=== design 1 ===
Figure 1. Gate families picked out (design 1).
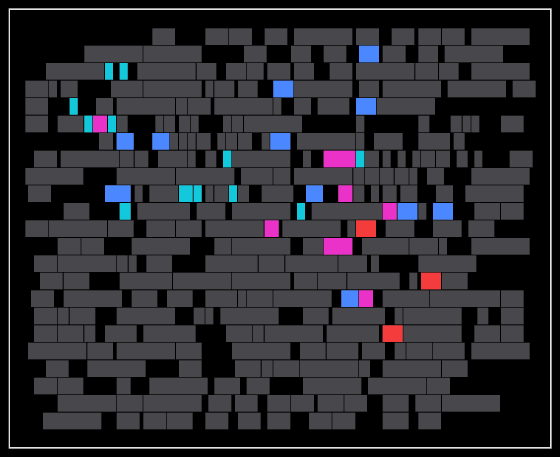

### config.mk
export PLATFORM = sky130hd
export DESIGN_NAME = bcd_serial_alu
export DESIGN_NICKNAME = d
export VERILOG_FILES = /design/src/rtl/bcd_serial_alu.sv
export SDC_FILE = /design/constraint.sdc
export NUM_CORES = 1
export LEC_CHECK = 0
export CAP_MARGIN = 20
export CORE_ASPECT_RATIO = 0.8
export CORE_MARGIN = 2
export CORE_UTILIZATION = 56
export DETAILED_ROUTE_END_ITERATION = 8
export GPL_ROUTABILITY_DRIVEN = 0
export PLACE_DENSITY = 0.81
export SYNTH_ARGS = -nofsm -noshare
export SYNTH_HDL_FRONTEND = slang
export SYNTH_SLANG_ARGS = --single-unit
### constraint.sdc
create_clock -name clk -period 8.1 [get_ports clk]
set_input_delay 1.62 -clock clk [delete_from_list [all_inputs] [get_ports clk]]
set_output_delay 1.62 -clock clk [all_outputs]
set_load 0.02 [all_outputs]
### src/rtl/bcd_serial_alu.sv
// Multi-digit BCD add/subtract sequencer: one shared decimal digit adder,
// one digit per clock (LSD first), carry rippled through a register.
module bcd_serial_alu #(
  parameter int DIGITS = 4
) (
  input  logic                  clk,
  input  logic                  rst,
  input  logic                  start,
  input  logic                  sub,
  input  logic [4*DIGITS-1:0]   a,
  input  logic [4*DIGITS-1:0]   b,
  output logic [4*DIGITS-1:0]   result,
  output logic                  cout,
  output logic                  err,
  output logic                  busy,
  output logic                  done
);

  localparam int W  = 4 * DIGITS;
  localparam int IW = (DIGITS > 1) ? $clog2(DIGITS) : 1;

  typedef enum logic [1:0] {
    IDLE = 2'd0,
    RUN  = 2'd1,
    DONE = 2'd2
  } state_t;

  state_t          state, state_n;
  logic [IW-1:0]   idx, idx_n;
  logic            carry, carry_n;
  logic [W-1:0]    a_r, a_n, b_r, b_n;
  logic            sub_r, sub_n;
  logic [W-1:0]    result_n;
  logic            cout_n, err_n, busy_n, done_n;

  logic [3:0]      a_dig, b_dig, bd, digit;
  logic [4:0]      sum;
  logic            carry_o;

  function automatic logic has_bad_digit(input logic [W-1:0] v);
    logic bad;
    bad = 1'b0;
    for (int i = 0; i < DIGITS; i++) begin
      if (v[4*i +: 4] > 4'd9) begin
        bad = 1'b1;
      end
    end
    return bad;
  endfunction

  // Shared decimal digit adder; B is nines-complemented for subtraction.
  assign a_dig   = a_r[4*idx +: 4];
  assign b_dig   = b_r[4*idx +: 4];
  assign bd      = sub_r ? (4'd9 - b_dig) : b_dig;
  assign sum     = {1'b0, a_dig} + {1'b0, bd} + {4'd0, carry};
  assign carry_o = (sum >= 5'd10);
  assign digit   = carry_o ? 4'(sum - 5'd10) : sum[3:0];

  always_ff @(posedge clk or posedge rst) begin
    if (rst) begin
      state  <= IDLE;
      idx    <= '0;
      carry  <= 1'b0;
      a_r    <= '0;
      b_r    <= '0;
      sub_r  <= 1'b0;
      result <= '0;
      cout   <= 1'b0;
      err    <= 1'b0;
      busy   <= 1'b0;
      done   <= 1'b0;
    end else begin
      state  <= state_n;
      idx    <= idx_n;
      carry  <= carry_n;
      a_r    <= a_n;
      b_r    <= b_n;
      sub_r  <= sub_n;
      result <= result_n;
      cout   <= cout_n;
      err    <= err_n;
      busy   <= busy_n;
      done   <= done_n;
    end
  end

  always_comb begin
    state_n  = state;
    idx_n    = idx;
    carry_n  = carry;
    a_n      = a_r;
    b_n      = b_r;
    sub_n    = sub_r;
    result_n = result;
    cout_n   = cout;
    err_n    = err;
    case (state)
      IDLE: begin
        if (start) begin
          result_n = '0;
          cout_n   = 1'b0;
          if (has_bad_digit(a) || has_bad_digit(b)) begin
            err_n   = 1'b1;
            state_n = DONE;
          end else begin
            a_n     = a;
            b_n     = b;
            sub_n   = sub;
            idx_n   = '0;
            carry_n = sub;
            err_n   = 1'b0;
            state_n = RUN;
          end
        end else begin
          state_n = IDLE;
        end
      end
      RUN: begin
        result_n[4*idx +: 4] = digit;
        carry_n              = carry_o;
        if (idx == IW'(DIGITS - 1)) begin
          cout_n  = carry_o;
          state_n = DONE;
        end else begin
          idx_n = idx + 1'b1;
        end
      end
      DONE: begin
        state_n = IDLE;
      end
      default: begin
        state_n = IDLE;
      end
    endcase
    // busy/done are registered decodes of the upcoming state.
    busy_n = (state_n != IDLE);
    done_n = (state_n == DONE);
  end

endmodule

=== design 2 ===
<file path="config.mk">
export PLATFORM = sky130hd
export DESIGN_NAME = player_motion_controller
export DESIGN_NICKNAME = d
export VERILOG_FILES = /design/src/rtl/player_pkg.sv /design/src/rtl/player_jump_integrator.sv /design/src/rtl/player_motion_controller.sv
export SDC_FILE = /design/constraint.sdc
export NUM_CORES = 1
export LEC_CHECK = 0
export CAP_MARGIN = 20
export CORE_UTILIZATION = 60
export CTS_BUF_LIST = sky130_fd_sc_hd__clkbuf_16
export DETAILED_ROUTE_END_ITERATION = 12
export PLACE_DENSITY = 0.89
export SYNTH_ARGS = -nofsm -noshare
export SYNTH_HDL_FRONTEND = slang
export SYNTH_SLANG_ARGS = --single-unit
export TNS_END_PERCENT = 50
</file>
<file path="constraint.sdc">
create_clock -name clk -period 4.57 [get_ports clk]
set_input_delay 0.6855 -clock clk [delete_from_list [all_inputs] [get_ports clk]]
set_output_delay 0.6855 -clock clk [all_outputs]
set_load 0.02 [all_outputs]
</file>
<file path="src/rtl/player_pkg.sv">
// Shared definitions for the dino player controller.
// Holds the game-state encoding used by the controller FSM and the state width.
package player_pkg;

  localparam int unsigned STATE_W = 3;

  typedef enum logic [STATE_W-1:0] {
    ST_RESTART   = 3'd0,
    ST_JUMPING   = 3'd1,
    ST_RUNNING   = 3'd2,
    ST_DUCKING   = 3'd3,
    ST_GAME_OVER = 3'd4
  } state_t;

endpackage

</file>
<file path="src/rtl/player_jump_integrator.sv">
// Jump physics for the dino player: height and velocity registers.
// Ports:
//   clk, reset       clock, asynchronous active-high reset
//   clear            zero height and velocity (restart)
//   load             load JUMP_VEL into velocity (jump start, height untouched)
//   step             advance one physics tick (game_tick[1] while jumping)
//   button_up        held level; release caps upward velocity at JUMP_CUT_VEL
//   button_down      held level; selects fast-fall deceleration
//   height           current height above ground
//   land             this step would reach or cross the ground
module player_jump_integrator #(
  parameter int POS_W           = 8,
  parameter int VEL_W           = 6,
  parameter int JUMP_VEL        = 12,
  parameter int GRAVITY         = 1,
  parameter int FAST_FALL_ACCEL = 3,
  parameter int JUMP_CUT_VEL    = 4,
  parameter int MAX_HEIGHT      = 255
) (
  input  logic             clk,
  input  logic             reset,
  input  logic             clear,
  input  logic             load,
  input  logic             step,
  input  logic             button_up,
  input  logic             button_down,
  output logic [POS_W-1:0] height,
  output logic             land
);

  localparam logic signed [VEL_W-1:0] CUT_V  = VEL_W'(JUMP_CUT_VEL);
  localparam logic signed [VEL_W-1:0] JUMP_V = VEL_W'(JUMP_VEL);
  localparam logic signed [VEL_W:0]   GRAV_W = (VEL_W+1)'(GRAVITY);
  localparam logic signed [VEL_W:0]   FAST_W = (VEL_W+1)'(FAST_FALL_ACCEL);
  localparam logic signed [VEL_W:0]   V_MIN  = (VEL_W+1)'(-(2**(VEL_W-1)));
  localparam logic signed [POS_W+1:0] H_MAX  = (POS_W+2)'(MAX_HEIGHT);

  logic signed [VEL_W-1:0] vel;
  logic signed [VEL_W-1:0] v_eff;
  logic signed [VEL_W:0]   v_eff_w;
  logic signed [VEL_W:0]   dec_w;
  logic signed [VEL_W:0]   v_wide;
  logic signed [VEL_W-1:0] v_next;
  logic signed [POS_W+1:0] sum;
  logic [POS_W-1:0]        h_next;

  always_comb begin
    v_eff   = (!button_up && (vel > CUT_V)) ? CUT_V : vel;
    // Two guard bits: one for the carry above MAX_HEIGHT, one for sign.
    sum     = $signed({2'b00, height}) +
              $signed({{(POS_W+2-VEL_W){v_eff[VEL_W-1]}}, v_eff});
    land    = sum[POS_W+1] || (sum == '0);
    h_next  = (sum > H_MAX) ? H_MAX[POS_W-1:0] : sum[POS_W-1:0];
    v_eff_w = {v_eff[VEL_W-1], v_eff};
    dec_w   = button_down ? FAST_W : GRAV_W;
    v_wide  = v_eff_w - dec_w;
    v_next  = (v_wide < V_MIN) ? V_MIN[VEL_W-1:0] : v_wide[VEL_W-1:0];
  end

  always_ff @(posedge clk or posedge reset) begin
    if (reset) begin
      height <= '0;
      vel    <= '0;
    end else if (clear) begin
      height <= '0;
      vel    <= '0;
    end else if (load) begin
      vel    <= JUMP_V;
    end else if (step) begin
      if (land) begin
        height <= '0;
        vel    <= '0;
      end else begin
        height <= h_next;
        vel    <= v_next;
      end
    end
  end

endmodule

</file>
<file path="src/rtl/player_motion_controller.sv">
// Dino player controller: game-state FSM, up-edge detect, restart lockout
// and registered outputs around the jump integrator.
// Ports:
//   clk, reset        clock, asynchronous active-high reset
//   game_tick[1:0]    [0] strobe (FSM), then [1] strobe next cycle (physics)
//   button_up/down    debounced levels
//   crash             collision level, sampled on game_tick[0]
//   player_position   height above ground
//   game_start_pulse  RESTART -> JUMPING
//   game_over_pulse   entry to GAME_OVER
//   jump_pulse        any entry to JUMPING
//   jumping/ducking/game_over  registered state flags
module player_motion_controller
  import player_pkg::*;
#(
  parameter int POS_W                 = 8,
  parameter int VEL_W                 = 6,
  parameter int JUMP_VEL              = 12,
  parameter int GRAVITY               = 1,
  parameter int FAST_FALL_ACCEL       = 3,
  parameter int JUMP_CUT_VEL          = 4,
  parameter int MAX_HEIGHT            = 255,
  parameter int RESTART_LOCKOUT_TICKS = 8
) (
  input  logic             clk,
  input  logic             reset,
  input  logic [1:0]       game_tick,
  input  logic             button_up,
  input  logic             button_down,
  input  logic             crash,
  output logic [POS_W-1:0] player_position,
  output logic             game_start_pulse,
  output logic             game_over_pulse,
  output logic             jump_pulse,
  output logic             jumping,
  output logic             ducking,
  output logic             game_over
);

  localparam int LOCK_W = (RESTART_LOCKOUT_TICKS > 0) ? $clog2(RESTART_LOCKOUT_TICKS + 1) : 1;
  localparam logic [LOCK_W-1:0] LOCK_MAX = LOCK_W'(RESTART_LOCKOUT_TICKS);

  state_t            state, state_nxt;
  logic              up_prev;
  logic [LOCK_W-1:0] lockout, lock_nxt;
  logic              tick0, tick1, up_rise;
  logic              load, clear, step, land;
  logic              start_n, over_n, jump_n;

  // A simultaneous [1] is ignored so only the [0] actions take effect.
  assign tick0   = game_tick[0];
  assign tick1   = game_tick[1] & ~game_tick[0];
  assign up_rise = button_up & ~up_prev;
  assign step    = tick1 && (state == ST_JUMPING);

  always_comb begin
    state_nxt = state;
    lock_nxt  = lockout;
    load      = 1'b0;
    clear     = 1'b0;
    start_n   = 1'b0;
    over_n    = 1'b0;
    jump_n    = 1'b0;
    if (tick0) begin
      case (state)
        ST_RESTART: if (up_rise) begin
          state_nxt = ST_JUMPING;
          load      = 1'b1;
          start_n   = 1'b1;
          jump_n    = 1'b1;
        end
        ST_RUNNING: begin
          if (crash)            state_nxt = ST_GAME_OVER;
          else if (button_down) state_nxt = ST_DUCKING;
          else if (button_up) begin
            state_nxt = ST_JUMPING;
            load      = 1'b1;
            jump_n    = 1'b1;
          end
        end
        ST_DUCKING: begin
          if (crash)             state_nxt = ST_GAME_OVER;
          else if (!button_down) state_nxt = ST_RUNNING;
        end
        ST_JUMPING: if (crash) state_nxt = ST_GAME_OVER;
        ST_GAME_OVER: begin
          if (lockout < LOCK_MAX) lock_nxt = lockout + 1'b1;
          else if (up_rise) begin
            state_nxt = ST_RESTART;
            clear     = 1'b1;
            lock_nxt  = '0;
          end
        end
        default: state_nxt = ST_RESTART;
      endcase
      if ((state_nxt == ST_GAME_OVER) && (state != ST_GAME_OVER)) begin
        over_n   = 1'b1;
        lock_nxt = '0;
      end
    end else if (step && land) begin
      state_nxt = ST_RUNNING;
    end
  end

  always_ff @(posedge clk or posedge reset) begin
    if (reset) begin
      state            <= ST_RESTART;
      up_prev          <= 1'b0;
      lockout          <= '0;
      game_start_pulse <= 1'b0;
      game_over_pulse  <= 1'b0;
      jump_pulse       <= 1'b0;
      jumping          <= 1'b0;
      ducking          <= 1'b0;
      game_over        <= 1'b0;
    end else begin
      state            <= state_nxt;
      lockout          <= lock_nxt;
      if (tick0) up_prev <= button_up;
      game_start_pulse <= start_n;
      game_over_pulse  <= over_n;
      jump_pulse       <= jump_n;
      jumping          <= (state_nxt == ST_JUMPING);
      ducking          <= (state_nxt == ST_DUCKING);
      game_over        <= (state_nxt == ST_GAME_OVER);
    end
  end

  player_jump_integrator #(
    .POS_W           (POS_W),
    .VEL_W           (VEL_W),
    .JUMP_VEL        (JUMP_VEL),
    .GRAVITY         (GRAVITY),
    .FAST_FALL_ACCEL (FAST_FALL_ACCEL),
    .JUMP_CUT_VEL    (JUMP_CUT_VEL),
    .MAX_HEIGHT      (MAX_HEIGHT)
  ) u_integrator (
    .clk         (clk),
    .reset       (reset),
    .clear       (clear),
    .load        (load),
    .step        (step),
    .button_up   (button_up),
    .button_down (button_down),
    .height      (player_position),
    .land        (land)
  );

endmodule

</file>
=== design 3 ===
### src/rtl/register_n_pkg.sv
// Shared definitions for register_n: shift-mode encodings, FSM states and the
// latched multi-cycle shift job.
package register_n_pkg;

  localparam logic [1:0] LOGICAL = 2'b00;
  localparam logic [1:0] ARITH   = 2'b01;
  localparam logic [1:0] ROTATE  = 2'b10;

  typedef enum logic {
    IDLE  = 1'b0,
    SHIFT = 1'b1
  } state_e;

  // Parameters of a multi-cycle shift, frozen when it launches
  typedef struct packed {
    logic       dir;
    logic [1:0] mode;
    logic       fill;
  } shift_job_t;

endpackage

### src/rtl/register_n_shift_step.sv
// Combinational single-bit shift of a WIDTH-bit word; dir 0 = right, 1 = left.
// Mode 11 falls through to logical behaviour.
module shift_step
  import register_n_pkg::*;
#(
  parameter int unsigned WIDTH = 8
) (
  input  logic [WIDTH-1:0] d,
  input  logic             dir,
  input  logic [1:0]       mode,
  input  logic             fill,
  output logic [WIDTH-1:0] q_c
);

  logic msb_fill;
  logic lsb_fill;

  always_comb begin
    msb_fill = fill;
    lsb_fill = fill;
    case (mode)
      LOGICAL: ;
      ARITH: begin
        msb_fill = d[WIDTH-1];
        lsb_fill = 1'b0;
      end
      ROTATE: begin
        msb_fill = d[0];
        lsb_fill = d[WIDTH-1];
      end
      default: ;
    endcase
    q_c = dir ? {d[WIDTH-2:0], lsb_fill} : {msb_fill, d[WIDTH-1:1]};
  end

endmodule

### src/rtl/register_n.sv
// Multi-function register: clear, load, count, single-bit shifts and a
// multi-cycle shift sequenced by a two-state FSM.
module register_n
  import register_n_pkg::*;
#(
  parameter int unsigned WIDTH = 8,
  parameter int unsigned SHW   = 3
) (
  input  logic             clk,
  input  logic             rst,
  input  logic             cl,
  input  logic             ld,
  input  logic [WIDTH-1:0] in,
  input  logic             inc,
  input  logic             dec,
  input  logic             sr,
  input  logic             sl,
  input  logic             ir,
  input  logic             il,
  input  logic [1:0]       mode,
  input  logic             start,
  input  logic             dir,
  input  logic [SHW-1:0]   shamt,
  output logic [WIDTH-1:0] out,
  output logic             busy,
  output logic             done,
  output logic             co
);

  state_e           state_q, state_d;
  logic [SHW-1:0]   cnt_q, cnt_d;
  shift_job_t       job_q, job_d;
  logic [WIDTH-1:0] out_d;
  logic             busy_d, done_d, co_d;

  logic             step_dir;
  logic [1:0]       step_mode;
  logic             step_fill;
  logic [WIDTH-1:0] shifted_c;

  // Shifter operands: frozen job while sequencing, live inputs otherwise
  always_comb begin
    step_dir  = ~sr;
    step_mode = mode;
    step_fill = sr ? ir : il;
    if (state_q == SHIFT) begin
      step_dir  = job_q.dir;
      step_mode = job_q.mode;
      step_fill = job_q.fill;
    end
  end

  shift_step #(.WIDTH(WIDTH)) u_shift_step (
    .d    (out),
    .dir  (step_dir),
    .mode (step_mode),
    .fill (step_fill),
    .q_c  (shifted_c)
  );

  always_ff @(posedge clk) begin
    if (rst) begin
      state_q <= IDLE;
      cnt_q   <= '0;
      job_q   <= '0;
      out     <= '0;
      busy    <= 1'b0;
      done    <= 1'b0;
      co      <= 1'b0;
    end else begin
      state_q <= state_d;
      cnt_q   <= cnt_d;
      job_q   <= job_d;
      out     <= out_d;
      busy    <= busy_d;
      done    <= done_d;
      co      <= co_d;
    end
  end

  // Next state, register contents and status pulses
  always_comb begin
    state_d = state_q;
    cnt_d   = cnt_q;
    job_d   = job_q;
    out_d   = out;
    busy_d  = busy;
    done_d  = 1'b0;
    co_d    = 1'b0;
    case (state_q)
      IDLE: begin
        if (cl) begin
          out_d = '0;
        end else if (ld) begin
          out_d = in;
        end else if (start) begin
          if (shamt == '0) begin
            done_d = 1'b1;
          end else begin
            state_d    = SHIFT;
            busy_d     = 1'b1;
            cnt_d      = shamt;
            job_d.dir  = dir;
            job_d.mode = mode;
            job_d.fill = dir ? il : ir;
          end
        end else if (inc) begin
          out_d = out + WIDTH'(1);
          co_d  = &out;
        end else if (dec) begin
          out_d = out - WIDTH'(1);
          co_d  = ~|out;
        end else if (sr || sl) begin
          out_d = shifted_c;
        end
      end
      SHIFT: begin
        if (cl) begin
          out_d   = '0;
          cnt_d   = '0;
          state_d = IDLE;
          busy_d  = 1'b0;
        end else begin
          out_d = shifted_c;
          cnt_d = cnt_q - SHW'(1);
          if (cnt_q == SHW'(1)) begin
            state_d = IDLE;
            busy_d  = 1'b0;
            done_d  = 1'b1;
          end
        end
      end
      default: state_d = IDLE;
    endcase
  end

endmodule

### config.mk
export PLATFORM = sky130hd
export DESIGN_NAME = register_n
export DESIGN_NICKNAME = d
export VERILOG_FILES = /design/src/rtl/register_n_pkg.sv /design/src/rtl/register_n_shift_step.sv /design/src/rtl/register_n.sv
export SDC_FILE = /design/constraint.sdc
export NUM_CORES = 1
export LEC_CHECK = 0
export ABC_AREA = 1
export CORE_MARGIN = 2
export CORE_UTILIZATION = 47
export DETAILED_ROUTE_END_ITERATION = 8
export PLACE_DENSITY = 0.77
export SYNTH_ARGS = -nofsm -noshare
export SYNTH_HDL_FRONTEND = slang
export SYNTH_SLANG_ARGS = --single-unit
### constraint.sdc
create_clock -name clk -period 1.7 [get_ports clk]
set_input_delay 0.51 -clock clk [delete_from_list [all_inputs] [get_ports clk]]
set_output_delay 0.51 -clock clk [all_outputs]
set_load 0.01 [all_outputs]
=== design 4 ===
[config.mk]
export PLATFORM = sky130hd
export DESIGN_NAME = mem_wb_stage
export DESIGN_NICKNAME = d
export VERILOG_FILES = /design/src/rtl/cpu_pkg.sv /design/src/rtl/data_mem_sync.sv /design/src/rtl/mem_wb_stage.sv
export SDC_FILE = /design/constraint.sdc
export NUM_CORES = 2
export LEC_CHECK = 0
export CAP_MARGIN = 25
export CORE_MARGIN = 1.5
export CORE_UTILIZATION = 51
export DETAILED_ROUTE_END_ITERATION = 8
export PLACE_DENSITY = 0.67
export SYNTH_ARGS = -nofsm -noshare
export SYNTH_HDL_FRONTEND = slang
export SYNTH_SLANG_ARGS = --single-unit
[constraint.sdc]
create_clock -name clk -period 3.3 [get_ports clk]
set_input_delay 0.33 -clock clk [delete_from_list [all_inputs] [get_ports clk]]
set_output_delay 0.33 -clock clk [all_outputs]
set_load 0.01 [all_outputs]
[src/rtl/cpu_pkg.sv]
// Shared widths and control-bit encodings for the 8-bit pipelined processor.
package cpu_pkg;
  localparam int DATA_W = 8;
  localparam int ADDR_W = 8;
  localparam int RW_W   = 5;
  localparam int FLAG_W = 4;

  localparam logic MEM_RW_STORE = 1'b1;
  localparam logic MUX_SEL_MEM  = 1'b1;
endpackage

[src/rtl/data_mem_sync.sv]
// Single-port synchronous data memory with a registered read port.
module data_mem_sync
  import cpu_pkg::*;
#(
  parameter int DW = DATA_W,
  parameter int AW = ADDR_W
) (
  input  logic          clk,
  input  logic          we,
  input  logic          re,
  input  logic [AW-1:0] addr,
  input  logic [DW-1:0] wdata,
  output logic [DW-1:0] rdata
);

  logic [DW-1:0] mem_q [2**AW];
  logic [DW-1:0] rdata_q;

  // Contents survive reset; the read register holds whenever re is low.
  always_ff @(posedge clk) begin
    if (we) begin
      mem_q[addr] <= wdata;
    end
    if (re) begin
      rdata_q <= mem_q[addr];
    end
  end

  assign rdata = rdata_q;

endmodule

[src/rtl/mem_wb_stage.sv]
// MEM/WB pipeline stage: load/store against data_mem_sync and the registered write-back bus.
module mem_wb_stage
  import cpu_pkg::*;
(
  input  logic              clk,
  input  logic              reset,
  input  logic              stall,
  input  logic [DATA_W-1:0] ans_ex,
  input  logic [DATA_W-1:0] B_Bypass,
  input  logic [FLAG_W-1:0] flag_ex,
  input  logic              mem_en_ex,
  input  logic              mem_rw_ex,
  input  logic              mem_mux_sel_ex,
  input  logic [RW_W-1:0]   RW_ex,
  output logic [DATA_W-1:0] wb_data,
  output logic [RW_W-1:0]   wb_rw,
  output logic              wb_en,
  output logic [FLAG_W-1:0] flag_wb,
  output logic [7:0]        store_cnt
);

  logic              store_s;
  logic              load_s;
  logic              mem_we_s;
  logic              mem_re_s;
  logic [DATA_W-1:0] ram_q;

  logic [DATA_W-1:0] ans_q, ans_d;
  logic              sel_q, sel_d;
  logic [RW_W-1:0]   rw_q, rw_d;
  logic              en_q, en_d;
  logic [FLAG_W-1:0] flag_q, flag_d;
  logic [7:0]        cnt_q, cnt_d;

  assign store_s  = mem_en_ex & (mem_rw_ex == MEM_RW_STORE);
  assign load_s   = mem_en_ex & (mem_rw_ex != MEM_RW_STORE);
  // Reset must also block the RAM write, since the RAM itself has no reset.
  assign mem_we_s = store_s & ~stall & ~reset;
  assign mem_re_s = load_s & ~stall;

  data_mem_sync #(
    .DW (DATA_W),
    .AW (ADDR_W)
  ) u_dmem (
    .clk   (clk),
    .we    (mem_we_s),
    .re    (mem_re_s),
    .addr  (ans_ex[ADDR_W-1:0]),
    .wdata (B_Bypass),
    .rdata (ram_q)
  );

  // Next-state for the stage registers: hold on stall, otherwise capture EX outputs.
  always_comb begin
    ans_d  = ans_q;
    sel_d  = sel_q;
    rw_d   = rw_q;
    en_d   = en_q;
    flag_d = flag_q;
    cnt_d  = cnt_q;
    if (stall) begin
      ans_d  = ans_q;
      sel_d  = sel_q;
      rw_d   = rw_q;
      en_d   = en_q;
      flag_d = flag_q;
      cnt_d  = cnt_q;
    end else begin
      ans_d  = ans_ex;
      sel_d  = (mem_mux_sel_ex == MUX_SEL_MEM) & load_s;
      rw_d   = RW_ex;
      en_d   = (RW_ex != {RW_W{1'b0}}) & ~store_s;
      flag_d = flag_ex;
      cnt_d  = store_s ? (cnt_q + 8'd1) : cnt_q;
    end
  end

  // Stage registers with synchronous reset taking priority over stall.
  always_ff @(posedge clk) begin
    if (reset) begin
      ans_q  <= {DATA_W{1'b0}};
      sel_q  <= 1'b0;
      rw_q   <= {RW_W{1'b0}};
      en_q   <= 1'b0;
      flag_q <= {FLAG_W{1'b0}};
      cnt_q  <= 8'd0;
    end else begin
      ans_q  <= ans_d;
      sel_q  <= sel_d;
      rw_q   <= rw_d;
      en_q   <= en_d;
      flag_q <= flag_d;
      cnt_q  <= cnt_d;
    end
  end

  assign wb_data   = sel_q ? ram_q : ans_q;
  assign wb_rw     = rw_q;
  assign wb_en     = en_q;
  assign flag_wb   = flag_q;
  assign store_cnt = cnt_q;

endmodule
Figure 2. Track usage over the die (design 1).
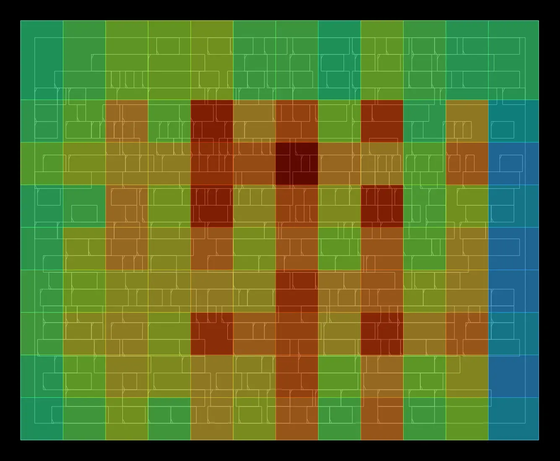
busiest grt layer: met2
WL/cell: 17.6 um
gr usage total: 24.8%
grt met2 use: 38.8%
GR met3 Demand/Resource: 8.81%

About Figure 1:
XOR/XNOR gates: drawn in red, cells 3. NOR gates: drawn in cyan, cells 12. AND-OR and OR-AND gates: drawn in blue, cells 11. AND and OR gates: drawn in magenta, cells 7.

==> GITHUB_STEP_SUMMARY, design 1 <==
### Metrics collected by this job

| Metric | Value |
|---|---|
| Post-layout util | between 70% and 80% |
| Number of OpenROAD warnings | 30 |
| Final total power | 1.17 mW |
| Delay-heaviest family, CP | adder cells |
| Period utilization | between 40% and 50% |
| Largest net degree at the start of global routing | 59 |
| Final HPWL DP | 4700 um |
| Seq pwr share | 32.4% |
| Final worst slack | 4.17 ns |
| Cts hold-fix bufs | 0 |
| MI comb area | between 0.001 and 0.0015 mm2 |
| Maxcap violations | 0 |
| Multi-In Gates | 151 |
| Yosys stat chip area | 0.00287 mm2 |
| Slew headroom | 50.9% |
| Inverters | 18 |
| Post-CTS sizing | 0 |
| Reg2Reg Depth | 12 |
| Outcome | finished clean |
| Total gr overflow | 0 |
| Cell chosen for the clock root | clkbuf_8 |
| Synth Flop Type | dfrtp_1 |
| R2r startpoint | idx[0] |
| Vias/cell | 5.74 |
| Crit Path Category | reg -> reg |
| Row cnt | 23 |
-- design 1: cell usage in the layout (no fill, tap or decap), drive strengths merged, types with 2 or more instances in the layout --
cell type / n
a211oi: 3
a21o: 3
a21oi: 4
a22o: 4
a31oi: 6
and2: 2
buf: 2
bufinv: 2
clkbuf: 9
clkdlybuf4s50: 55
clkinv: 3
clkinvlp: 2
dfrtp: 58
fa: 2
ha: 10
inv: 18
mux2: 33
mux4: 8
nand2: 16
nand2b: 3
nand3: 2
nand4: 3
nor2: 10
o21ai: 15
o22ai: 2
o2bb2ai: 9
or3: 2
xnor2: 3
-- design 1: path summary, 6_finish.rpt --
path | endpoint | slack, ns
max in group asynchronous | result[13] | 5.81
hold reg to reg | result[15] | 0.48
hold / removal | result[15] | 0.48
setup / recovery | result[14] | 4.17
min in group asynchronous | err | 1.79
setup reg to reg | result[14] | 4.17
-- design 1: logic make-up after synthesis --
kind of cell,share of synthesized area [%]
AND-OR/OR-AND,12.4
XOR/XNOR,0.915
adder cells (fa/ha/maj),5.75
buffers and inverters,3.75
flip-flops,50.5
multiplexers,19.2
AND/OR/NAND/NOR,7.45
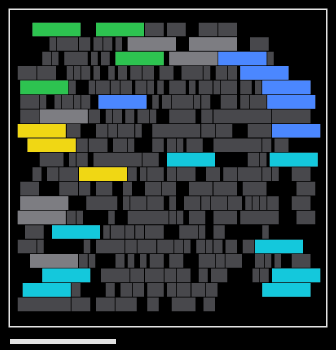
Figure 3: design 2, register map, names as in the netlist.
Scale bar: 20 um. Other sequential cells in the stronger gray, the rest of the logic in the fainter gray.
`lockout`: drawn in green, sequential cells 4, where north-west. `state`: drawn in yellow, sequential cells 3. `u_integrator.vel`: drawn in blue, sequential cells 6, where north-east. `u_integrator.height`: drawn in cyan, sequential cells 8.
Another 7 sequential cells are not colored.

==> GITHUB_STEP_SUMMARY, design 2 <==
### Metrics collected by this job

| Metric | Value |
|---|---|
| Placed cell count | 278 |
| Internal power | 0.852 mW |
| Number of OpenROAD warnings | 26 |
| WL/cell | 16.0 um |
| Die Y | between 50 and 60 um |
| Final Max-Slew Violation Tally | 0 |
| MI comb area | around 0.0012 mm2 |
| Async S/R FF share, synth | 100% |
| Largest Register | u_integrator.height |
| I/O pin count | 21 |
| Vias/cell | 6.27 |
| Pre-Repair DR Iteration Count | 4 |
| Design Area, Final | 0.00233 mm2 |
| CP arrival | 3.95 ns |
| Inserted Diodes | 0 |
| Crit Path Category | in -> reg |
| Cell taking the most area after synthesis | dfrtp_1 |
| Fill count | 236 |
| Top Registers | u_integrator.height (8), u_integrator.vel (6), lockout (4) |
| Slew headroom | 46.7% |
| Hold Slack | 0.486 ns |
| Final WL | 4540 um |
| Outcome | finished clean |
| Detail Route Antenna Nets | 0 |
| H-tree levels | 1 |
| Synthesized registers | 28 |
| Endpoints failing setup | 0 |
| Worst reg-to-reg setup slack | 1.05 ns |
| Top cell area share | 35.4% |
| Worst VDD drop | 336 uV |
-- design 2: layout make-up --
cell class	count	share of cell area [%]
inverter	7	1.13
clock buffer	3	3.23
multi-input combinational	179	52.1
clock inverter	1	1.29
tap	44	2.37
timing repair buffer	21	9.78
sequential	28	30.1
-- design 2: power by group through the flow --
stage / Clock (mW) / Sequential (mW) / Combinational [mW]
floorplan: 0 / 0.428 / 0.592
global placement: 0 / 0.427 / 0.771
detailed placement: 0 / 0.430 / 0.782
CTS: 0.260 / 0.427 / 0.791
global route: 0.269 / 0.442 / 0.883
finish: 0.260 / 0.430 / 0.799
-- design 2: critical path: stages --
cell and delay, ns:
clkdlybuf4s50_1 0.48, a211oi_1 0.59, nor2b_1 0.20, ha_1 0.27
inv_1 0.07, fa_1 0.19, nand2b_1 0.15, a21oi_2 0.10
o211ai_1 0.35, o211a_1 0.25, nand4_4 0.14, nor2b_4 0.18
a221o_1 0.29
-- design 2: metal layers --
| metal | vias up | track usage, % |
|---|---|---|
| met5 | - | 0 |
| met4 | 0 | 4.08 |
| met3 | 2 | 4.15 |
| met2 | 61 | 46.4 |
| met1 | 869 | 38.3 |
| li1 | 841 | - |
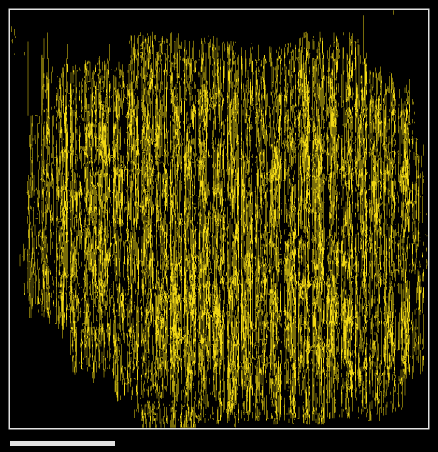
Figure 4: design 4, M2 wires.
Scale bar: 100 um.
The layer holds 47% of the routed length. The longest straight run is 150 um. The wires run mostly vertical. The layer carries 92.0 mm of wire.

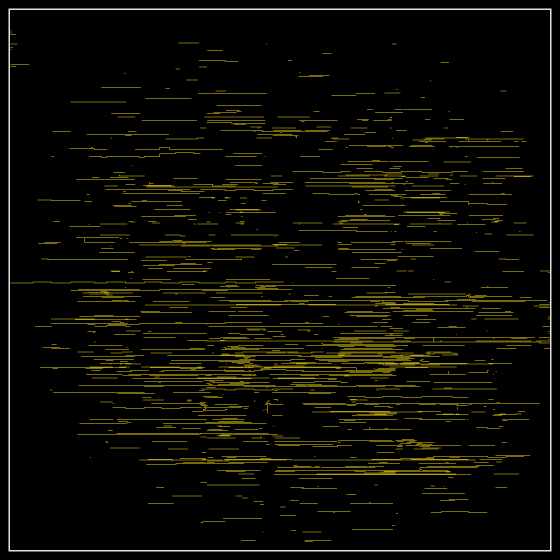
Figure 5: design 4, M3 wires.
The longest straight run is 153 um. The layer holds 9.9% of the routed length.

==> GITHUB_STEP_SUMMARY, design 4 <==
### Metrics collected by this job

| Metric | Value |
|---|---|
| Cts hold-fix bufs | 0 |
| Clock buffers | 254 |
| Top layer in use | met5 |
| Number of DRC markers in iteration 0 | between 5k and 6k |
| Slew headroom | between 30% and 40% |
| Synthesized registers | 2,083 |
| Clk Latency, worst-skew pair | 0.83 ns |
| Buffers outside the clock class | 580 |
| Cell chosen for the clock root | clkbuf_16 |
| Top cell area share | 77.6% |
| I/O pin count | 57 |
| WP buf/inv | 1 |
| H-tree levels | 4 |
| Outcome | finished clean |
| Die Y | 398 um |
| Flop share of the area | 67.1% |
==> design 4: Yosys cell counts, drive strengths merged (5+ instances only) <==
| cell | number |
|---|---|
| a22oi | 257 |
| nand2 | 29 |
| o41ai | 32 |
| mux2 | 8 |
| clkbuf | 131 |
| nand3 | 9 |
| a21oi | 131 |
| buf | 104 |
| xor2 | 5 |
| nor2b | 8 |
| mux4 | 512 |
| edfxtp | 2056 |
| mux2i | 17 |
| nand4 | 11 |
| nor2 | 287 |
| dfxtp | 27 |
==> design 4: registers in the layout, summed over array words and instances, names as in the netlist <==
signal / count
wb_en: 1
wb_rw: 5
sel_q: 1
store_cnt: 8
u_dmem.mem_q: 2048
flag_wb: 4
u_dmem.rdata: 8
ans_q: 8
==> design 4: power by group <==
part / internal, mW / total, mW / leakage (nW) / switching (mW)
Clock: 12.7 / 22.4 / 3.13 / 9.67
Combinational: 0.995 / 2.56 / 7.56 / 1.57
Sequential: 29.1 / 29.1 / 18.7 / 0.0157
Total: 42.8 / 54.0 / 29.4 / 11.2
==> design 4: routing by layer <==
layer  up-vias  track usage, %
met5         -               0
met4        10            8.46
met3       321            6.34
met2      1927            37.9
met1     20946            35.1
li1      16497               -
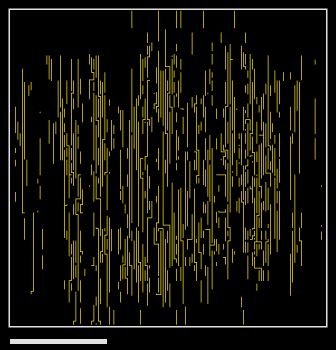
Figure 6: design 3, M2 wires.
Scale bar: 20 um.
The layer holds 48% of the routed length. The wires run mostly vertical. 315 nets have wire on it. The longest straight run is 29.6 um. The layer carries 2,410 um of wire.
grt met2 use: 45.9%
final WL: 5070 um
routed vias: 2,135

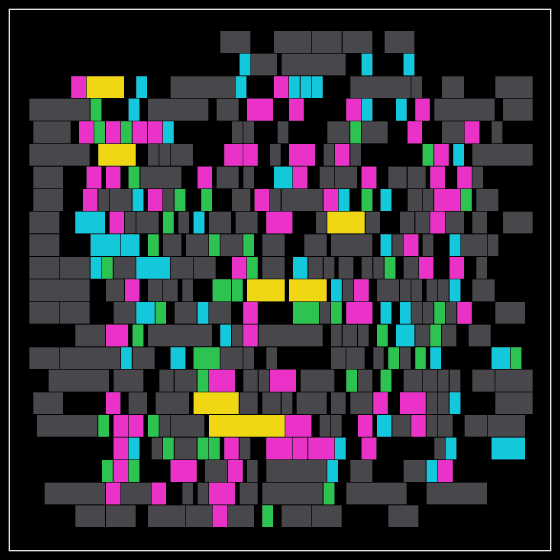
Figure 7: design 3, gate families picked out.
adder and majority cells: drawn in yellow, cells 7. inverters: drawn in green, cells 42. inverting AOI/OAI gates: drawn in magenta, cells 67, where spread over the die. NOR gates: drawn in cyan, cells 46.

==> GITHUB_STEP_SUMMARY, design 3 <==
### Metrics collected by this job

| Metric | Value |
|---|---|
| Gp weighted congestion | 0.968 |
| Worst VDD drop | about 430 uV |
| Main power group | combinational cells |
| Outcome | finished clean |
| WL/cell | 12.6 um |
| Power Density | 567 mW/mm2 |
| Period utilization | 96.9% |
| Placed cell count | 398 |
| Die Size | 0.00423 mm2 |
| GR met3 Demand/Resource | 5.21% |
| RSZ-0062 raised after global routing | true |
| Met1 global-route usage | 30.7% |
| Leak | 1.22 nW |
| Combinational share of cell area | 47.8% |
| Hold Crit Start | job_q[3] |
| Hold Slack | 0.479 ns |
| Delay-heaviest family, CP | buffers and inverters |
| Crit Path Category | reg -> out |
| CP Max Fanout | 2 |
| Seq/Total Area, Yosys | between 20% and 30% |
| Logic gate share of total power | 40.7% |
| Flop+latch power | ~0.5 mW |
| Setup Slack @ Placement | -0.490 ns |
| Final non-clock buffer share | 25.4% |
| Clock buffers | 4 |
| Layout cells sized above 1 | 23.4% |
| Post-Syn Instances | 289 |
-- design 3: layout by cell type, fill, tap and decap left out --
| cell | instances |
|---|---|
| a31oi_1 | 1 |
| nor2_1 | 34 |
| a211oi_1 | 1 |
| nand2_2 | 7 |
| buf_4 | 35 |
| nand4_1 | 5 |
| ha_2 | 1 |
| o21ai_0 | 23 |
| clkbuf_8 | 3 |
| o21ai_1 | 9 |
| inv_6 | 2 |
| inv_1 | 36 |
| a31o_1 | 1 |
| nor3_1 | 3 |
| a21oi_2 | 4 |
| ha_4 | 1 |
| inv_4 | 1 |
| nor2_2 | 5 |
| nand2_4 | 3 |
| or2_0 | 1 |
| a21oi_1 | 20 |
| nand3_1 | 21 |
| nand2_1 | 58 |
| nand3b_1 | 1 |
| dfxtp_2 | 4 |
| inv_2 | 3 |
| dlymetal6s2s_1 | 7 |
| xor2_1 | 1 |
| nand3_2 | 1 |
| o21ai_2 | 9 |
| nor3_2 | 2 |
| dlygate4sd2_1 | 3 |
| ha_1 | 5 |
| dfxtp_1 | 15 |
| clkbuf_1 | 1 |
| clkdlybuf4s15_1 | 1 |
| clkdlybuf4s50_1 | 24 |
| nor2_4 | 2 |

=== design 5 ===
Figure 8. Track usage over the die (design 5).
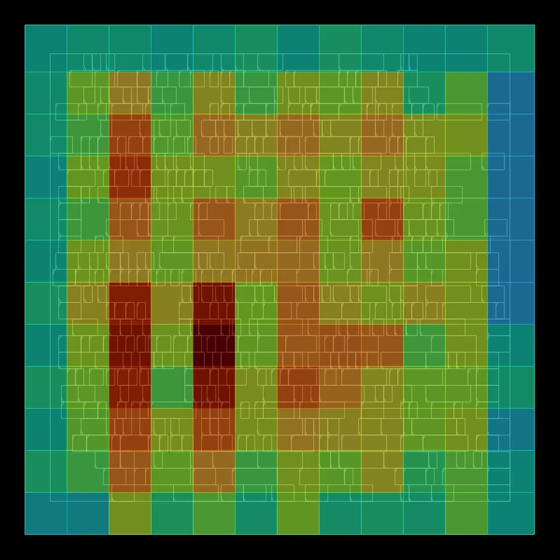

--- src/rtl/vga_frame_reader.sv ---
// Frame-buffer reader feeding the VGA timing driver: looks ahead of the driver's pixel
// position, reads RGB332 from the displayed bank, and swaps banks only at the frame boundary.
module vga_frame_reader #(
  parameter int         H_TOTAL    = 795,
  parameter int         V_TOTAL    = 525,
  parameter int         V_VISIBLE  = 480,
  parameter int         IMG_W      = 176,
  parameter int         IMG_H      = 144,
  parameter int         SCALE_LOG2 = 0,
  parameter int         ADDR_W     = 16,
  parameter int         RAM_LAT    = 1,
  parameter logic [7:0] BG_COLOR   = 8'h00
) (
  input  logic              CLOCK,
  input  logic              RESET,
  input  logic [9:0]        PIXEL_X,
  input  logic [9:0]        PIXEL_Y,
  output logic [ADDR_W-1:0] RAM_ADDR,
  input  logic [7:0]        RAM_DATA,
  output logic [7:0]        PIXEL_COLOR,
  input  logic              FRAME_READY,
  output logic              BUF_SEL,
  output logic              FRAME_DONE,
  output logic              SWAPPED
);
  // Address stage + RAM latency + output register = total lookahead.
  localparam int LOOKAHEAD = RAM_LAT + 2;
  localparam int OFF_W     = ADDR_W - 1;

  logic [10:0]      lx_sum, ly_sum, lx, ly;
  logic             in_win;
  logic [OFF_W-1:0] offset;
  logic [RAM_LAT:0] win_pipe;
  logic             pending;
  logic             boundary;

  always_comb begin
    lx_sum = {1'b0, PIXEL_X} + 11'(LOOKAHEAD);
    ly_sum = {1'b0, PIXEL_Y};
    lx     = lx_sum;
    if (lx_sum >= 11'(H_TOTAL)) begin
      lx     = lx_sum - 11'(H_TOTAL);
      ly_sum = {1'b0, PIXEL_Y} + 11'd1;
    end
    ly     = (ly_sum >= 11'(V_TOTAL)) ? 11'd0 : ly_sum;
    in_win = (lx < 11'(IMG_W << SCALE_LOG2)) && (ly < 11'(IMG_H << SCALE_LOG2));
    offset = OFF_W'((ly >> SCALE_LOG2) * IMG_W + (lx >> SCALE_LOG2));
  end

  assign boundary = (PIXEL_Y == 10'(V_VISIBLE)) && (PIXEL_X == 10'd0);

  always_ff @(posedge CLOCK) begin
    if (RESET) begin
      RAM_ADDR    <= '0;
      win_pipe    <= '0;
      PIXEL_COLOR <= 8'h00;
    end else begin
      RAM_ADDR    <= {BUF_SEL, offset};
      // in_win rides alongside the RAM access so it lines up with RAM_DATA
      win_pipe    <= (win_pipe << 1) | (RAM_LAT+1)'(in_win);
      PIXEL_COLOR <= win_pipe[RAM_LAT] ? RAM_DATA : BG_COLOR;
    end
  end

  // Swap during vertical blanking so no visible line mixes banks.
  always_ff @(posedge CLOCK) begin
    if (RESET) begin
      BUF_SEL    <= 1'b0;
      pending    <= 1'b0;
      FRAME_DONE <= 1'b0;
      SWAPPED    <= 1'b0;
    end else begin
      FRAME_DONE <= boundary;
      SWAPPED    <= 1'b0;
      if (boundary && (pending || FRAME_READY)) begin
        BUF_SEL <= ~BUF_SEL;
        SWAPPED <= 1'b1;
        pending <= 1'b0;
      end else if (FRAME_READY) begin
        pending <= 1'b1;
      end
    end
  end
endmodule

--- config.mk ---
export PLATFORM = sky130hd
export DESIGN_NAME = vga_frame_reader
export DESIGN_NICKNAME = d
export VERILOG_FILES = /design/src/rtl/vga_frame_reader.sv
export SDC_FILE = /design/constraint.sdc
export NUM_CORES = 1
export LEC_CHECK = 0
export ABC_AREA = 1
export CAP_MARGIN = 10
export CORE_MARGIN = 4
export CORE_UTILIZATION = 53
export DETAILED_ROUTE_END_ITERATION = 10
export GPL_TIMING_DRIVEN = 0
export PLACE_DENSITY_LB_ADDON = 0.2
export SYNTH_ARGS = -nofsm -noshare
export SYNTH_HDL_FRONTEND = slang
export SYNTH_SLANG_ARGS = --single-unit
--- constraint.sdc ---
create_clock -name CLOCK -period 7.51 [get_ports CLOCK]
set_input_delay 1.1265 -clock CLOCK [delete_from_list [all_inputs] [get_ports CLOCK]]
set_output_delay 1.1265 -clock CLOCK [all_outputs]
set_load 0.05 [all_outputs]
=== design 6 ===
<file path="src/rtl/i8acc_pkg.sv">
// Shared types for the int8 accumulator output path: byte/word types, packer states and helpers.
package i8acc_pkg;

  typedef logic signed [7:0] s8_t;
  typedef logic [31:0]       u32_t;

  localparam int unsigned WBYTES = 4;

  typedef enum logic [1:0] {
    StIdle,
    StPack,
    StWrite,
    StFlush
  } pack_st_t;

  function automatic logic [2:0] strb_count(input logic [WBYTES-1:0] strb);
    logic [2:0] cnt;
    cnt = '0;
    for (int k = 0; k < WBYTES; k++) begin
      cnt = cnt + {2'b00, strb[k]};
    end
    return cnt;
  endfunction

endpackage

</file>
<file path="src/rtl/i8pack_fifo.sv">
// Synchronous lane-vector FIFO; a push into a full FIFO is accepted when a pop happens
// in the same cycle.
module i8pack_fifo #(
  parameter int unsigned Width = 32,
  parameter int unsigned Depth = 4
) (
  input  logic             clk,
  input  logic             xreset,
  input  logic             clear,
  input  logic             push,
  input  logic [Width-1:0] wdata,
  input  logic             pop,
  output logic [Width-1:0] rdata,
  output logic             full,
  output logic             empty
);

  localparam int unsigned AW = $clog2(Depth);

  logic [AW:0]      wr_q, rd_q;
  logic [Width-1:0] mem_q [Depth];
  logic             do_push, do_pop;

  assign empty   = (wr_q == rd_q);
  assign full    = (wr_q[AW] != rd_q[AW]) && (wr_q[AW-1:0] == rd_q[AW-1:0]);
  assign do_pop  = pop && !empty;
  assign do_push = push && (!full || do_pop);
  assign rdata   = mem_q[rd_q[AW-1:0]];

  always_ff @(posedge clk or negedge xreset) begin
    if (!xreset) begin
      wr_q <= '0;
      rd_q <= '0;
    end else if (clear) begin
      wr_q <= '0;
      rd_q <= '0;
    end else begin
      if (do_push) wr_q <= wr_q + 1'b1;
      if (do_pop)  rd_q <= rd_q + 1'b1;
    end
  end

  // Storage needs no reset: the pointers define which entries are valid.
  always_ff @(posedge clk) begin
    if (do_push && !clear) mem_q[wr_q[AW-1:0]] <= wdata;
  end

endmodule

</file>
<file path="src/rtl/i8out_pack.sv">
// Packs s8 lane vectors into little-endian 32-bit output words with byte strobes.
// Optional byte counter output wcount when I8PACK_BYTECNT_EN is defined.
module i8out_pack
  import i8acc_pkg::*;
#(
  parameter int unsigned NLANE  = 4,
  parameter int unsigned FDEPTH = 4
) (
  input  logic               clk,
  input  logic               xreset,
  input  logic               start,
  input  logic [31:0]        base_addr,
  input  logic               flush,
  input  logic               acvalid,
  input  logic [NLANE*8-1:0] accd,
  output logic               wvalid,
  input  logic               wready,
  output logic [31:0]        waddr,
  output logic [31:0]        wdata,
  output logic [3:0]         wstrb,
`ifdef I8PACK_BYTECNT_EN
  output logic [31:0]        wcount,
`endif
  output logic               busy,
  output logic               done,
  output logic               overflow
);

  localparam int unsigned LiW = (NLANE > 1) ? $clog2(NLANE) : 1;

  typedef s8_t [NLANE-1:0] lanev_t;

  pack_st_t                  state_q, state_d;
  u32_t                      wptr_q, wptr_d;
  logic [1:0]                bp_q, bp_d;
  logic [LiW-1:0]            li_q, li_d;
  logic [WBYTES-1:0][7:0]    data_q, data_d;
  logic [WBYTES-1:0]         strb_q, strb_d;
  logic                      flush_pend_q, flush_pend_d;
  logic                      ovf_q, ovf_d;

  logic                      fifo_push, fifo_pop, fifo_full, fifo_empty;
  logic [NLANE*8-1:0]        fifo_rdata;
  lanev_t                    head;
  logic                      lane_last;

  assign head      = fifo_rdata;
  assign lane_last = (li_q == LiW'(NLANE - 1));
  assign fifo_push = acvalid && (state_q != StIdle) && !start;

  i8pack_fifo #(
    .Width (NLANE * 8),
    .Depth (FDEPTH)
  ) u_fifo (
    .clk    (clk),
    .xreset (xreset),
    .clear  (start),
    .push   (fifo_push),
    .wdata  (accd),
    .pop    (fifo_pop),
    .rdata  (fifo_rdata),
    .full   (fifo_full),
    .empty  (fifo_empty)
  );

  always_comb begin
    state_d      = state_q;
    wptr_d       = wptr_q;
    bp_d         = bp_q;
    li_d         = li_q;
    data_d       = data_q;
    strb_d       = strb_q;
    flush_pend_d = flush_pend_q;
    ovf_d        = ovf_q;
    fifo_pop     = 1'b0;

    if (start) begin
      state_d      = StPack;
      wptr_d       = {base_addr[31:2], 2'b00};
      bp_d         = base_addr[1:0];
      li_d         = '0;
      data_d       = '0;
      strb_d       = '0;
      flush_pend_d = 1'b0;
      ovf_d        = 1'b0;
    end else begin
      if (flush && (state_q != StIdle)) flush_pend_d = 1'b1;

      unique case (state_q)
        StIdle: ;
        StPack: begin
          if (!fifo_empty) begin
            data_d[bp_q] = head[li_q];
            strb_d[bp_q] = 1'b1;
            bp_d         = bp_q + 2'd1;
            if (lane_last) begin
              fifo_pop = 1'b1;
              li_d     = '0;
            end else begin
              li_d = li_q + 1'b1;
            end
            if ((bp_q == 2'd3) || ((strb_q | (4'b0001 << bp_q)) == 4'hF)) state_d = StWrite;
          end else if (flush_pend_q && (li_q == '0)) begin
            state_d = (strb_q != '0) ? StWrite : StFlush;
          end
        end
        StWrite: begin
          if (wready) begin
            wptr_d = wptr_q + 32'd4;
            strb_d = '0;
            data_d = '0;
            // Last (possibly partial) word accepted with nothing left to pack.
            if (flush_pend_q && fifo_empty && !fifo_push && (li_q == '0)) state_d = StFlush;
            else                                                           state_d = StPack;
          end
        end
        StFlush: begin
          state_d      = StIdle;
          flush_pend_d = 1'b0;
        end
        default: state_d = StIdle;
      endcase

      if (fifo_push && fifo_full && !fifo_pop) ovf_d = 1'b1;
    end
  end

  always_ff @(posedge clk or negedge xreset) begin
    if (!xreset) begin
      state_q      <= StIdle;
      wptr_q       <= '0;
      bp_q         <= '0;
      li_q         <= '0;
      data_q       <= '0;
      strb_q       <= '0;
      flush_pend_q <= 1'b0;
      ovf_q        <= 1'b0;
    end else begin
      state_q      <= state_d;
      wptr_q       <= wptr_d;
      bp_q         <= bp_d;
      li_q         <= li_d;
      data_q       <= data_d;
      strb_q       <= strb_d;
      flush_pend_q <= flush_pend_d;
      ovf_q        <= ovf_d;
    end
  end

  assign wvalid   = (state_q == StWrite);
  assign waddr    = wptr_q;
  assign wdata    = data_q;
  assign wstrb    = strb_q;
  assign busy     = (state_q != StIdle);
  assign done     = (state_q == StFlush);
  assign overflow = ovf_q;

`ifdef I8PACK_BYTECNT_EN
  u32_t cnt_q;

  always_ff @(posedge clk or negedge xreset) begin
    if (!xreset) begin
      cnt_q <= '0;
    end else if (start) begin
      cnt_q <= '0;
    end else if (wvalid && wready) begin
      cnt_q <= cnt_q + u32_t'(strb_count(strb_q));
    end
  end

  assign wcount = cnt_q;
`endif

endmodule

</file>
<file path="config.mk">
export PLATFORM = sky130hd
export DESIGN_NAME = i8out_pack
export DESIGN_NICKNAME = d
export VERILOG_FILES = /design/src/rtl/i8acc_pkg.sv /design/src/rtl/i8pack_fifo.sv /design/src/rtl/i8out_pack.sv
export SDC_FILE = /design/constraint.sdc
export NUM_CORES = 1
export LEC_CHECK = 0
export ABC_AREA = 1
export ABC_CLOCK_PERIOD_IN_PS = 6200
export CAP_MARGIN = 25
export CORE_MARGIN = 2
export CORE_UTILIZATION = 35
export CTS_CLUSTER_DIAMETER = 150
export DETAILED_ROUTE_END_ITERATION = 6
export SLEW_MARGIN = 40
export SYNTH_ARGS = -nofsm -noshare
export SYNTH_HDL_FRONTEND = slang
export SYNTH_SLANG_ARGS = --single-unit
export TNS_END_PERCENT = 100
</file>
<file path="constraint.sdc">
create_clock -name clk -period 6.2 [get_ports clk]
set_input_delay 1.24 -clock clk [delete_from_list [all_inputs] [get_ports clk]]
set_output_delay 1.24 -clock clk [all_outputs]
set_load 0.03 [all_outputs]
</file>
=== design 7 ===
### src/rtl/trim_sweep_gen_if.sv
// -----------------------------------------------------------------------------
// trim_sweep_gen_if
// Purpose : bundles the sequencer-facing control/status and the serial trim-bus
//           signals of trim_sweep_gen into one port.
// Signals : START, ABORT, MODE, CODE_INIT, CODE_END, STEP  (sequencer -> block)
//           ENCLK, DOUT, LATCH                             (block -> trim register)
//           TRIM_CODE, BUSY, DONE                          (block -> sequencer)
// Handshake: there is no valid/ready pair. A sweep is requested by a rising edge
//           on START while BUSY is low; the block answers with BUSY high on the
//           next cycle. The sweep has ended when BUSY falls with DONE high.
//           ABORT ends it at once with BUSY and DONE both low. CODE_INIT, CODE_END,
//           STEP and MODE only need to be valid in the cycle START rises.
// -----------------------------------------------------------------------------
interface trim_sweep_gen_if #(
    parameter int W = 12
);
    logic         START;
    logic         ABORT;
    logic [1:0]   MODE;
    logic [W-1:0] CODE_INIT;
    logic [W-1:0] CODE_END;
    logic [W-1:0] STEP;
    logic         ENCLK;
    logic         DOUT;
    logic         LATCH;
    logic [W-1:0] TRIM_CODE;
    logic         BUSY;
    logic         DONE;

    modport master (
        output START, ABORT, MODE, CODE_INIT, CODE_END, STEP,
        input  ENCLK, DOUT, LATCH, TRIM_CODE, BUSY, DONE
    );

    modport slave (
        input  START, ABORT, MODE, CODE_INIT, CODE_END, STEP,
        output ENCLK, DOUT, LATCH, TRIM_CODE, BUSY, DONE
    );
endinterface

### src/rtl/trim_sweep_gen.sv
// -----------------------------------------------------------------------------
// trim_sweep_gen
// Purpose : steps a W-bit BGR trim code from CODE_INIT toward CODE_END by STEP.
//           Each code is shifted MSB-first on DOUT under a divided clock ENCLK.
//           It is then committed with a LATCH pulse and held for a dwell period.
// Optional: define TRIM_PARITY_EN to append an even-parity bit (XOR of the code)
//           after the LSB of every frame. If it is undefined, exactly W bits are sent.
// Ports   : CLK50       system clock, rising edge
//           RST         asynchronous active-high reset
//           bus         trim_sweep_gen_if.slave (control, status, serial trim bus)
//           dbg_state_o current FSM state (0 IDLE, 1 SHIFT, 2 LATCH, 3 DWELL, 4 DONE)
// -----------------------------------------------------------------------------
module trim_sweep_gen #(
    parameter int W         = 12,
    parameter int CLK_DIV   = 2,
    parameter int DWELL_CYC = 8
) (
    input  logic                CLK50,
    input  logic                RST,
    trim_sweep_gen_if.slave     bus,
    output logic [2:0]          dbg_state_o
);
`ifdef TRIM_PARITY_EN
    localparam int NB = W + 1;
`else
    localparam int NB = W;
`endif

    localparam logic [15:0] BIT_LAST   = 16'(2 * CLK_DIV - 1);
    localparam logic [15:0] ENCLK_HI   = 16'(CLK_DIV);
    localparam logic [15:0] LATCH_LAST = 16'(CLK_DIV - 1);
    localparam logic [15:0] DWELL_LAST = 16'(DWELL_CYC - 1);
    localparam logic [4:0]  NB_LAST    = 5'(NB - 1);

    typedef enum logic [2:0] {
        S_IDLE  = 3'd0,
        S_SHIFT = 3'd1,
        S_LATCH = 3'd2,
        S_DWELL = 3'd3,
        S_DONE  = 3'd4
    } state_t;

    state_t         state_q, state_d;
    logic           start_prev_q;
    logic           up_q, up_d;
    logic           single_q, single_d;
    logic [W-1:0]   end_q, end_d;
    logic [W-1:0]   step_q, step_d;
    logic [W-1:0]   cur_q, cur_d;
    logic [W-1:0]   trim_q, trim_d;
    logic [NB-1:0]  shreg_q, shreg_d;
    logic [15:0]    cnt_q, cnt_d;
    logic [4:0]     bit_q, bit_d;

    logic           start_edge;
    logic [W:0]     nxt_up, nxt_dn;
    logic [W-1:0]   nxt;
    logic           finish;

    // Frame image of one code: the code itself plus, optionally, its parity bit.
    function automatic logic [NB-1:0] frame_of(input logic [W-1:0] c);
`ifdef TRIM_PARITY_EN
        return {c, ^c};
`else
        return c;
`endif
    endfunction

    // State register
    always_ff @(posedge CLK50 or posedge RST) begin
        if (RST) begin
            state_q      <= S_IDLE;
            start_prev_q <= 1'b1;   // START held high through reset must not launch
            up_q         <= 1'b0;
            single_q     <= 1'b1;
            end_q        <= '0;
            step_q       <= '0;
            cur_q        <= '0;
            trim_q       <= '0;
            shreg_q      <= '0;
            cnt_q        <= '0;
            bit_q        <= '0;
        end else begin
            state_q      <= state_d;
            start_prev_q <= bus.START;
            up_q         <= up_d;
            single_q     <= single_d;
            end_q        <= end_d;
            step_q       <= step_d;
            cur_q        <= cur_d;
            trim_q       <= trim_d;
            shreg_q      <= shreg_d;
            cnt_q        <= cnt_d;
            bit_q        <= bit_d;
        end
    end

    // The next code is formed in W+1 bits so an up-carry or down-borrow is visible
    // as "past the limit" instead of wrapping around to a legal-looking code.
    always_comb begin
        nxt_up = {1'b0, cur_q} + {1'b0, step_q};
        nxt_dn = {1'b0, cur_q} - {1'b0, step_q};
        finish = 1'b1;
        nxt    = nxt_dn[W-1:0];
        if (up_q) begin
            nxt = nxt_up[W-1:0];
        end
        if (!single_q) begin
            if (up_q) begin
                finish = (cur_q >= end_q) || (nxt_up > {1'b0, end_q});
            end else begin
                finish = (cur_q <= end_q) || nxt_dn[W] || (nxt_dn[W-1:0] < end_q);
            end
        end
    end

    // Next-state logic
    always_comb begin
        state_d    = state_q;
        up_d       = up_q;
        single_d   = single_q;
        end_d      = end_q;
        step_d     = step_q;
        cur_d      = cur_q;
        trim_d     = trim_q;
        shreg_d    = shreg_q;
        cnt_d      = cnt_q;
        bit_d      = bit_q;
        start_edge = bus.START && !start_prev_q;

        if (bus.ABORT) begin
            state_d = S_IDLE;
        end else begin
            case (state_q)
                S_IDLE, S_DONE: begin
                    if (start_edge) begin
                        state_d  = S_SHIFT;
                        up_d     = (bus.MODE == 2'd1);
                        single_d = (bus.MODE == 2'd0) || (bus.MODE == 2'd3) ||
                                   (bus.STEP == '0);
                        end_d    = bus.CODE_END;
                        step_d   = bus.STEP;
                        cur_d    = bus.CODE_INIT;
                        shreg_d  = frame_of(bus.CODE_INIT);
                        cnt_d    = '0;
                        bit_d    = '0;
                    end
                end
                S_SHIFT: begin
                    if (cnt_q == BIT_LAST) begin
                        cnt_d = '0;
                        if (bit_q == NB_LAST) begin
                            state_d = S_LATCH;
                            trim_d  = cur_q;
                        end else begin
                            bit_d   = bit_q + 5'd1;
                            shreg_d = shreg_q << 1;
                        end
                    end else begin
                        cnt_d = cnt_q + 16'd1;
                    end
                end
                S_LATCH: begin
                    if (cnt_q == LATCH_LAST) begin
                        state_d = S_DWELL;
                        cnt_d   = '0;
                    end else begin
                        cnt_d = cnt_q + 16'd1;
                    end
                end
                S_DWELL: begin
                    if (cnt_q == DWELL_LAST) begin
                        cnt_d = '0;
                        if (finish) begin
                            state_d = S_DONE;
                        end else begin
                            state_d = S_SHIFT;
                            cur_d   = nxt;
                            shreg_d = frame_of(nxt);
                            bit_d   = '0;
                        end
                    end else begin
                        cnt_d = cnt_q + 16'd1;
                    end
                end
                default: state_d = S_IDLE;
            endcase
        end
    end

    // Output decode. The first half of each bit period is ENCLK low; the shift
    // register only moves at the bit boundary, so DOUT is steady while ENCLK is high.
    always_comb begin
        bus.ENCLK     = (state_q == S_SHIFT) && (cnt_q >= ENCLK_HI);
        bus.DOUT      = (state_q == S_SHIFT) && shreg_q[NB-1];
        bus.LATCH     = (state_q == S_LATCH);
        bus.BUSY      = (state_q == S_SHIFT) || (state_q == S_LATCH) ||
                        (state_q == S_DWELL);
        bus.DONE      = (state_q == S_DONE);
        bus.TRIM_CODE = trim_q;
        dbg_state_o   = state_q;
    end
endmodule

### src/flat_wrapper.sv
// flat-port wrapper written by rule: the top's interface ports become plain ports
module trim_sweep_gen_flat 
#(
    parameter int W         = 12,
    parameter int CLK_DIV   = 2,
    parameter int DWELL_CYC = 8
)
  (CLK50, RST, dbg_state_o, bus_START, bus_ABORT, bus_MODE, bus_CODE_INIT, bus_CODE_END, bus_STEP, bus_ENCLK, bus_DOUT, bus_LATCH, bus_TRIM_CODE, bus_BUSY, bus_DONE);
  trim_sweep_gen_if #(.W(W)) bus_i ();
  input  logic CLK50;
  input  logic RST;
  output logic [2:0] dbg_state_o;
  input wire logic [$bits(bus_i.START)-1:0] bus_START;
  input wire logic [$bits(bus_i.ABORT)-1:0] bus_ABORT;
  input wire logic [$bits(bus_i.MODE)-1:0] bus_MODE;
  input wire logic [$bits(bus_i.CODE_INIT)-1:0] bus_CODE_INIT;
  input wire logic [$bits(bus_i.CODE_END)-1:0] bus_CODE_END;
  input wire logic [$bits(bus_i.STEP)-1:0] bus_STEP;
  output wire logic [$bits(bus_i.ENCLK)-1:0] bus_ENCLK;
  output wire logic [$bits(bus_i.DOUT)-1:0] bus_DOUT;
  output wire logic [$bits(bus_i.LATCH)-1:0] bus_LATCH;
  output wire logic [$bits(bus_i.TRIM_CODE)-1:0] bus_TRIM_CODE;
  output wire logic [$bits(bus_i.BUSY)-1:0] bus_BUSY;
  output wire logic [$bits(bus_i.DONE)-1:0] bus_DONE;
  assign bus_i.START = bus_START;
  assign bus_i.ABORT = bus_ABORT;
  assign bus_i.MODE = bus_MODE;
  assign bus_i.CODE_INIT = bus_CODE_INIT;
  assign bus_i.CODE_END = bus_CODE_END;
  assign bus_i.STEP = bus_STEP;
  assign bus_ENCLK = bus_i.ENCLK;
  assign bus_DOUT = bus_i.DOUT;
  assign bus_LATCH = bus_i.LATCH;
  assign bus_TRIM_CODE = bus_i.TRIM_CODE;
  assign bus_BUSY = bus_i.BUSY;
  assign bus_DONE = bus_i.DONE;
  trim_sweep_gen #(.W(W), .CLK_DIV(CLK_DIV), .DWELL_CYC(DWELL_CYC)) u_core (.CLK50(CLK50), .RST(RST), .bus(bus_i), .dbg_state_o(dbg_state_o));
endmodule
### config.mk
export PLATFORM = sky130hd
export DESIGN_NAME = trim_sweep_gen_flat
export DESIGN_NICKNAME = d
export VERILOG_FILES = /design/src/rtl/trim_sweep_gen_if.sv /design/src/rtl/trim_sweep_gen.sv /design/src/flat_wrapper.sv
export SDC_FILE = /design/constraint.sdc
export NUM_CORES = 1
export LEC_CHECK = 0
export CORE_ASPECT_RATIO = 0.75
export CORE_MARGIN = 2
export CORE_UTILIZATION = 40
export DETAILED_ROUTE_END_ITERATION = 6
export DONT_BUFFER_PORTS = 1
export PLACE_DENSITY = 0.51
export SYNTH_ARGS = -nofsm -noshare
export SYNTH_HDL_FRONTEND = slang
export SYNTH_SLANG_ARGS = --single-unit
export TNS_END_PERCENT = 50
### constraint.sdc
create_clock -name CLK50 -period 6.9 [get_ports CLK50]
set_clock_uncertainty 0.05 [all_clocks]
set_input_delay 0.69 -clock CLK50 [delete_from_list [all_inputs] [get_ports CLK50]]
set_output_delay 0.69 -clock CLK50 [all_outputs]
set_load 0.005 [all_outputs]
=== design 8 ===
[src/rtl/hazard_forward_unit_if.sv]
// Decode/EX hazard bus between the core datapath (master) and the hazard unit (slave).
interface hazard_forward_unit_if #(
  parameter int REG_AW = 5,
  parameter int CNT_W  = 32
);
  logic              valid_d_i;
  logic [REG_AW-1:0] rs1_d_i;
  logic [REG_AW-1:0] rs2_d_i;
  logic [REG_AW-1:0] rd_d_i;
  logic              regwrite_d_i;
  logic              memread_d_i;
  logic              pcsrc_e_i;
  logic [1:0]        fwd_a_e_o;
  logic [1:0]        fwd_b_e_o;
  logic              stall_f_o;
  logic              stall_d_o;
  logic              flush_d_o;
  logic              flush_e_o;
  logic [CNT_W-1:0]  stall_cnt_o;

  modport master (
    output valid_d_i, rs1_d_i, rs2_d_i, rd_d_i, regwrite_d_i, memread_d_i, pcsrc_e_i,
    input  fwd_a_e_o, fwd_b_e_o, stall_f_o, stall_d_o, flush_d_o, flush_e_o, stall_cnt_o
  );

  modport slave (
    input  valid_d_i, rs1_d_i, rs2_d_i, rd_d_i, regwrite_d_i, memread_d_i, pcsrc_e_i,
    output fwd_a_e_o, fwd_b_e_o, stall_f_o, stall_d_o, flush_d_o, flush_e_o, stall_cnt_o
  );
endinterface

[src/rtl/hazard_forward_unit.sv]
// Load-use stall, branch flush and EX operand forwarding control for the 5-stage core.
// Tracks its own E/M/W shadow of destination/control bits; stall cycles are counted.
module hazard_forward_sel #(
  parameter int REG_AW = 5
) (
  input  logic [REG_AW-1:0] src,
  input  logic [REG_AW-1:0] m_rd,
  input  logic              m_we,
  input  logic [REG_AW-1:0] w_rd,
  input  logic              w_we,
  output logic [1:0]        sel
);
  // MEM holds the youngest producer, so it is tested first; x0 never forwards
  always_comb begin
    sel = 2'b00;
    if (m_we && (m_rd != '0) && (m_rd == src))
      sel = 2'b10;
    else if (w_we && (w_rd != '0) && (w_rd == src))
      sel = 2'b01;
  end
endmodule

module hazard_forward_unit #(
  parameter int REG_AW = 5,
  parameter int CNT_W  = 32
) (
  input  logic                 clk_i,
  input  logic                 rst_i,
  hazard_forward_unit_if.slave hz
);
  localparam int NUM_OPS = 2;

  typedef struct packed {
    logic [REG_AW-1:0] rs1;
    logic [REG_AW-1:0] rs2;
    logic [REG_AW-1:0] rd;
    logic              regwrite;
    logic              memread;
  } e_t;

  typedef struct packed {
    logic [REG_AW-1:0] rd;
    logic              regwrite;
  } mw_t;

  e_t               e_q;
  mw_t              m_q, w_q;
  logic [CNT_W-1:0] stall_cnt;
  logic             lw_hz, lw_stall, flush_e;

  logic [NUM_OPS-1:0][REG_AW-1:0] src_e;
  logic [NUM_OPS-1:0][1:0]        sel_e;

  assign lw_hz    = hz.valid_d_i & e_q.memread & (e_q.rd != '0) &
                    ((e_q.rd == hz.rs1_d_i) | (e_q.rd == hz.rs2_d_i));
  // a taken branch discards the decode instruction, so no point stalling it
  assign lw_stall = lw_hz & ~hz.pcsrc_e_i;
  assign flush_e  = lw_stall | hz.pcsrc_e_i;

  assign hz.stall_f_o   = lw_stall;
  assign hz.stall_d_o   = lw_stall;
  assign hz.flush_d_o   = hz.pcsrc_e_i;
  assign hz.flush_e_o   = flush_e;
  assign hz.stall_cnt_o = stall_cnt;

  assign src_e = {e_q.rs2, e_q.rs1};

  for (genvar g = 0; g < NUM_OPS; g++) begin : g_fwd
    hazard_forward_sel #(.REG_AW(REG_AW)) u_sel (
      .src  (src_e[g]),
      .m_rd (m_q.rd),
      .m_we (m_q.regwrite),
      .w_rd (w_q.rd),
      .w_we (w_q.regwrite),
      .sel  (sel_e[g])
    );
  end

  assign hz.fwd_a_e_o = sel_e[0];
  assign hz.fwd_b_e_o = sel_e[1];

  always_ff @(posedge clk_i) begin
    if (rst_i) begin
      e_q       <= '0;
      m_q       <= '0;
      w_q       <= '0;
      stall_cnt <= '0;
    end else begin
      if (flush_e) begin
        e_q <= '0;
      end else begin
        e_q.rs1      <= hz.rs1_d_i;
        e_q.rs2      <= hz.rs2_d_i;
        e_q.rd       <= hz.rd_d_i;
        e_q.regwrite <= hz.valid_d_i & hz.regwrite_d_i;
        e_q.memread  <= hz.valid_d_i & hz.memread_d_i;
      end
      m_q.rd       <= e_q.rd;
      m_q.regwrite <= e_q.regwrite;
      w_q          <= m_q;
      if (lw_stall && (stall_cnt != '1))
        stall_cnt <= stall_cnt + {{(CNT_W-1){1'b0}}, 1'b1};
    end
  end
endmodule
[src/flat_wrapper.sv]
// flat-port wrapper written by rule: the top's interface ports become plain ports
module hazard_forward_unit_flat 
#(
  parameter int REG_AW = 5,
  parameter int CNT_W  = 32
)
  (clk_i, rst_i, hz_valid_d_i, hz_rs1_d_i, hz_rs2_d_i, hz_rd_d_i, hz_regwrite_d_i, hz_memread_d_i, hz_pcsrc_e_i, hz_fwd_a_e_o, hz_fwd_b_e_o, hz_stall_f_o, hz_stall_d_o, hz_flush_d_o, hz_flush_e_o, hz_stall_cnt_o);
  hazard_forward_unit_if #(.REG_AW(REG_AW), .CNT_W(CNT_W)) hz_i ();
  input  logic clk_i;
  input  logic rst_i;
  input wire logic [$bits(hz_i.valid_d_i)-1:0] hz_valid_d_i;
  input wire logic [$bits(hz_i.rs1_d_i)-1:0] hz_rs1_d_i;
  input wire logic [$bits(hz_i.rs2_d_i)-1:0] hz_rs2_d_i;
  input wire logic [$bits(hz_i.rd_d_i)-1:0] hz_rd_d_i;
  input wire logic [$bits(hz_i.regwrite_d_i)-1:0] hz_regwrite_d_i;
  input wire logic [$bits(hz_i.memread_d_i)-1:0] hz_memread_d_i;
  input wire logic [$bits(hz_i.pcsrc_e_i)-1:0] hz_pcsrc_e_i;
  output wire logic [$bits(hz_i.fwd_a_e_o)-1:0] hz_fwd_a_e_o;
  output wire logic [$bits(hz_i.fwd_b_e_o)-1:0] hz_fwd_b_e_o;
  output wire logic [$bits(hz_i.stall_f_o)-1:0] hz_stall_f_o;
  output wire logic [$bits(hz_i.stall_d_o)-1:0] hz_stall_d_o;
  output wire logic [$bits(hz_i.flush_d_o)-1:0] hz_flush_d_o;
  output wire logic [$bits(hz_i.flush_e_o)-1:0] hz_flush_e_o;
  output wire logic [$bits(hz_i.stall_cnt_o)-1:0] hz_stall_cnt_o;
  assign hz_i.valid_d_i = hz_valid_d_i;
  assign hz_i.rs1_d_i = hz_rs1_d_i;
  assign hz_i.rs2_d_i = hz_rs2_d_i;
  assign hz_i.rd_d_i = hz_rd_d_i;
  assign hz_i.regwrite_d_i = hz_regwrite_d_i;
  assign hz_i.memread_d_i = hz_memread_d_i;
  assign hz_i.pcsrc_e_i = hz_pcsrc_e_i;
  assign hz_fwd_a_e_o = hz_i.fwd_a_e_o;
  assign hz_fwd_b_e_o = hz_i.fwd_b_e_o;
  assign hz_stall_f_o = hz_i.stall_f_o;
  assign hz_stall_d_o = hz_i.stall_d_o;
  assign hz_flush_d_o = hz_i.flush_d_o;
  assign hz_flush_e_o = hz_i.flush_e_o;
  assign hz_stall_cnt_o = hz_i.stall_cnt_o;
  hazard_forward_unit #(.REG_AW(REG_AW), .CNT_W(CNT_W)) u_core (.clk_i(clk_i), .rst_i(rst_i), .hz(hz_i));
endmodule
[config.mk]
export PLATFORM = sky130hd
export DESIGN_NAME = hazard_forward_unit_flat
export DESIGN_NICKNAME = d
export VERILOG_FILES = /design/src/rtl/hazard_forward_unit_if.sv /design/src/rtl/hazard_forward_unit.sv /design/src/flat_wrapper.sv
export SDC_FILE = /design/constraint.sdc
export NUM_CORES = 1
export LEC_CHECK = 0
export ABC_AREA = 1
export CAP_MARGIN = 30
export CORE_UTILIZATION = 45
export CTS_BUF_LIST = sky130_fd_sc_hd__clkbuf_4 sky130_fd_sc_hd__clkbuf_8
export CTS_CLUSTER_DIAMETER = 150
export DETAILED_ROUTE_END_ITERATION = 10
export GPL_TIMING_DRIVEN = 1
export PLACE_DENSITY_LB_ADDON = 0.05
export SLEW_MARGIN = 5
export SYNTH_ARGS = -nofsm -noshare
export SYNTH_HDL_FRONTEND = slang
export SYNTH_HIERARCHICAL = 1
export SYNTH_SLANG_ARGS = --single-unit
[constraint.sdc]
create_clock -name clk_i -period 3.4 [get_ports clk_i]
set_input_delay 0.51 -clock clk_i [delete_from_list [all_inputs] [get_ports clk_i]]
set_output_delay 0.51 -clock clk_i [all_outputs]
set_load 0.05 [all_outputs]

==> notes/layouts.md <==
Pictures saved along the way, in no particular order.

M2 wires.
Plate I
Scale bar: 50 um.
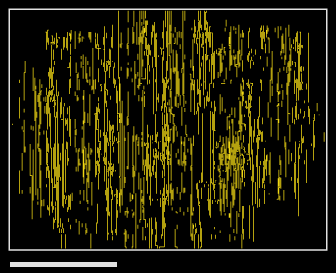
Plate II
Scale bar: 20 um.
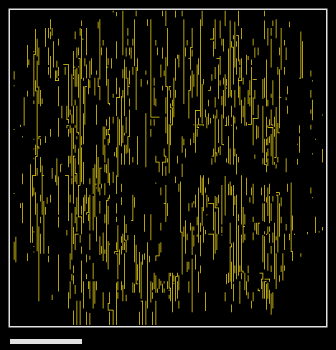
Plate III
Scale bar: 50 um.
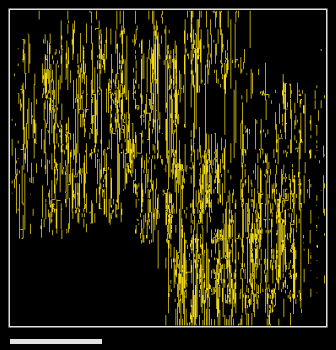
Plate IV
Scale bar: 20 um.
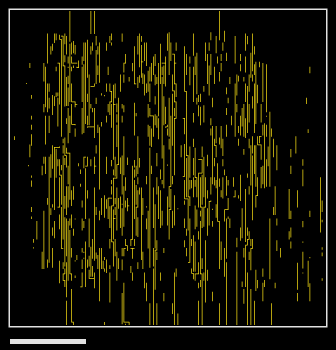
- largest die: Plate III
| from | picture |
|---|---|
| design 5 | Plate IV |
| design 8 | Plate II |
| design 7 | Plate I |
| design 6 | Plate III |

Figure 9. Register map, names as in the netlist (design 8).
Scale bar: 20 um. Other sequential cells in the stronger gray, the rest of the logic in the fainter gray.
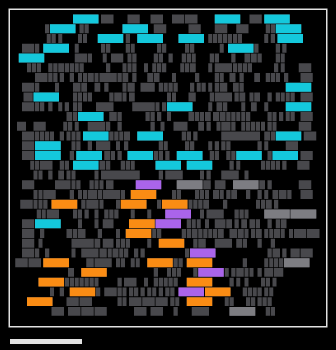
`u_core/hz.stall_cnt_o`: drawn in cyan, sequential cells 32. `u_core/m_q`: drawn in purple, sequential cells 6. `u_core/e_q`: drawn in orange, sequential cells 17.
post-layout util: 58.8%
Flop+latch power: 0.736 mW
storage element area: 0.00122 mm2
flop share of the area: 28.8%

==> GITHUB_STEP_SUMMARY, design 8 <==
### Metrics collected by this job

| Metric | Value |
|---|---|
| Outcome | finished clean |
| Busiest grt layer | met2 |
| Synthesized registers | 61 |
| Worst-path clk slew | ~0.07 ns |
| Seq/Total Area, Yosys | a little over a third |
| Sw Ratio | about 22% |
| Slew headroom | 56.6% |
| Period utilization | 86.9% |
| Xor+xnor area frac | 1.05% |
| Pre-Repair DR Iteration Count | 4 |
| Commonest Layout Cell | nand2_1 |
| Post-Syn Nets | 585 |
| Detail Route Antenna Nets | 0 |
| Tap cells | 99 |
| Die Y | 88.2 um |
| Routed vias | 3,415 |
| Core Util at FP | a little under half |
| H-tree levels | 3 |
| Met1 global-route usage | 29.9% |
| Number of DRC markers in iteration 0 | 119 |
| Final total power | 1.62 mW |
| Final worst slack | 0.446 ns |
| CTS tree | yes |
| Skew final | roughly 0.0083 ns |
| Worst path slowest cell | clkdlybuf4s50_1 |
==> design 8: synthesized netlist by cell type <==
library cell  count  share of area, %
nand2_1         176                20
nor2_1          160                18
inv_1            65               7.3
dfxtp_1          61                37
nand3_1          32               4.8
inv_2            11               1.2
nor2_2            7               1.3
o21ai_0           6              0.90
a21oi_1           5              0.75
nand2_2           5              0.94
nor3_1            5              0.75
buf_6             4               1.3
buf_2             3              0.45
nand4_1           3              0.56
nor2_4            3               1.0
a21boi_0          2              0.45
buf_4             2              0.45
clkbuf_1          2              0.22
nand3_4           2               1.0
xnor2_1           2              0.52
xor2_1            2              0.52
clkinv_1          1              0.11
ha_1              1              0.37
nand3_2           1              0.30
nor3b_1           1              0.22
or2_2             1              0.19
==> design 8: how the worst min path moves through the flow <==
stage | from | to | slack (ns)
2_1_floorplan | u_core/e_q[1] | u_core/m_q[0] | 0.39
3_3_place_gp | u_core/e_q[1] | u_core/m_q[0] | 0.39
3_5_place_dp | u_core/e_q[1] | u_core/m_q[0] | 0.40
4_1_cts | u_core/e_q[1] | u_core/m_q[0] | 0.41
5_1_grt | u_core/e_q[1] | u_core/m_q[0] | 0.42
6_report | u_core/e_q[1] | u_core/m_q[0] | 0.41
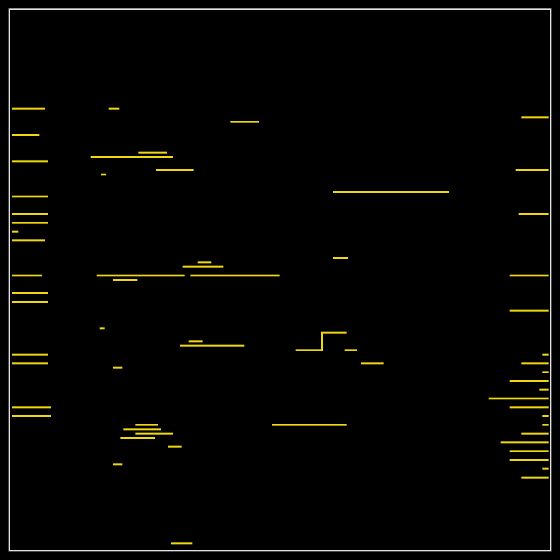
Figure 10: design 5, M3 wires.
The longest straight run is 17.7 um. 54 nets have wire on it. The layer carries 303 um of wire. The layer holds 4.7% of the routed length.

## Picture notes: Figure 8
gr usage total: 19.2%
busiest grt layer: met2
grt met2 use: 34.6%
met1 global-route usage: 22.8%

==> GITHUB_STEP_SUMMARY, design 5 <==
### Metrics collected by this job

| Metric | Value |
|---|---|
| Layout cells sized above 1 | 13.3% |
| Period utilization | 91.8% |
| Clock power share | 16.5% |
| Clk Latency, worst-skew pair | 0.29 ns |
| Outcome | finished clean |
| Final Max-Slew Violation Tally | 0 |
| Internal power | 0.447 mW |
| Setup TNS | 0 ns |
| Logic gate share of total power | 60.5% |
| Storage element area | roughly 600 um2 |
| Synthesized area | 0.00303 mm2 |
| Switching pwr | roughly 0.38 mW |
| Top cell area share | 19.8% |
| Core Util at FP | a little over half |
| Flop+latch power | 0.191 mW |
| Detail Route Antenna Nets | 0 |
-- design 5: cell type report --
class / count / area share [%]
buffer: 6 / 1.26
clock buffer: 6 / 2.19
clock inverter: 2 / 0.332
inverter: 96 / 9.63
multi-input combinational: 315 / 53.6
sequential: 30 / 15.9
tap: 72 / 2.39
timing repair buffer: 55 / 14.6
-- design 5: placed cells by master, fill, tap and decap left out, types with 2 or more instances in the layout --
master	synthesis	layout
inv_1	86	86
nand2_1	67	67
clkdlybuf4s50_1	0	55
nor2_1	46	46
dfxtp_1	30	30
ha_1	29	29
nand3_1	26	26
a21oi_1	23	23
o21ai_0	20	20
nand2_2	19	19
xor2_1	14	14
nor2_2	11	11
nor3_1	9	9
inv_2	8	8
xnor2_1	8	8
fa_1	8	8
nor2_4	6	6
clkbuf_8	0	6
nand4_1	5	5
nor4_1	5	5
nand3_2	4	4
nand2_4	3	3
buf_4	2	2
o21ai_1	2	2
clkbuf_1	2	2
o21bai_1	2	2
-- design 5: final timing paths --
kind	endpoint	depth (start not counted)
worst max-delay path	RAM_ADDR[14]	40
worst min-delay path	win_pipe[1]	2
worst max register to register	pending	4
worst min register to register	win_pipe[1]	2
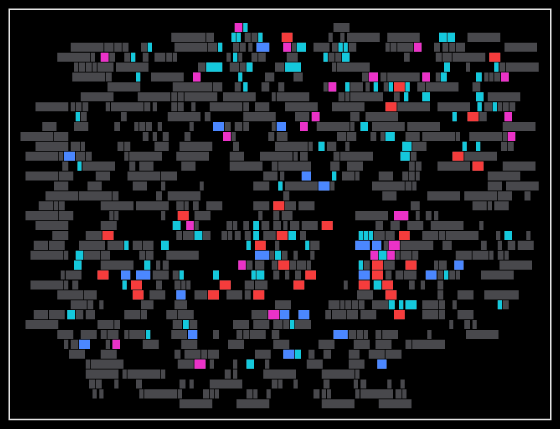
Figure 11: design 7, gate families picked out.
NOR gates: drawn in cyan, cells 82, where spread over the die. XOR/XNOR gates: drawn in red, cells 30. AND and OR gates: drawn in magenta, cells 23. AND-OR and OR-AND gates: drawn in blue, cells 22.
combinational share of cell area: 56.0%
Layout Cells excl Fill: 904

==> GITHUB_STEP_SUMMARY, design 7 <==
### Metrics collected by this job

| Metric | Value |
|---|---|
| Worst reg-to-reg setup slack | 2.23 ns |
| Flop share of the area | 32.5% |
| Outcome | finished clean |
| Pre-Repair DR Iteration Count | 5 |
| Top cells by area | dfrtp_1 34%, ha_1 13%, o21ai_0 6.4%, mux2_2 5.0%, nand2_1 4.5% |
| Crit path capture | u_core.shreg_q[10] |
| Final non-clock buffer share | 0.448% |
| Final WL | roughly 17,000 um |
| Synthesized registers | 87 |
| Tmin final | 4.67 ns |
| Post-Syn Nets | 821 |
| Cts hold-fix bufs | 0 |
| WL/cell | between 15 and 20 um |
| Top cell category | combinational gates |
| Reg2Reg Depth | 15 |
| Total gr overflow | 0 |
| Power Density | around 360 mW/mm2 |
| Commonest cells post-synth | 85 x dfrtp_1, 80 x o21ai_0, 75 x nand2_1, 64 x ha_1, 46 x inv_1 |
| Leak | between 2 and 3 nW |
| Die Y | 112 um |
| Xor+xnor area frac | 4.20% |
[design 7: layer usage]
metal	GRT usage, %	vias up	wire (um)
met5	0	-	0
met4	4.00	0	158
met3	5.81	12	1130
met2	30.5	134	6930
met1	31.2	2414	8550
li1	-	2491	-
[design 7: state kept, by name, indices dropped and copies added (netlist names)]
signal                cells
u_core.bit_q              5
u_core.end_q             12
u_core.up_q               1
u_core.bus.TRIM_CODE     12
u_core.start_prev_q       1
u_core.step_q            12
u_core.shreg_q           12
u_core.cnt_q             16
u_core.single_q           1
u_core.dbg_state_o        3
u_core.cur_q             12
[design 7: metrics by stage]
step	power, mW	area, um2	setup WS [ns]
after global routing	2.64	6700	1.98
after global placement	1.92	6400	2.29
after floorplan	1.61	6250	3.09
final	2.44	6700	2.23
after detailed placement	1.93	6400	2.29
after CTS	2.45	6700	2.25
[design 7: power by group through the flow]
stage,Combinational (mW),Clock (mW),Sequential [mW]
2_1_floorplan,0.954,0,0.656
3_3_place_gp,1.23,0,0.691
3_5_place_dp,1.24,0,0.693
4_1_cts,1.25,0.518,0.685
5_1_grt,1.40,0.536,0.699
6_report,1.25,0.502,0.684
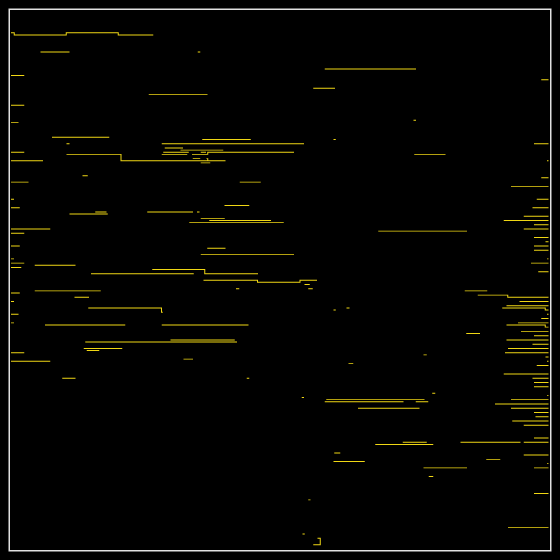
Figure 12: design 6, M3 wires.
118 nets have wire on it. The layer carries 1,430 um of wire.

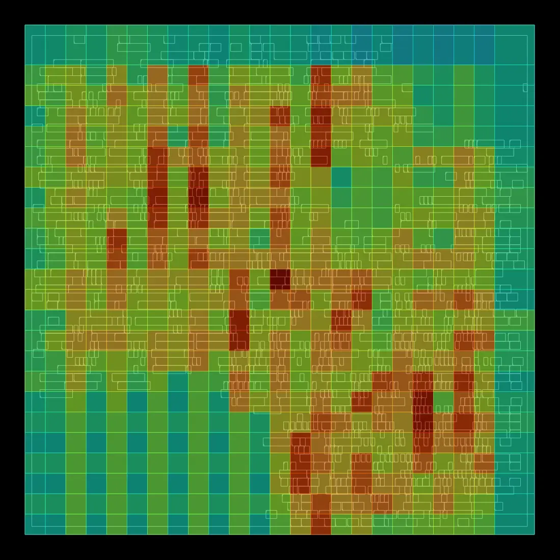
Figure 13: design 6, track usage over the die.
GR met3 Demand/Resource: 2.63%
busiest grt layer: met2
met1 global-route usage: 23.7%

==> GITHUB_STEP_SUMMARY, design 6 <==
### Metrics collected by this job

| Metric | Value |
|---|---|
| Tmin final | 3.26 ns |
| Vias/cell | between 4 and 5 |
| WL/cell | 16.1 um |
| Crit. End Element | output port |
| Core area | 0.0278 mm2 |
| Synth Flop Type | edfxtp_1 |
| Hold path cells | 2 |
| Synthesized area | 0.00990 mm2 |
| Synth top cell by count | nand2_1 |
| Synthesized registers | 208 |
| Area delta synth->final | 25.1% |
| Crit Path Category | reg -> out |
| Placed cell count | roughly 1.6k |
| Most frequent cells in the layout | 344 x nand2_1, 170 x nor2_1, 138 x clkdlybuf4s50_1 |
| Outcome | finished clean |
| Setup TNS | 0 ns |
## design 6: worst paths after layout
path	start	to	slack, ns
min in group asynchronous	xreset	waddr[12]	0.66
hold / removal	wdata[6]	wdata[6]	0.48
hold reg to reg	wdata[6]	wdata[6]	0.48
max in group asynchronous	xreset	wdata[12]	4.55
setup reg to reg	u_fifo.rd_q[1]	u_fifo.mem_q[1][3]	3.31
setup / recovery	state_q[0]	wvalid	2.94
## design 6: critical path: cells and delay by family (launching register included)
kind,cells,cell delay (ns)
flip-flops,1,0.43
buffers and inverters,3,0.97
AND/OR/NAND/NOR,1,0.08
## design 6: where the power goes
part / internal, mW / switching [mW]
sequential: 1.66 / 0.174
combinational: 0.448 / 0.809
clock: 0.744 / 0.573
## design 6: metal layers
metal,share of wire [%],track usage [%]
met2,48,30.2
met5,0,0
met1,44,23.7
met3,5.5,2.63
met4,2.4,5.01
## design 6: cell families (layout without fill, tap and decap cells)
logic type,after synthesis,after routing,synth area share [%]
compound gates,120,120,7.14
xor+xnor,2,2,0.177
buf+inv,117,267,4.92
other cells,1,2,0.0379
fa+ha+maj,12,12,1.52
simple gates,634,634,27.2
flops,208,208,59.1


==> gallery <==
Gate families picked out.
panel A
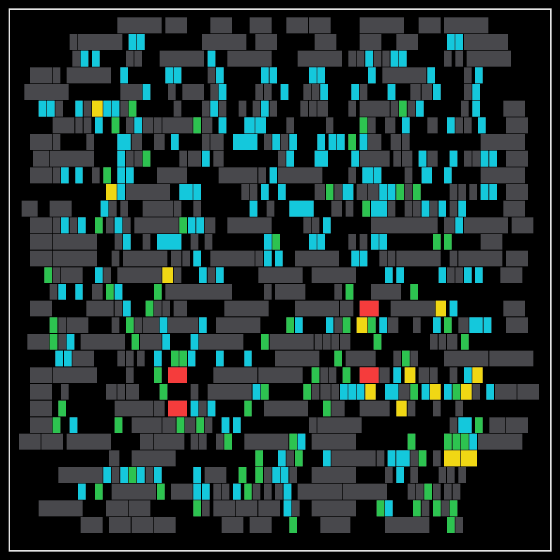
panel B
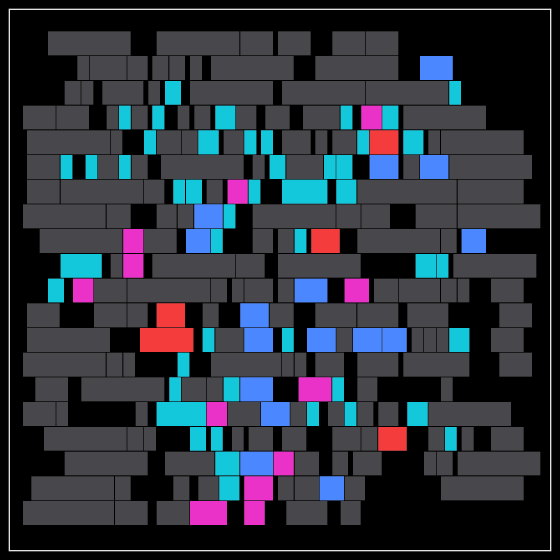
panel C
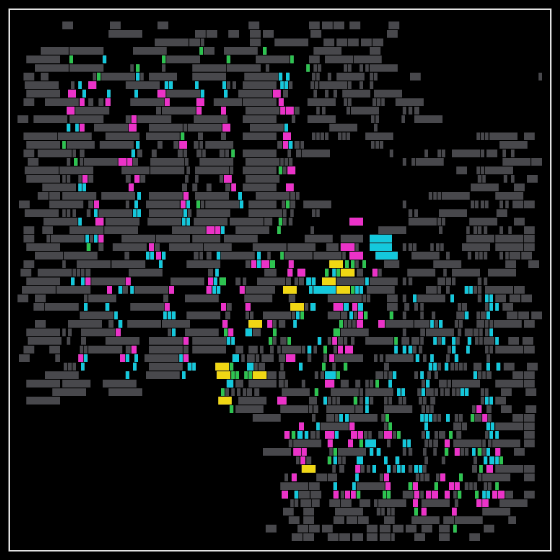
panel D
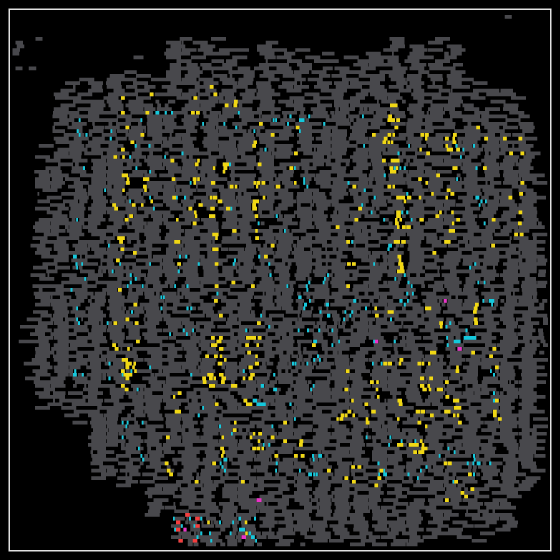
panel E
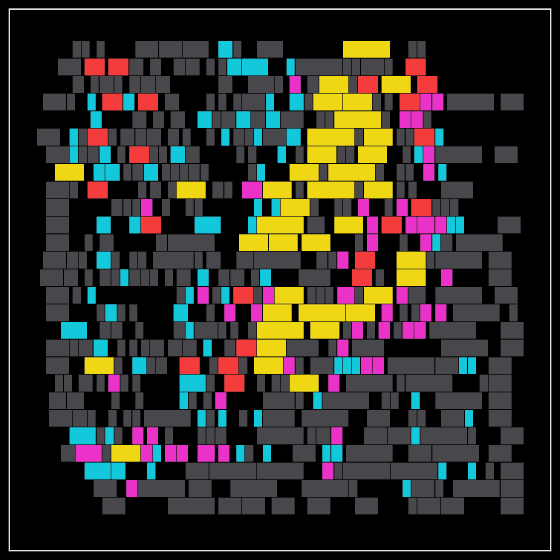
panel A: design 8
panel D: design 4
panel E: design 5
panel C: design 6
panel B: design 2


==> screenshots <==
M3 wires.
picture 1
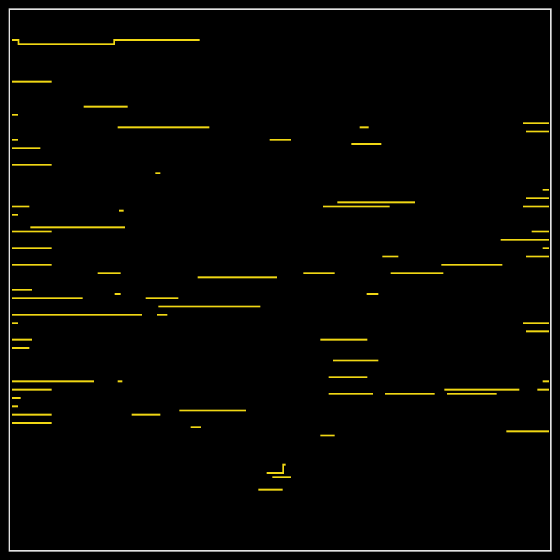
picture 2
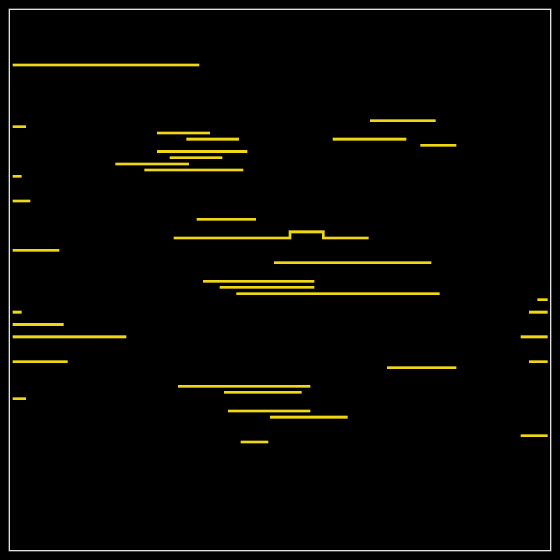
picture 3
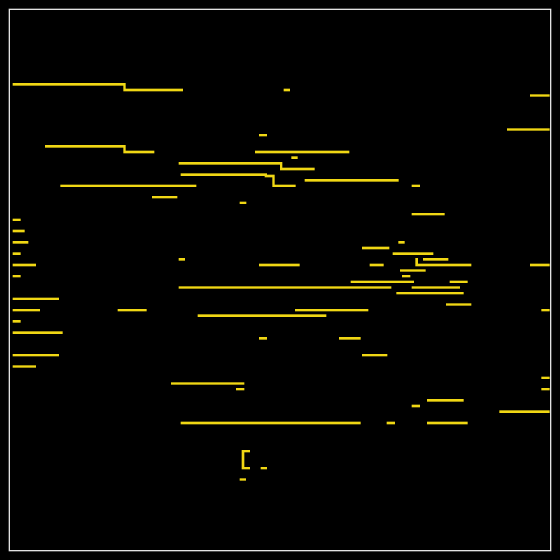
picture 4
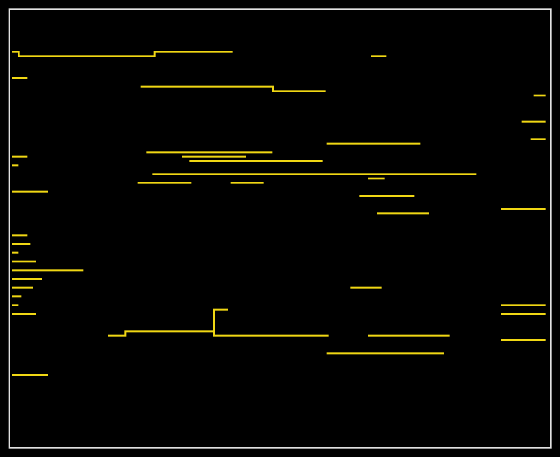
picture 5
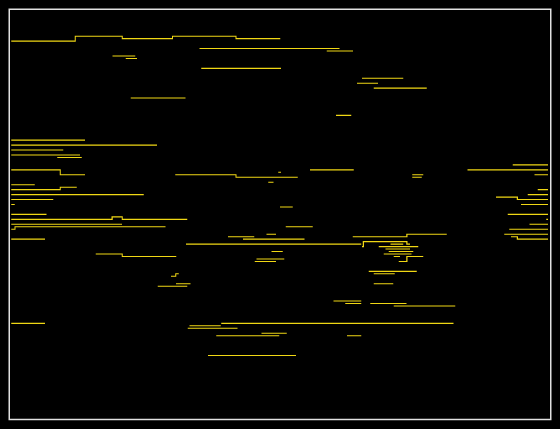
Picture 2 comes from design 2.
Picture 1 comes from design 8.
Picture 3 comes from design 3.
Picture 4 comes from design 1.
Picture 5 comes from design 7.

Key to picture 1:
The layer carries 412 um of wire. The longest straight run is 20.9 um. 62 nets have wire on it.

Power figures rest on the tool's default switching activity, not on a simulated workload.
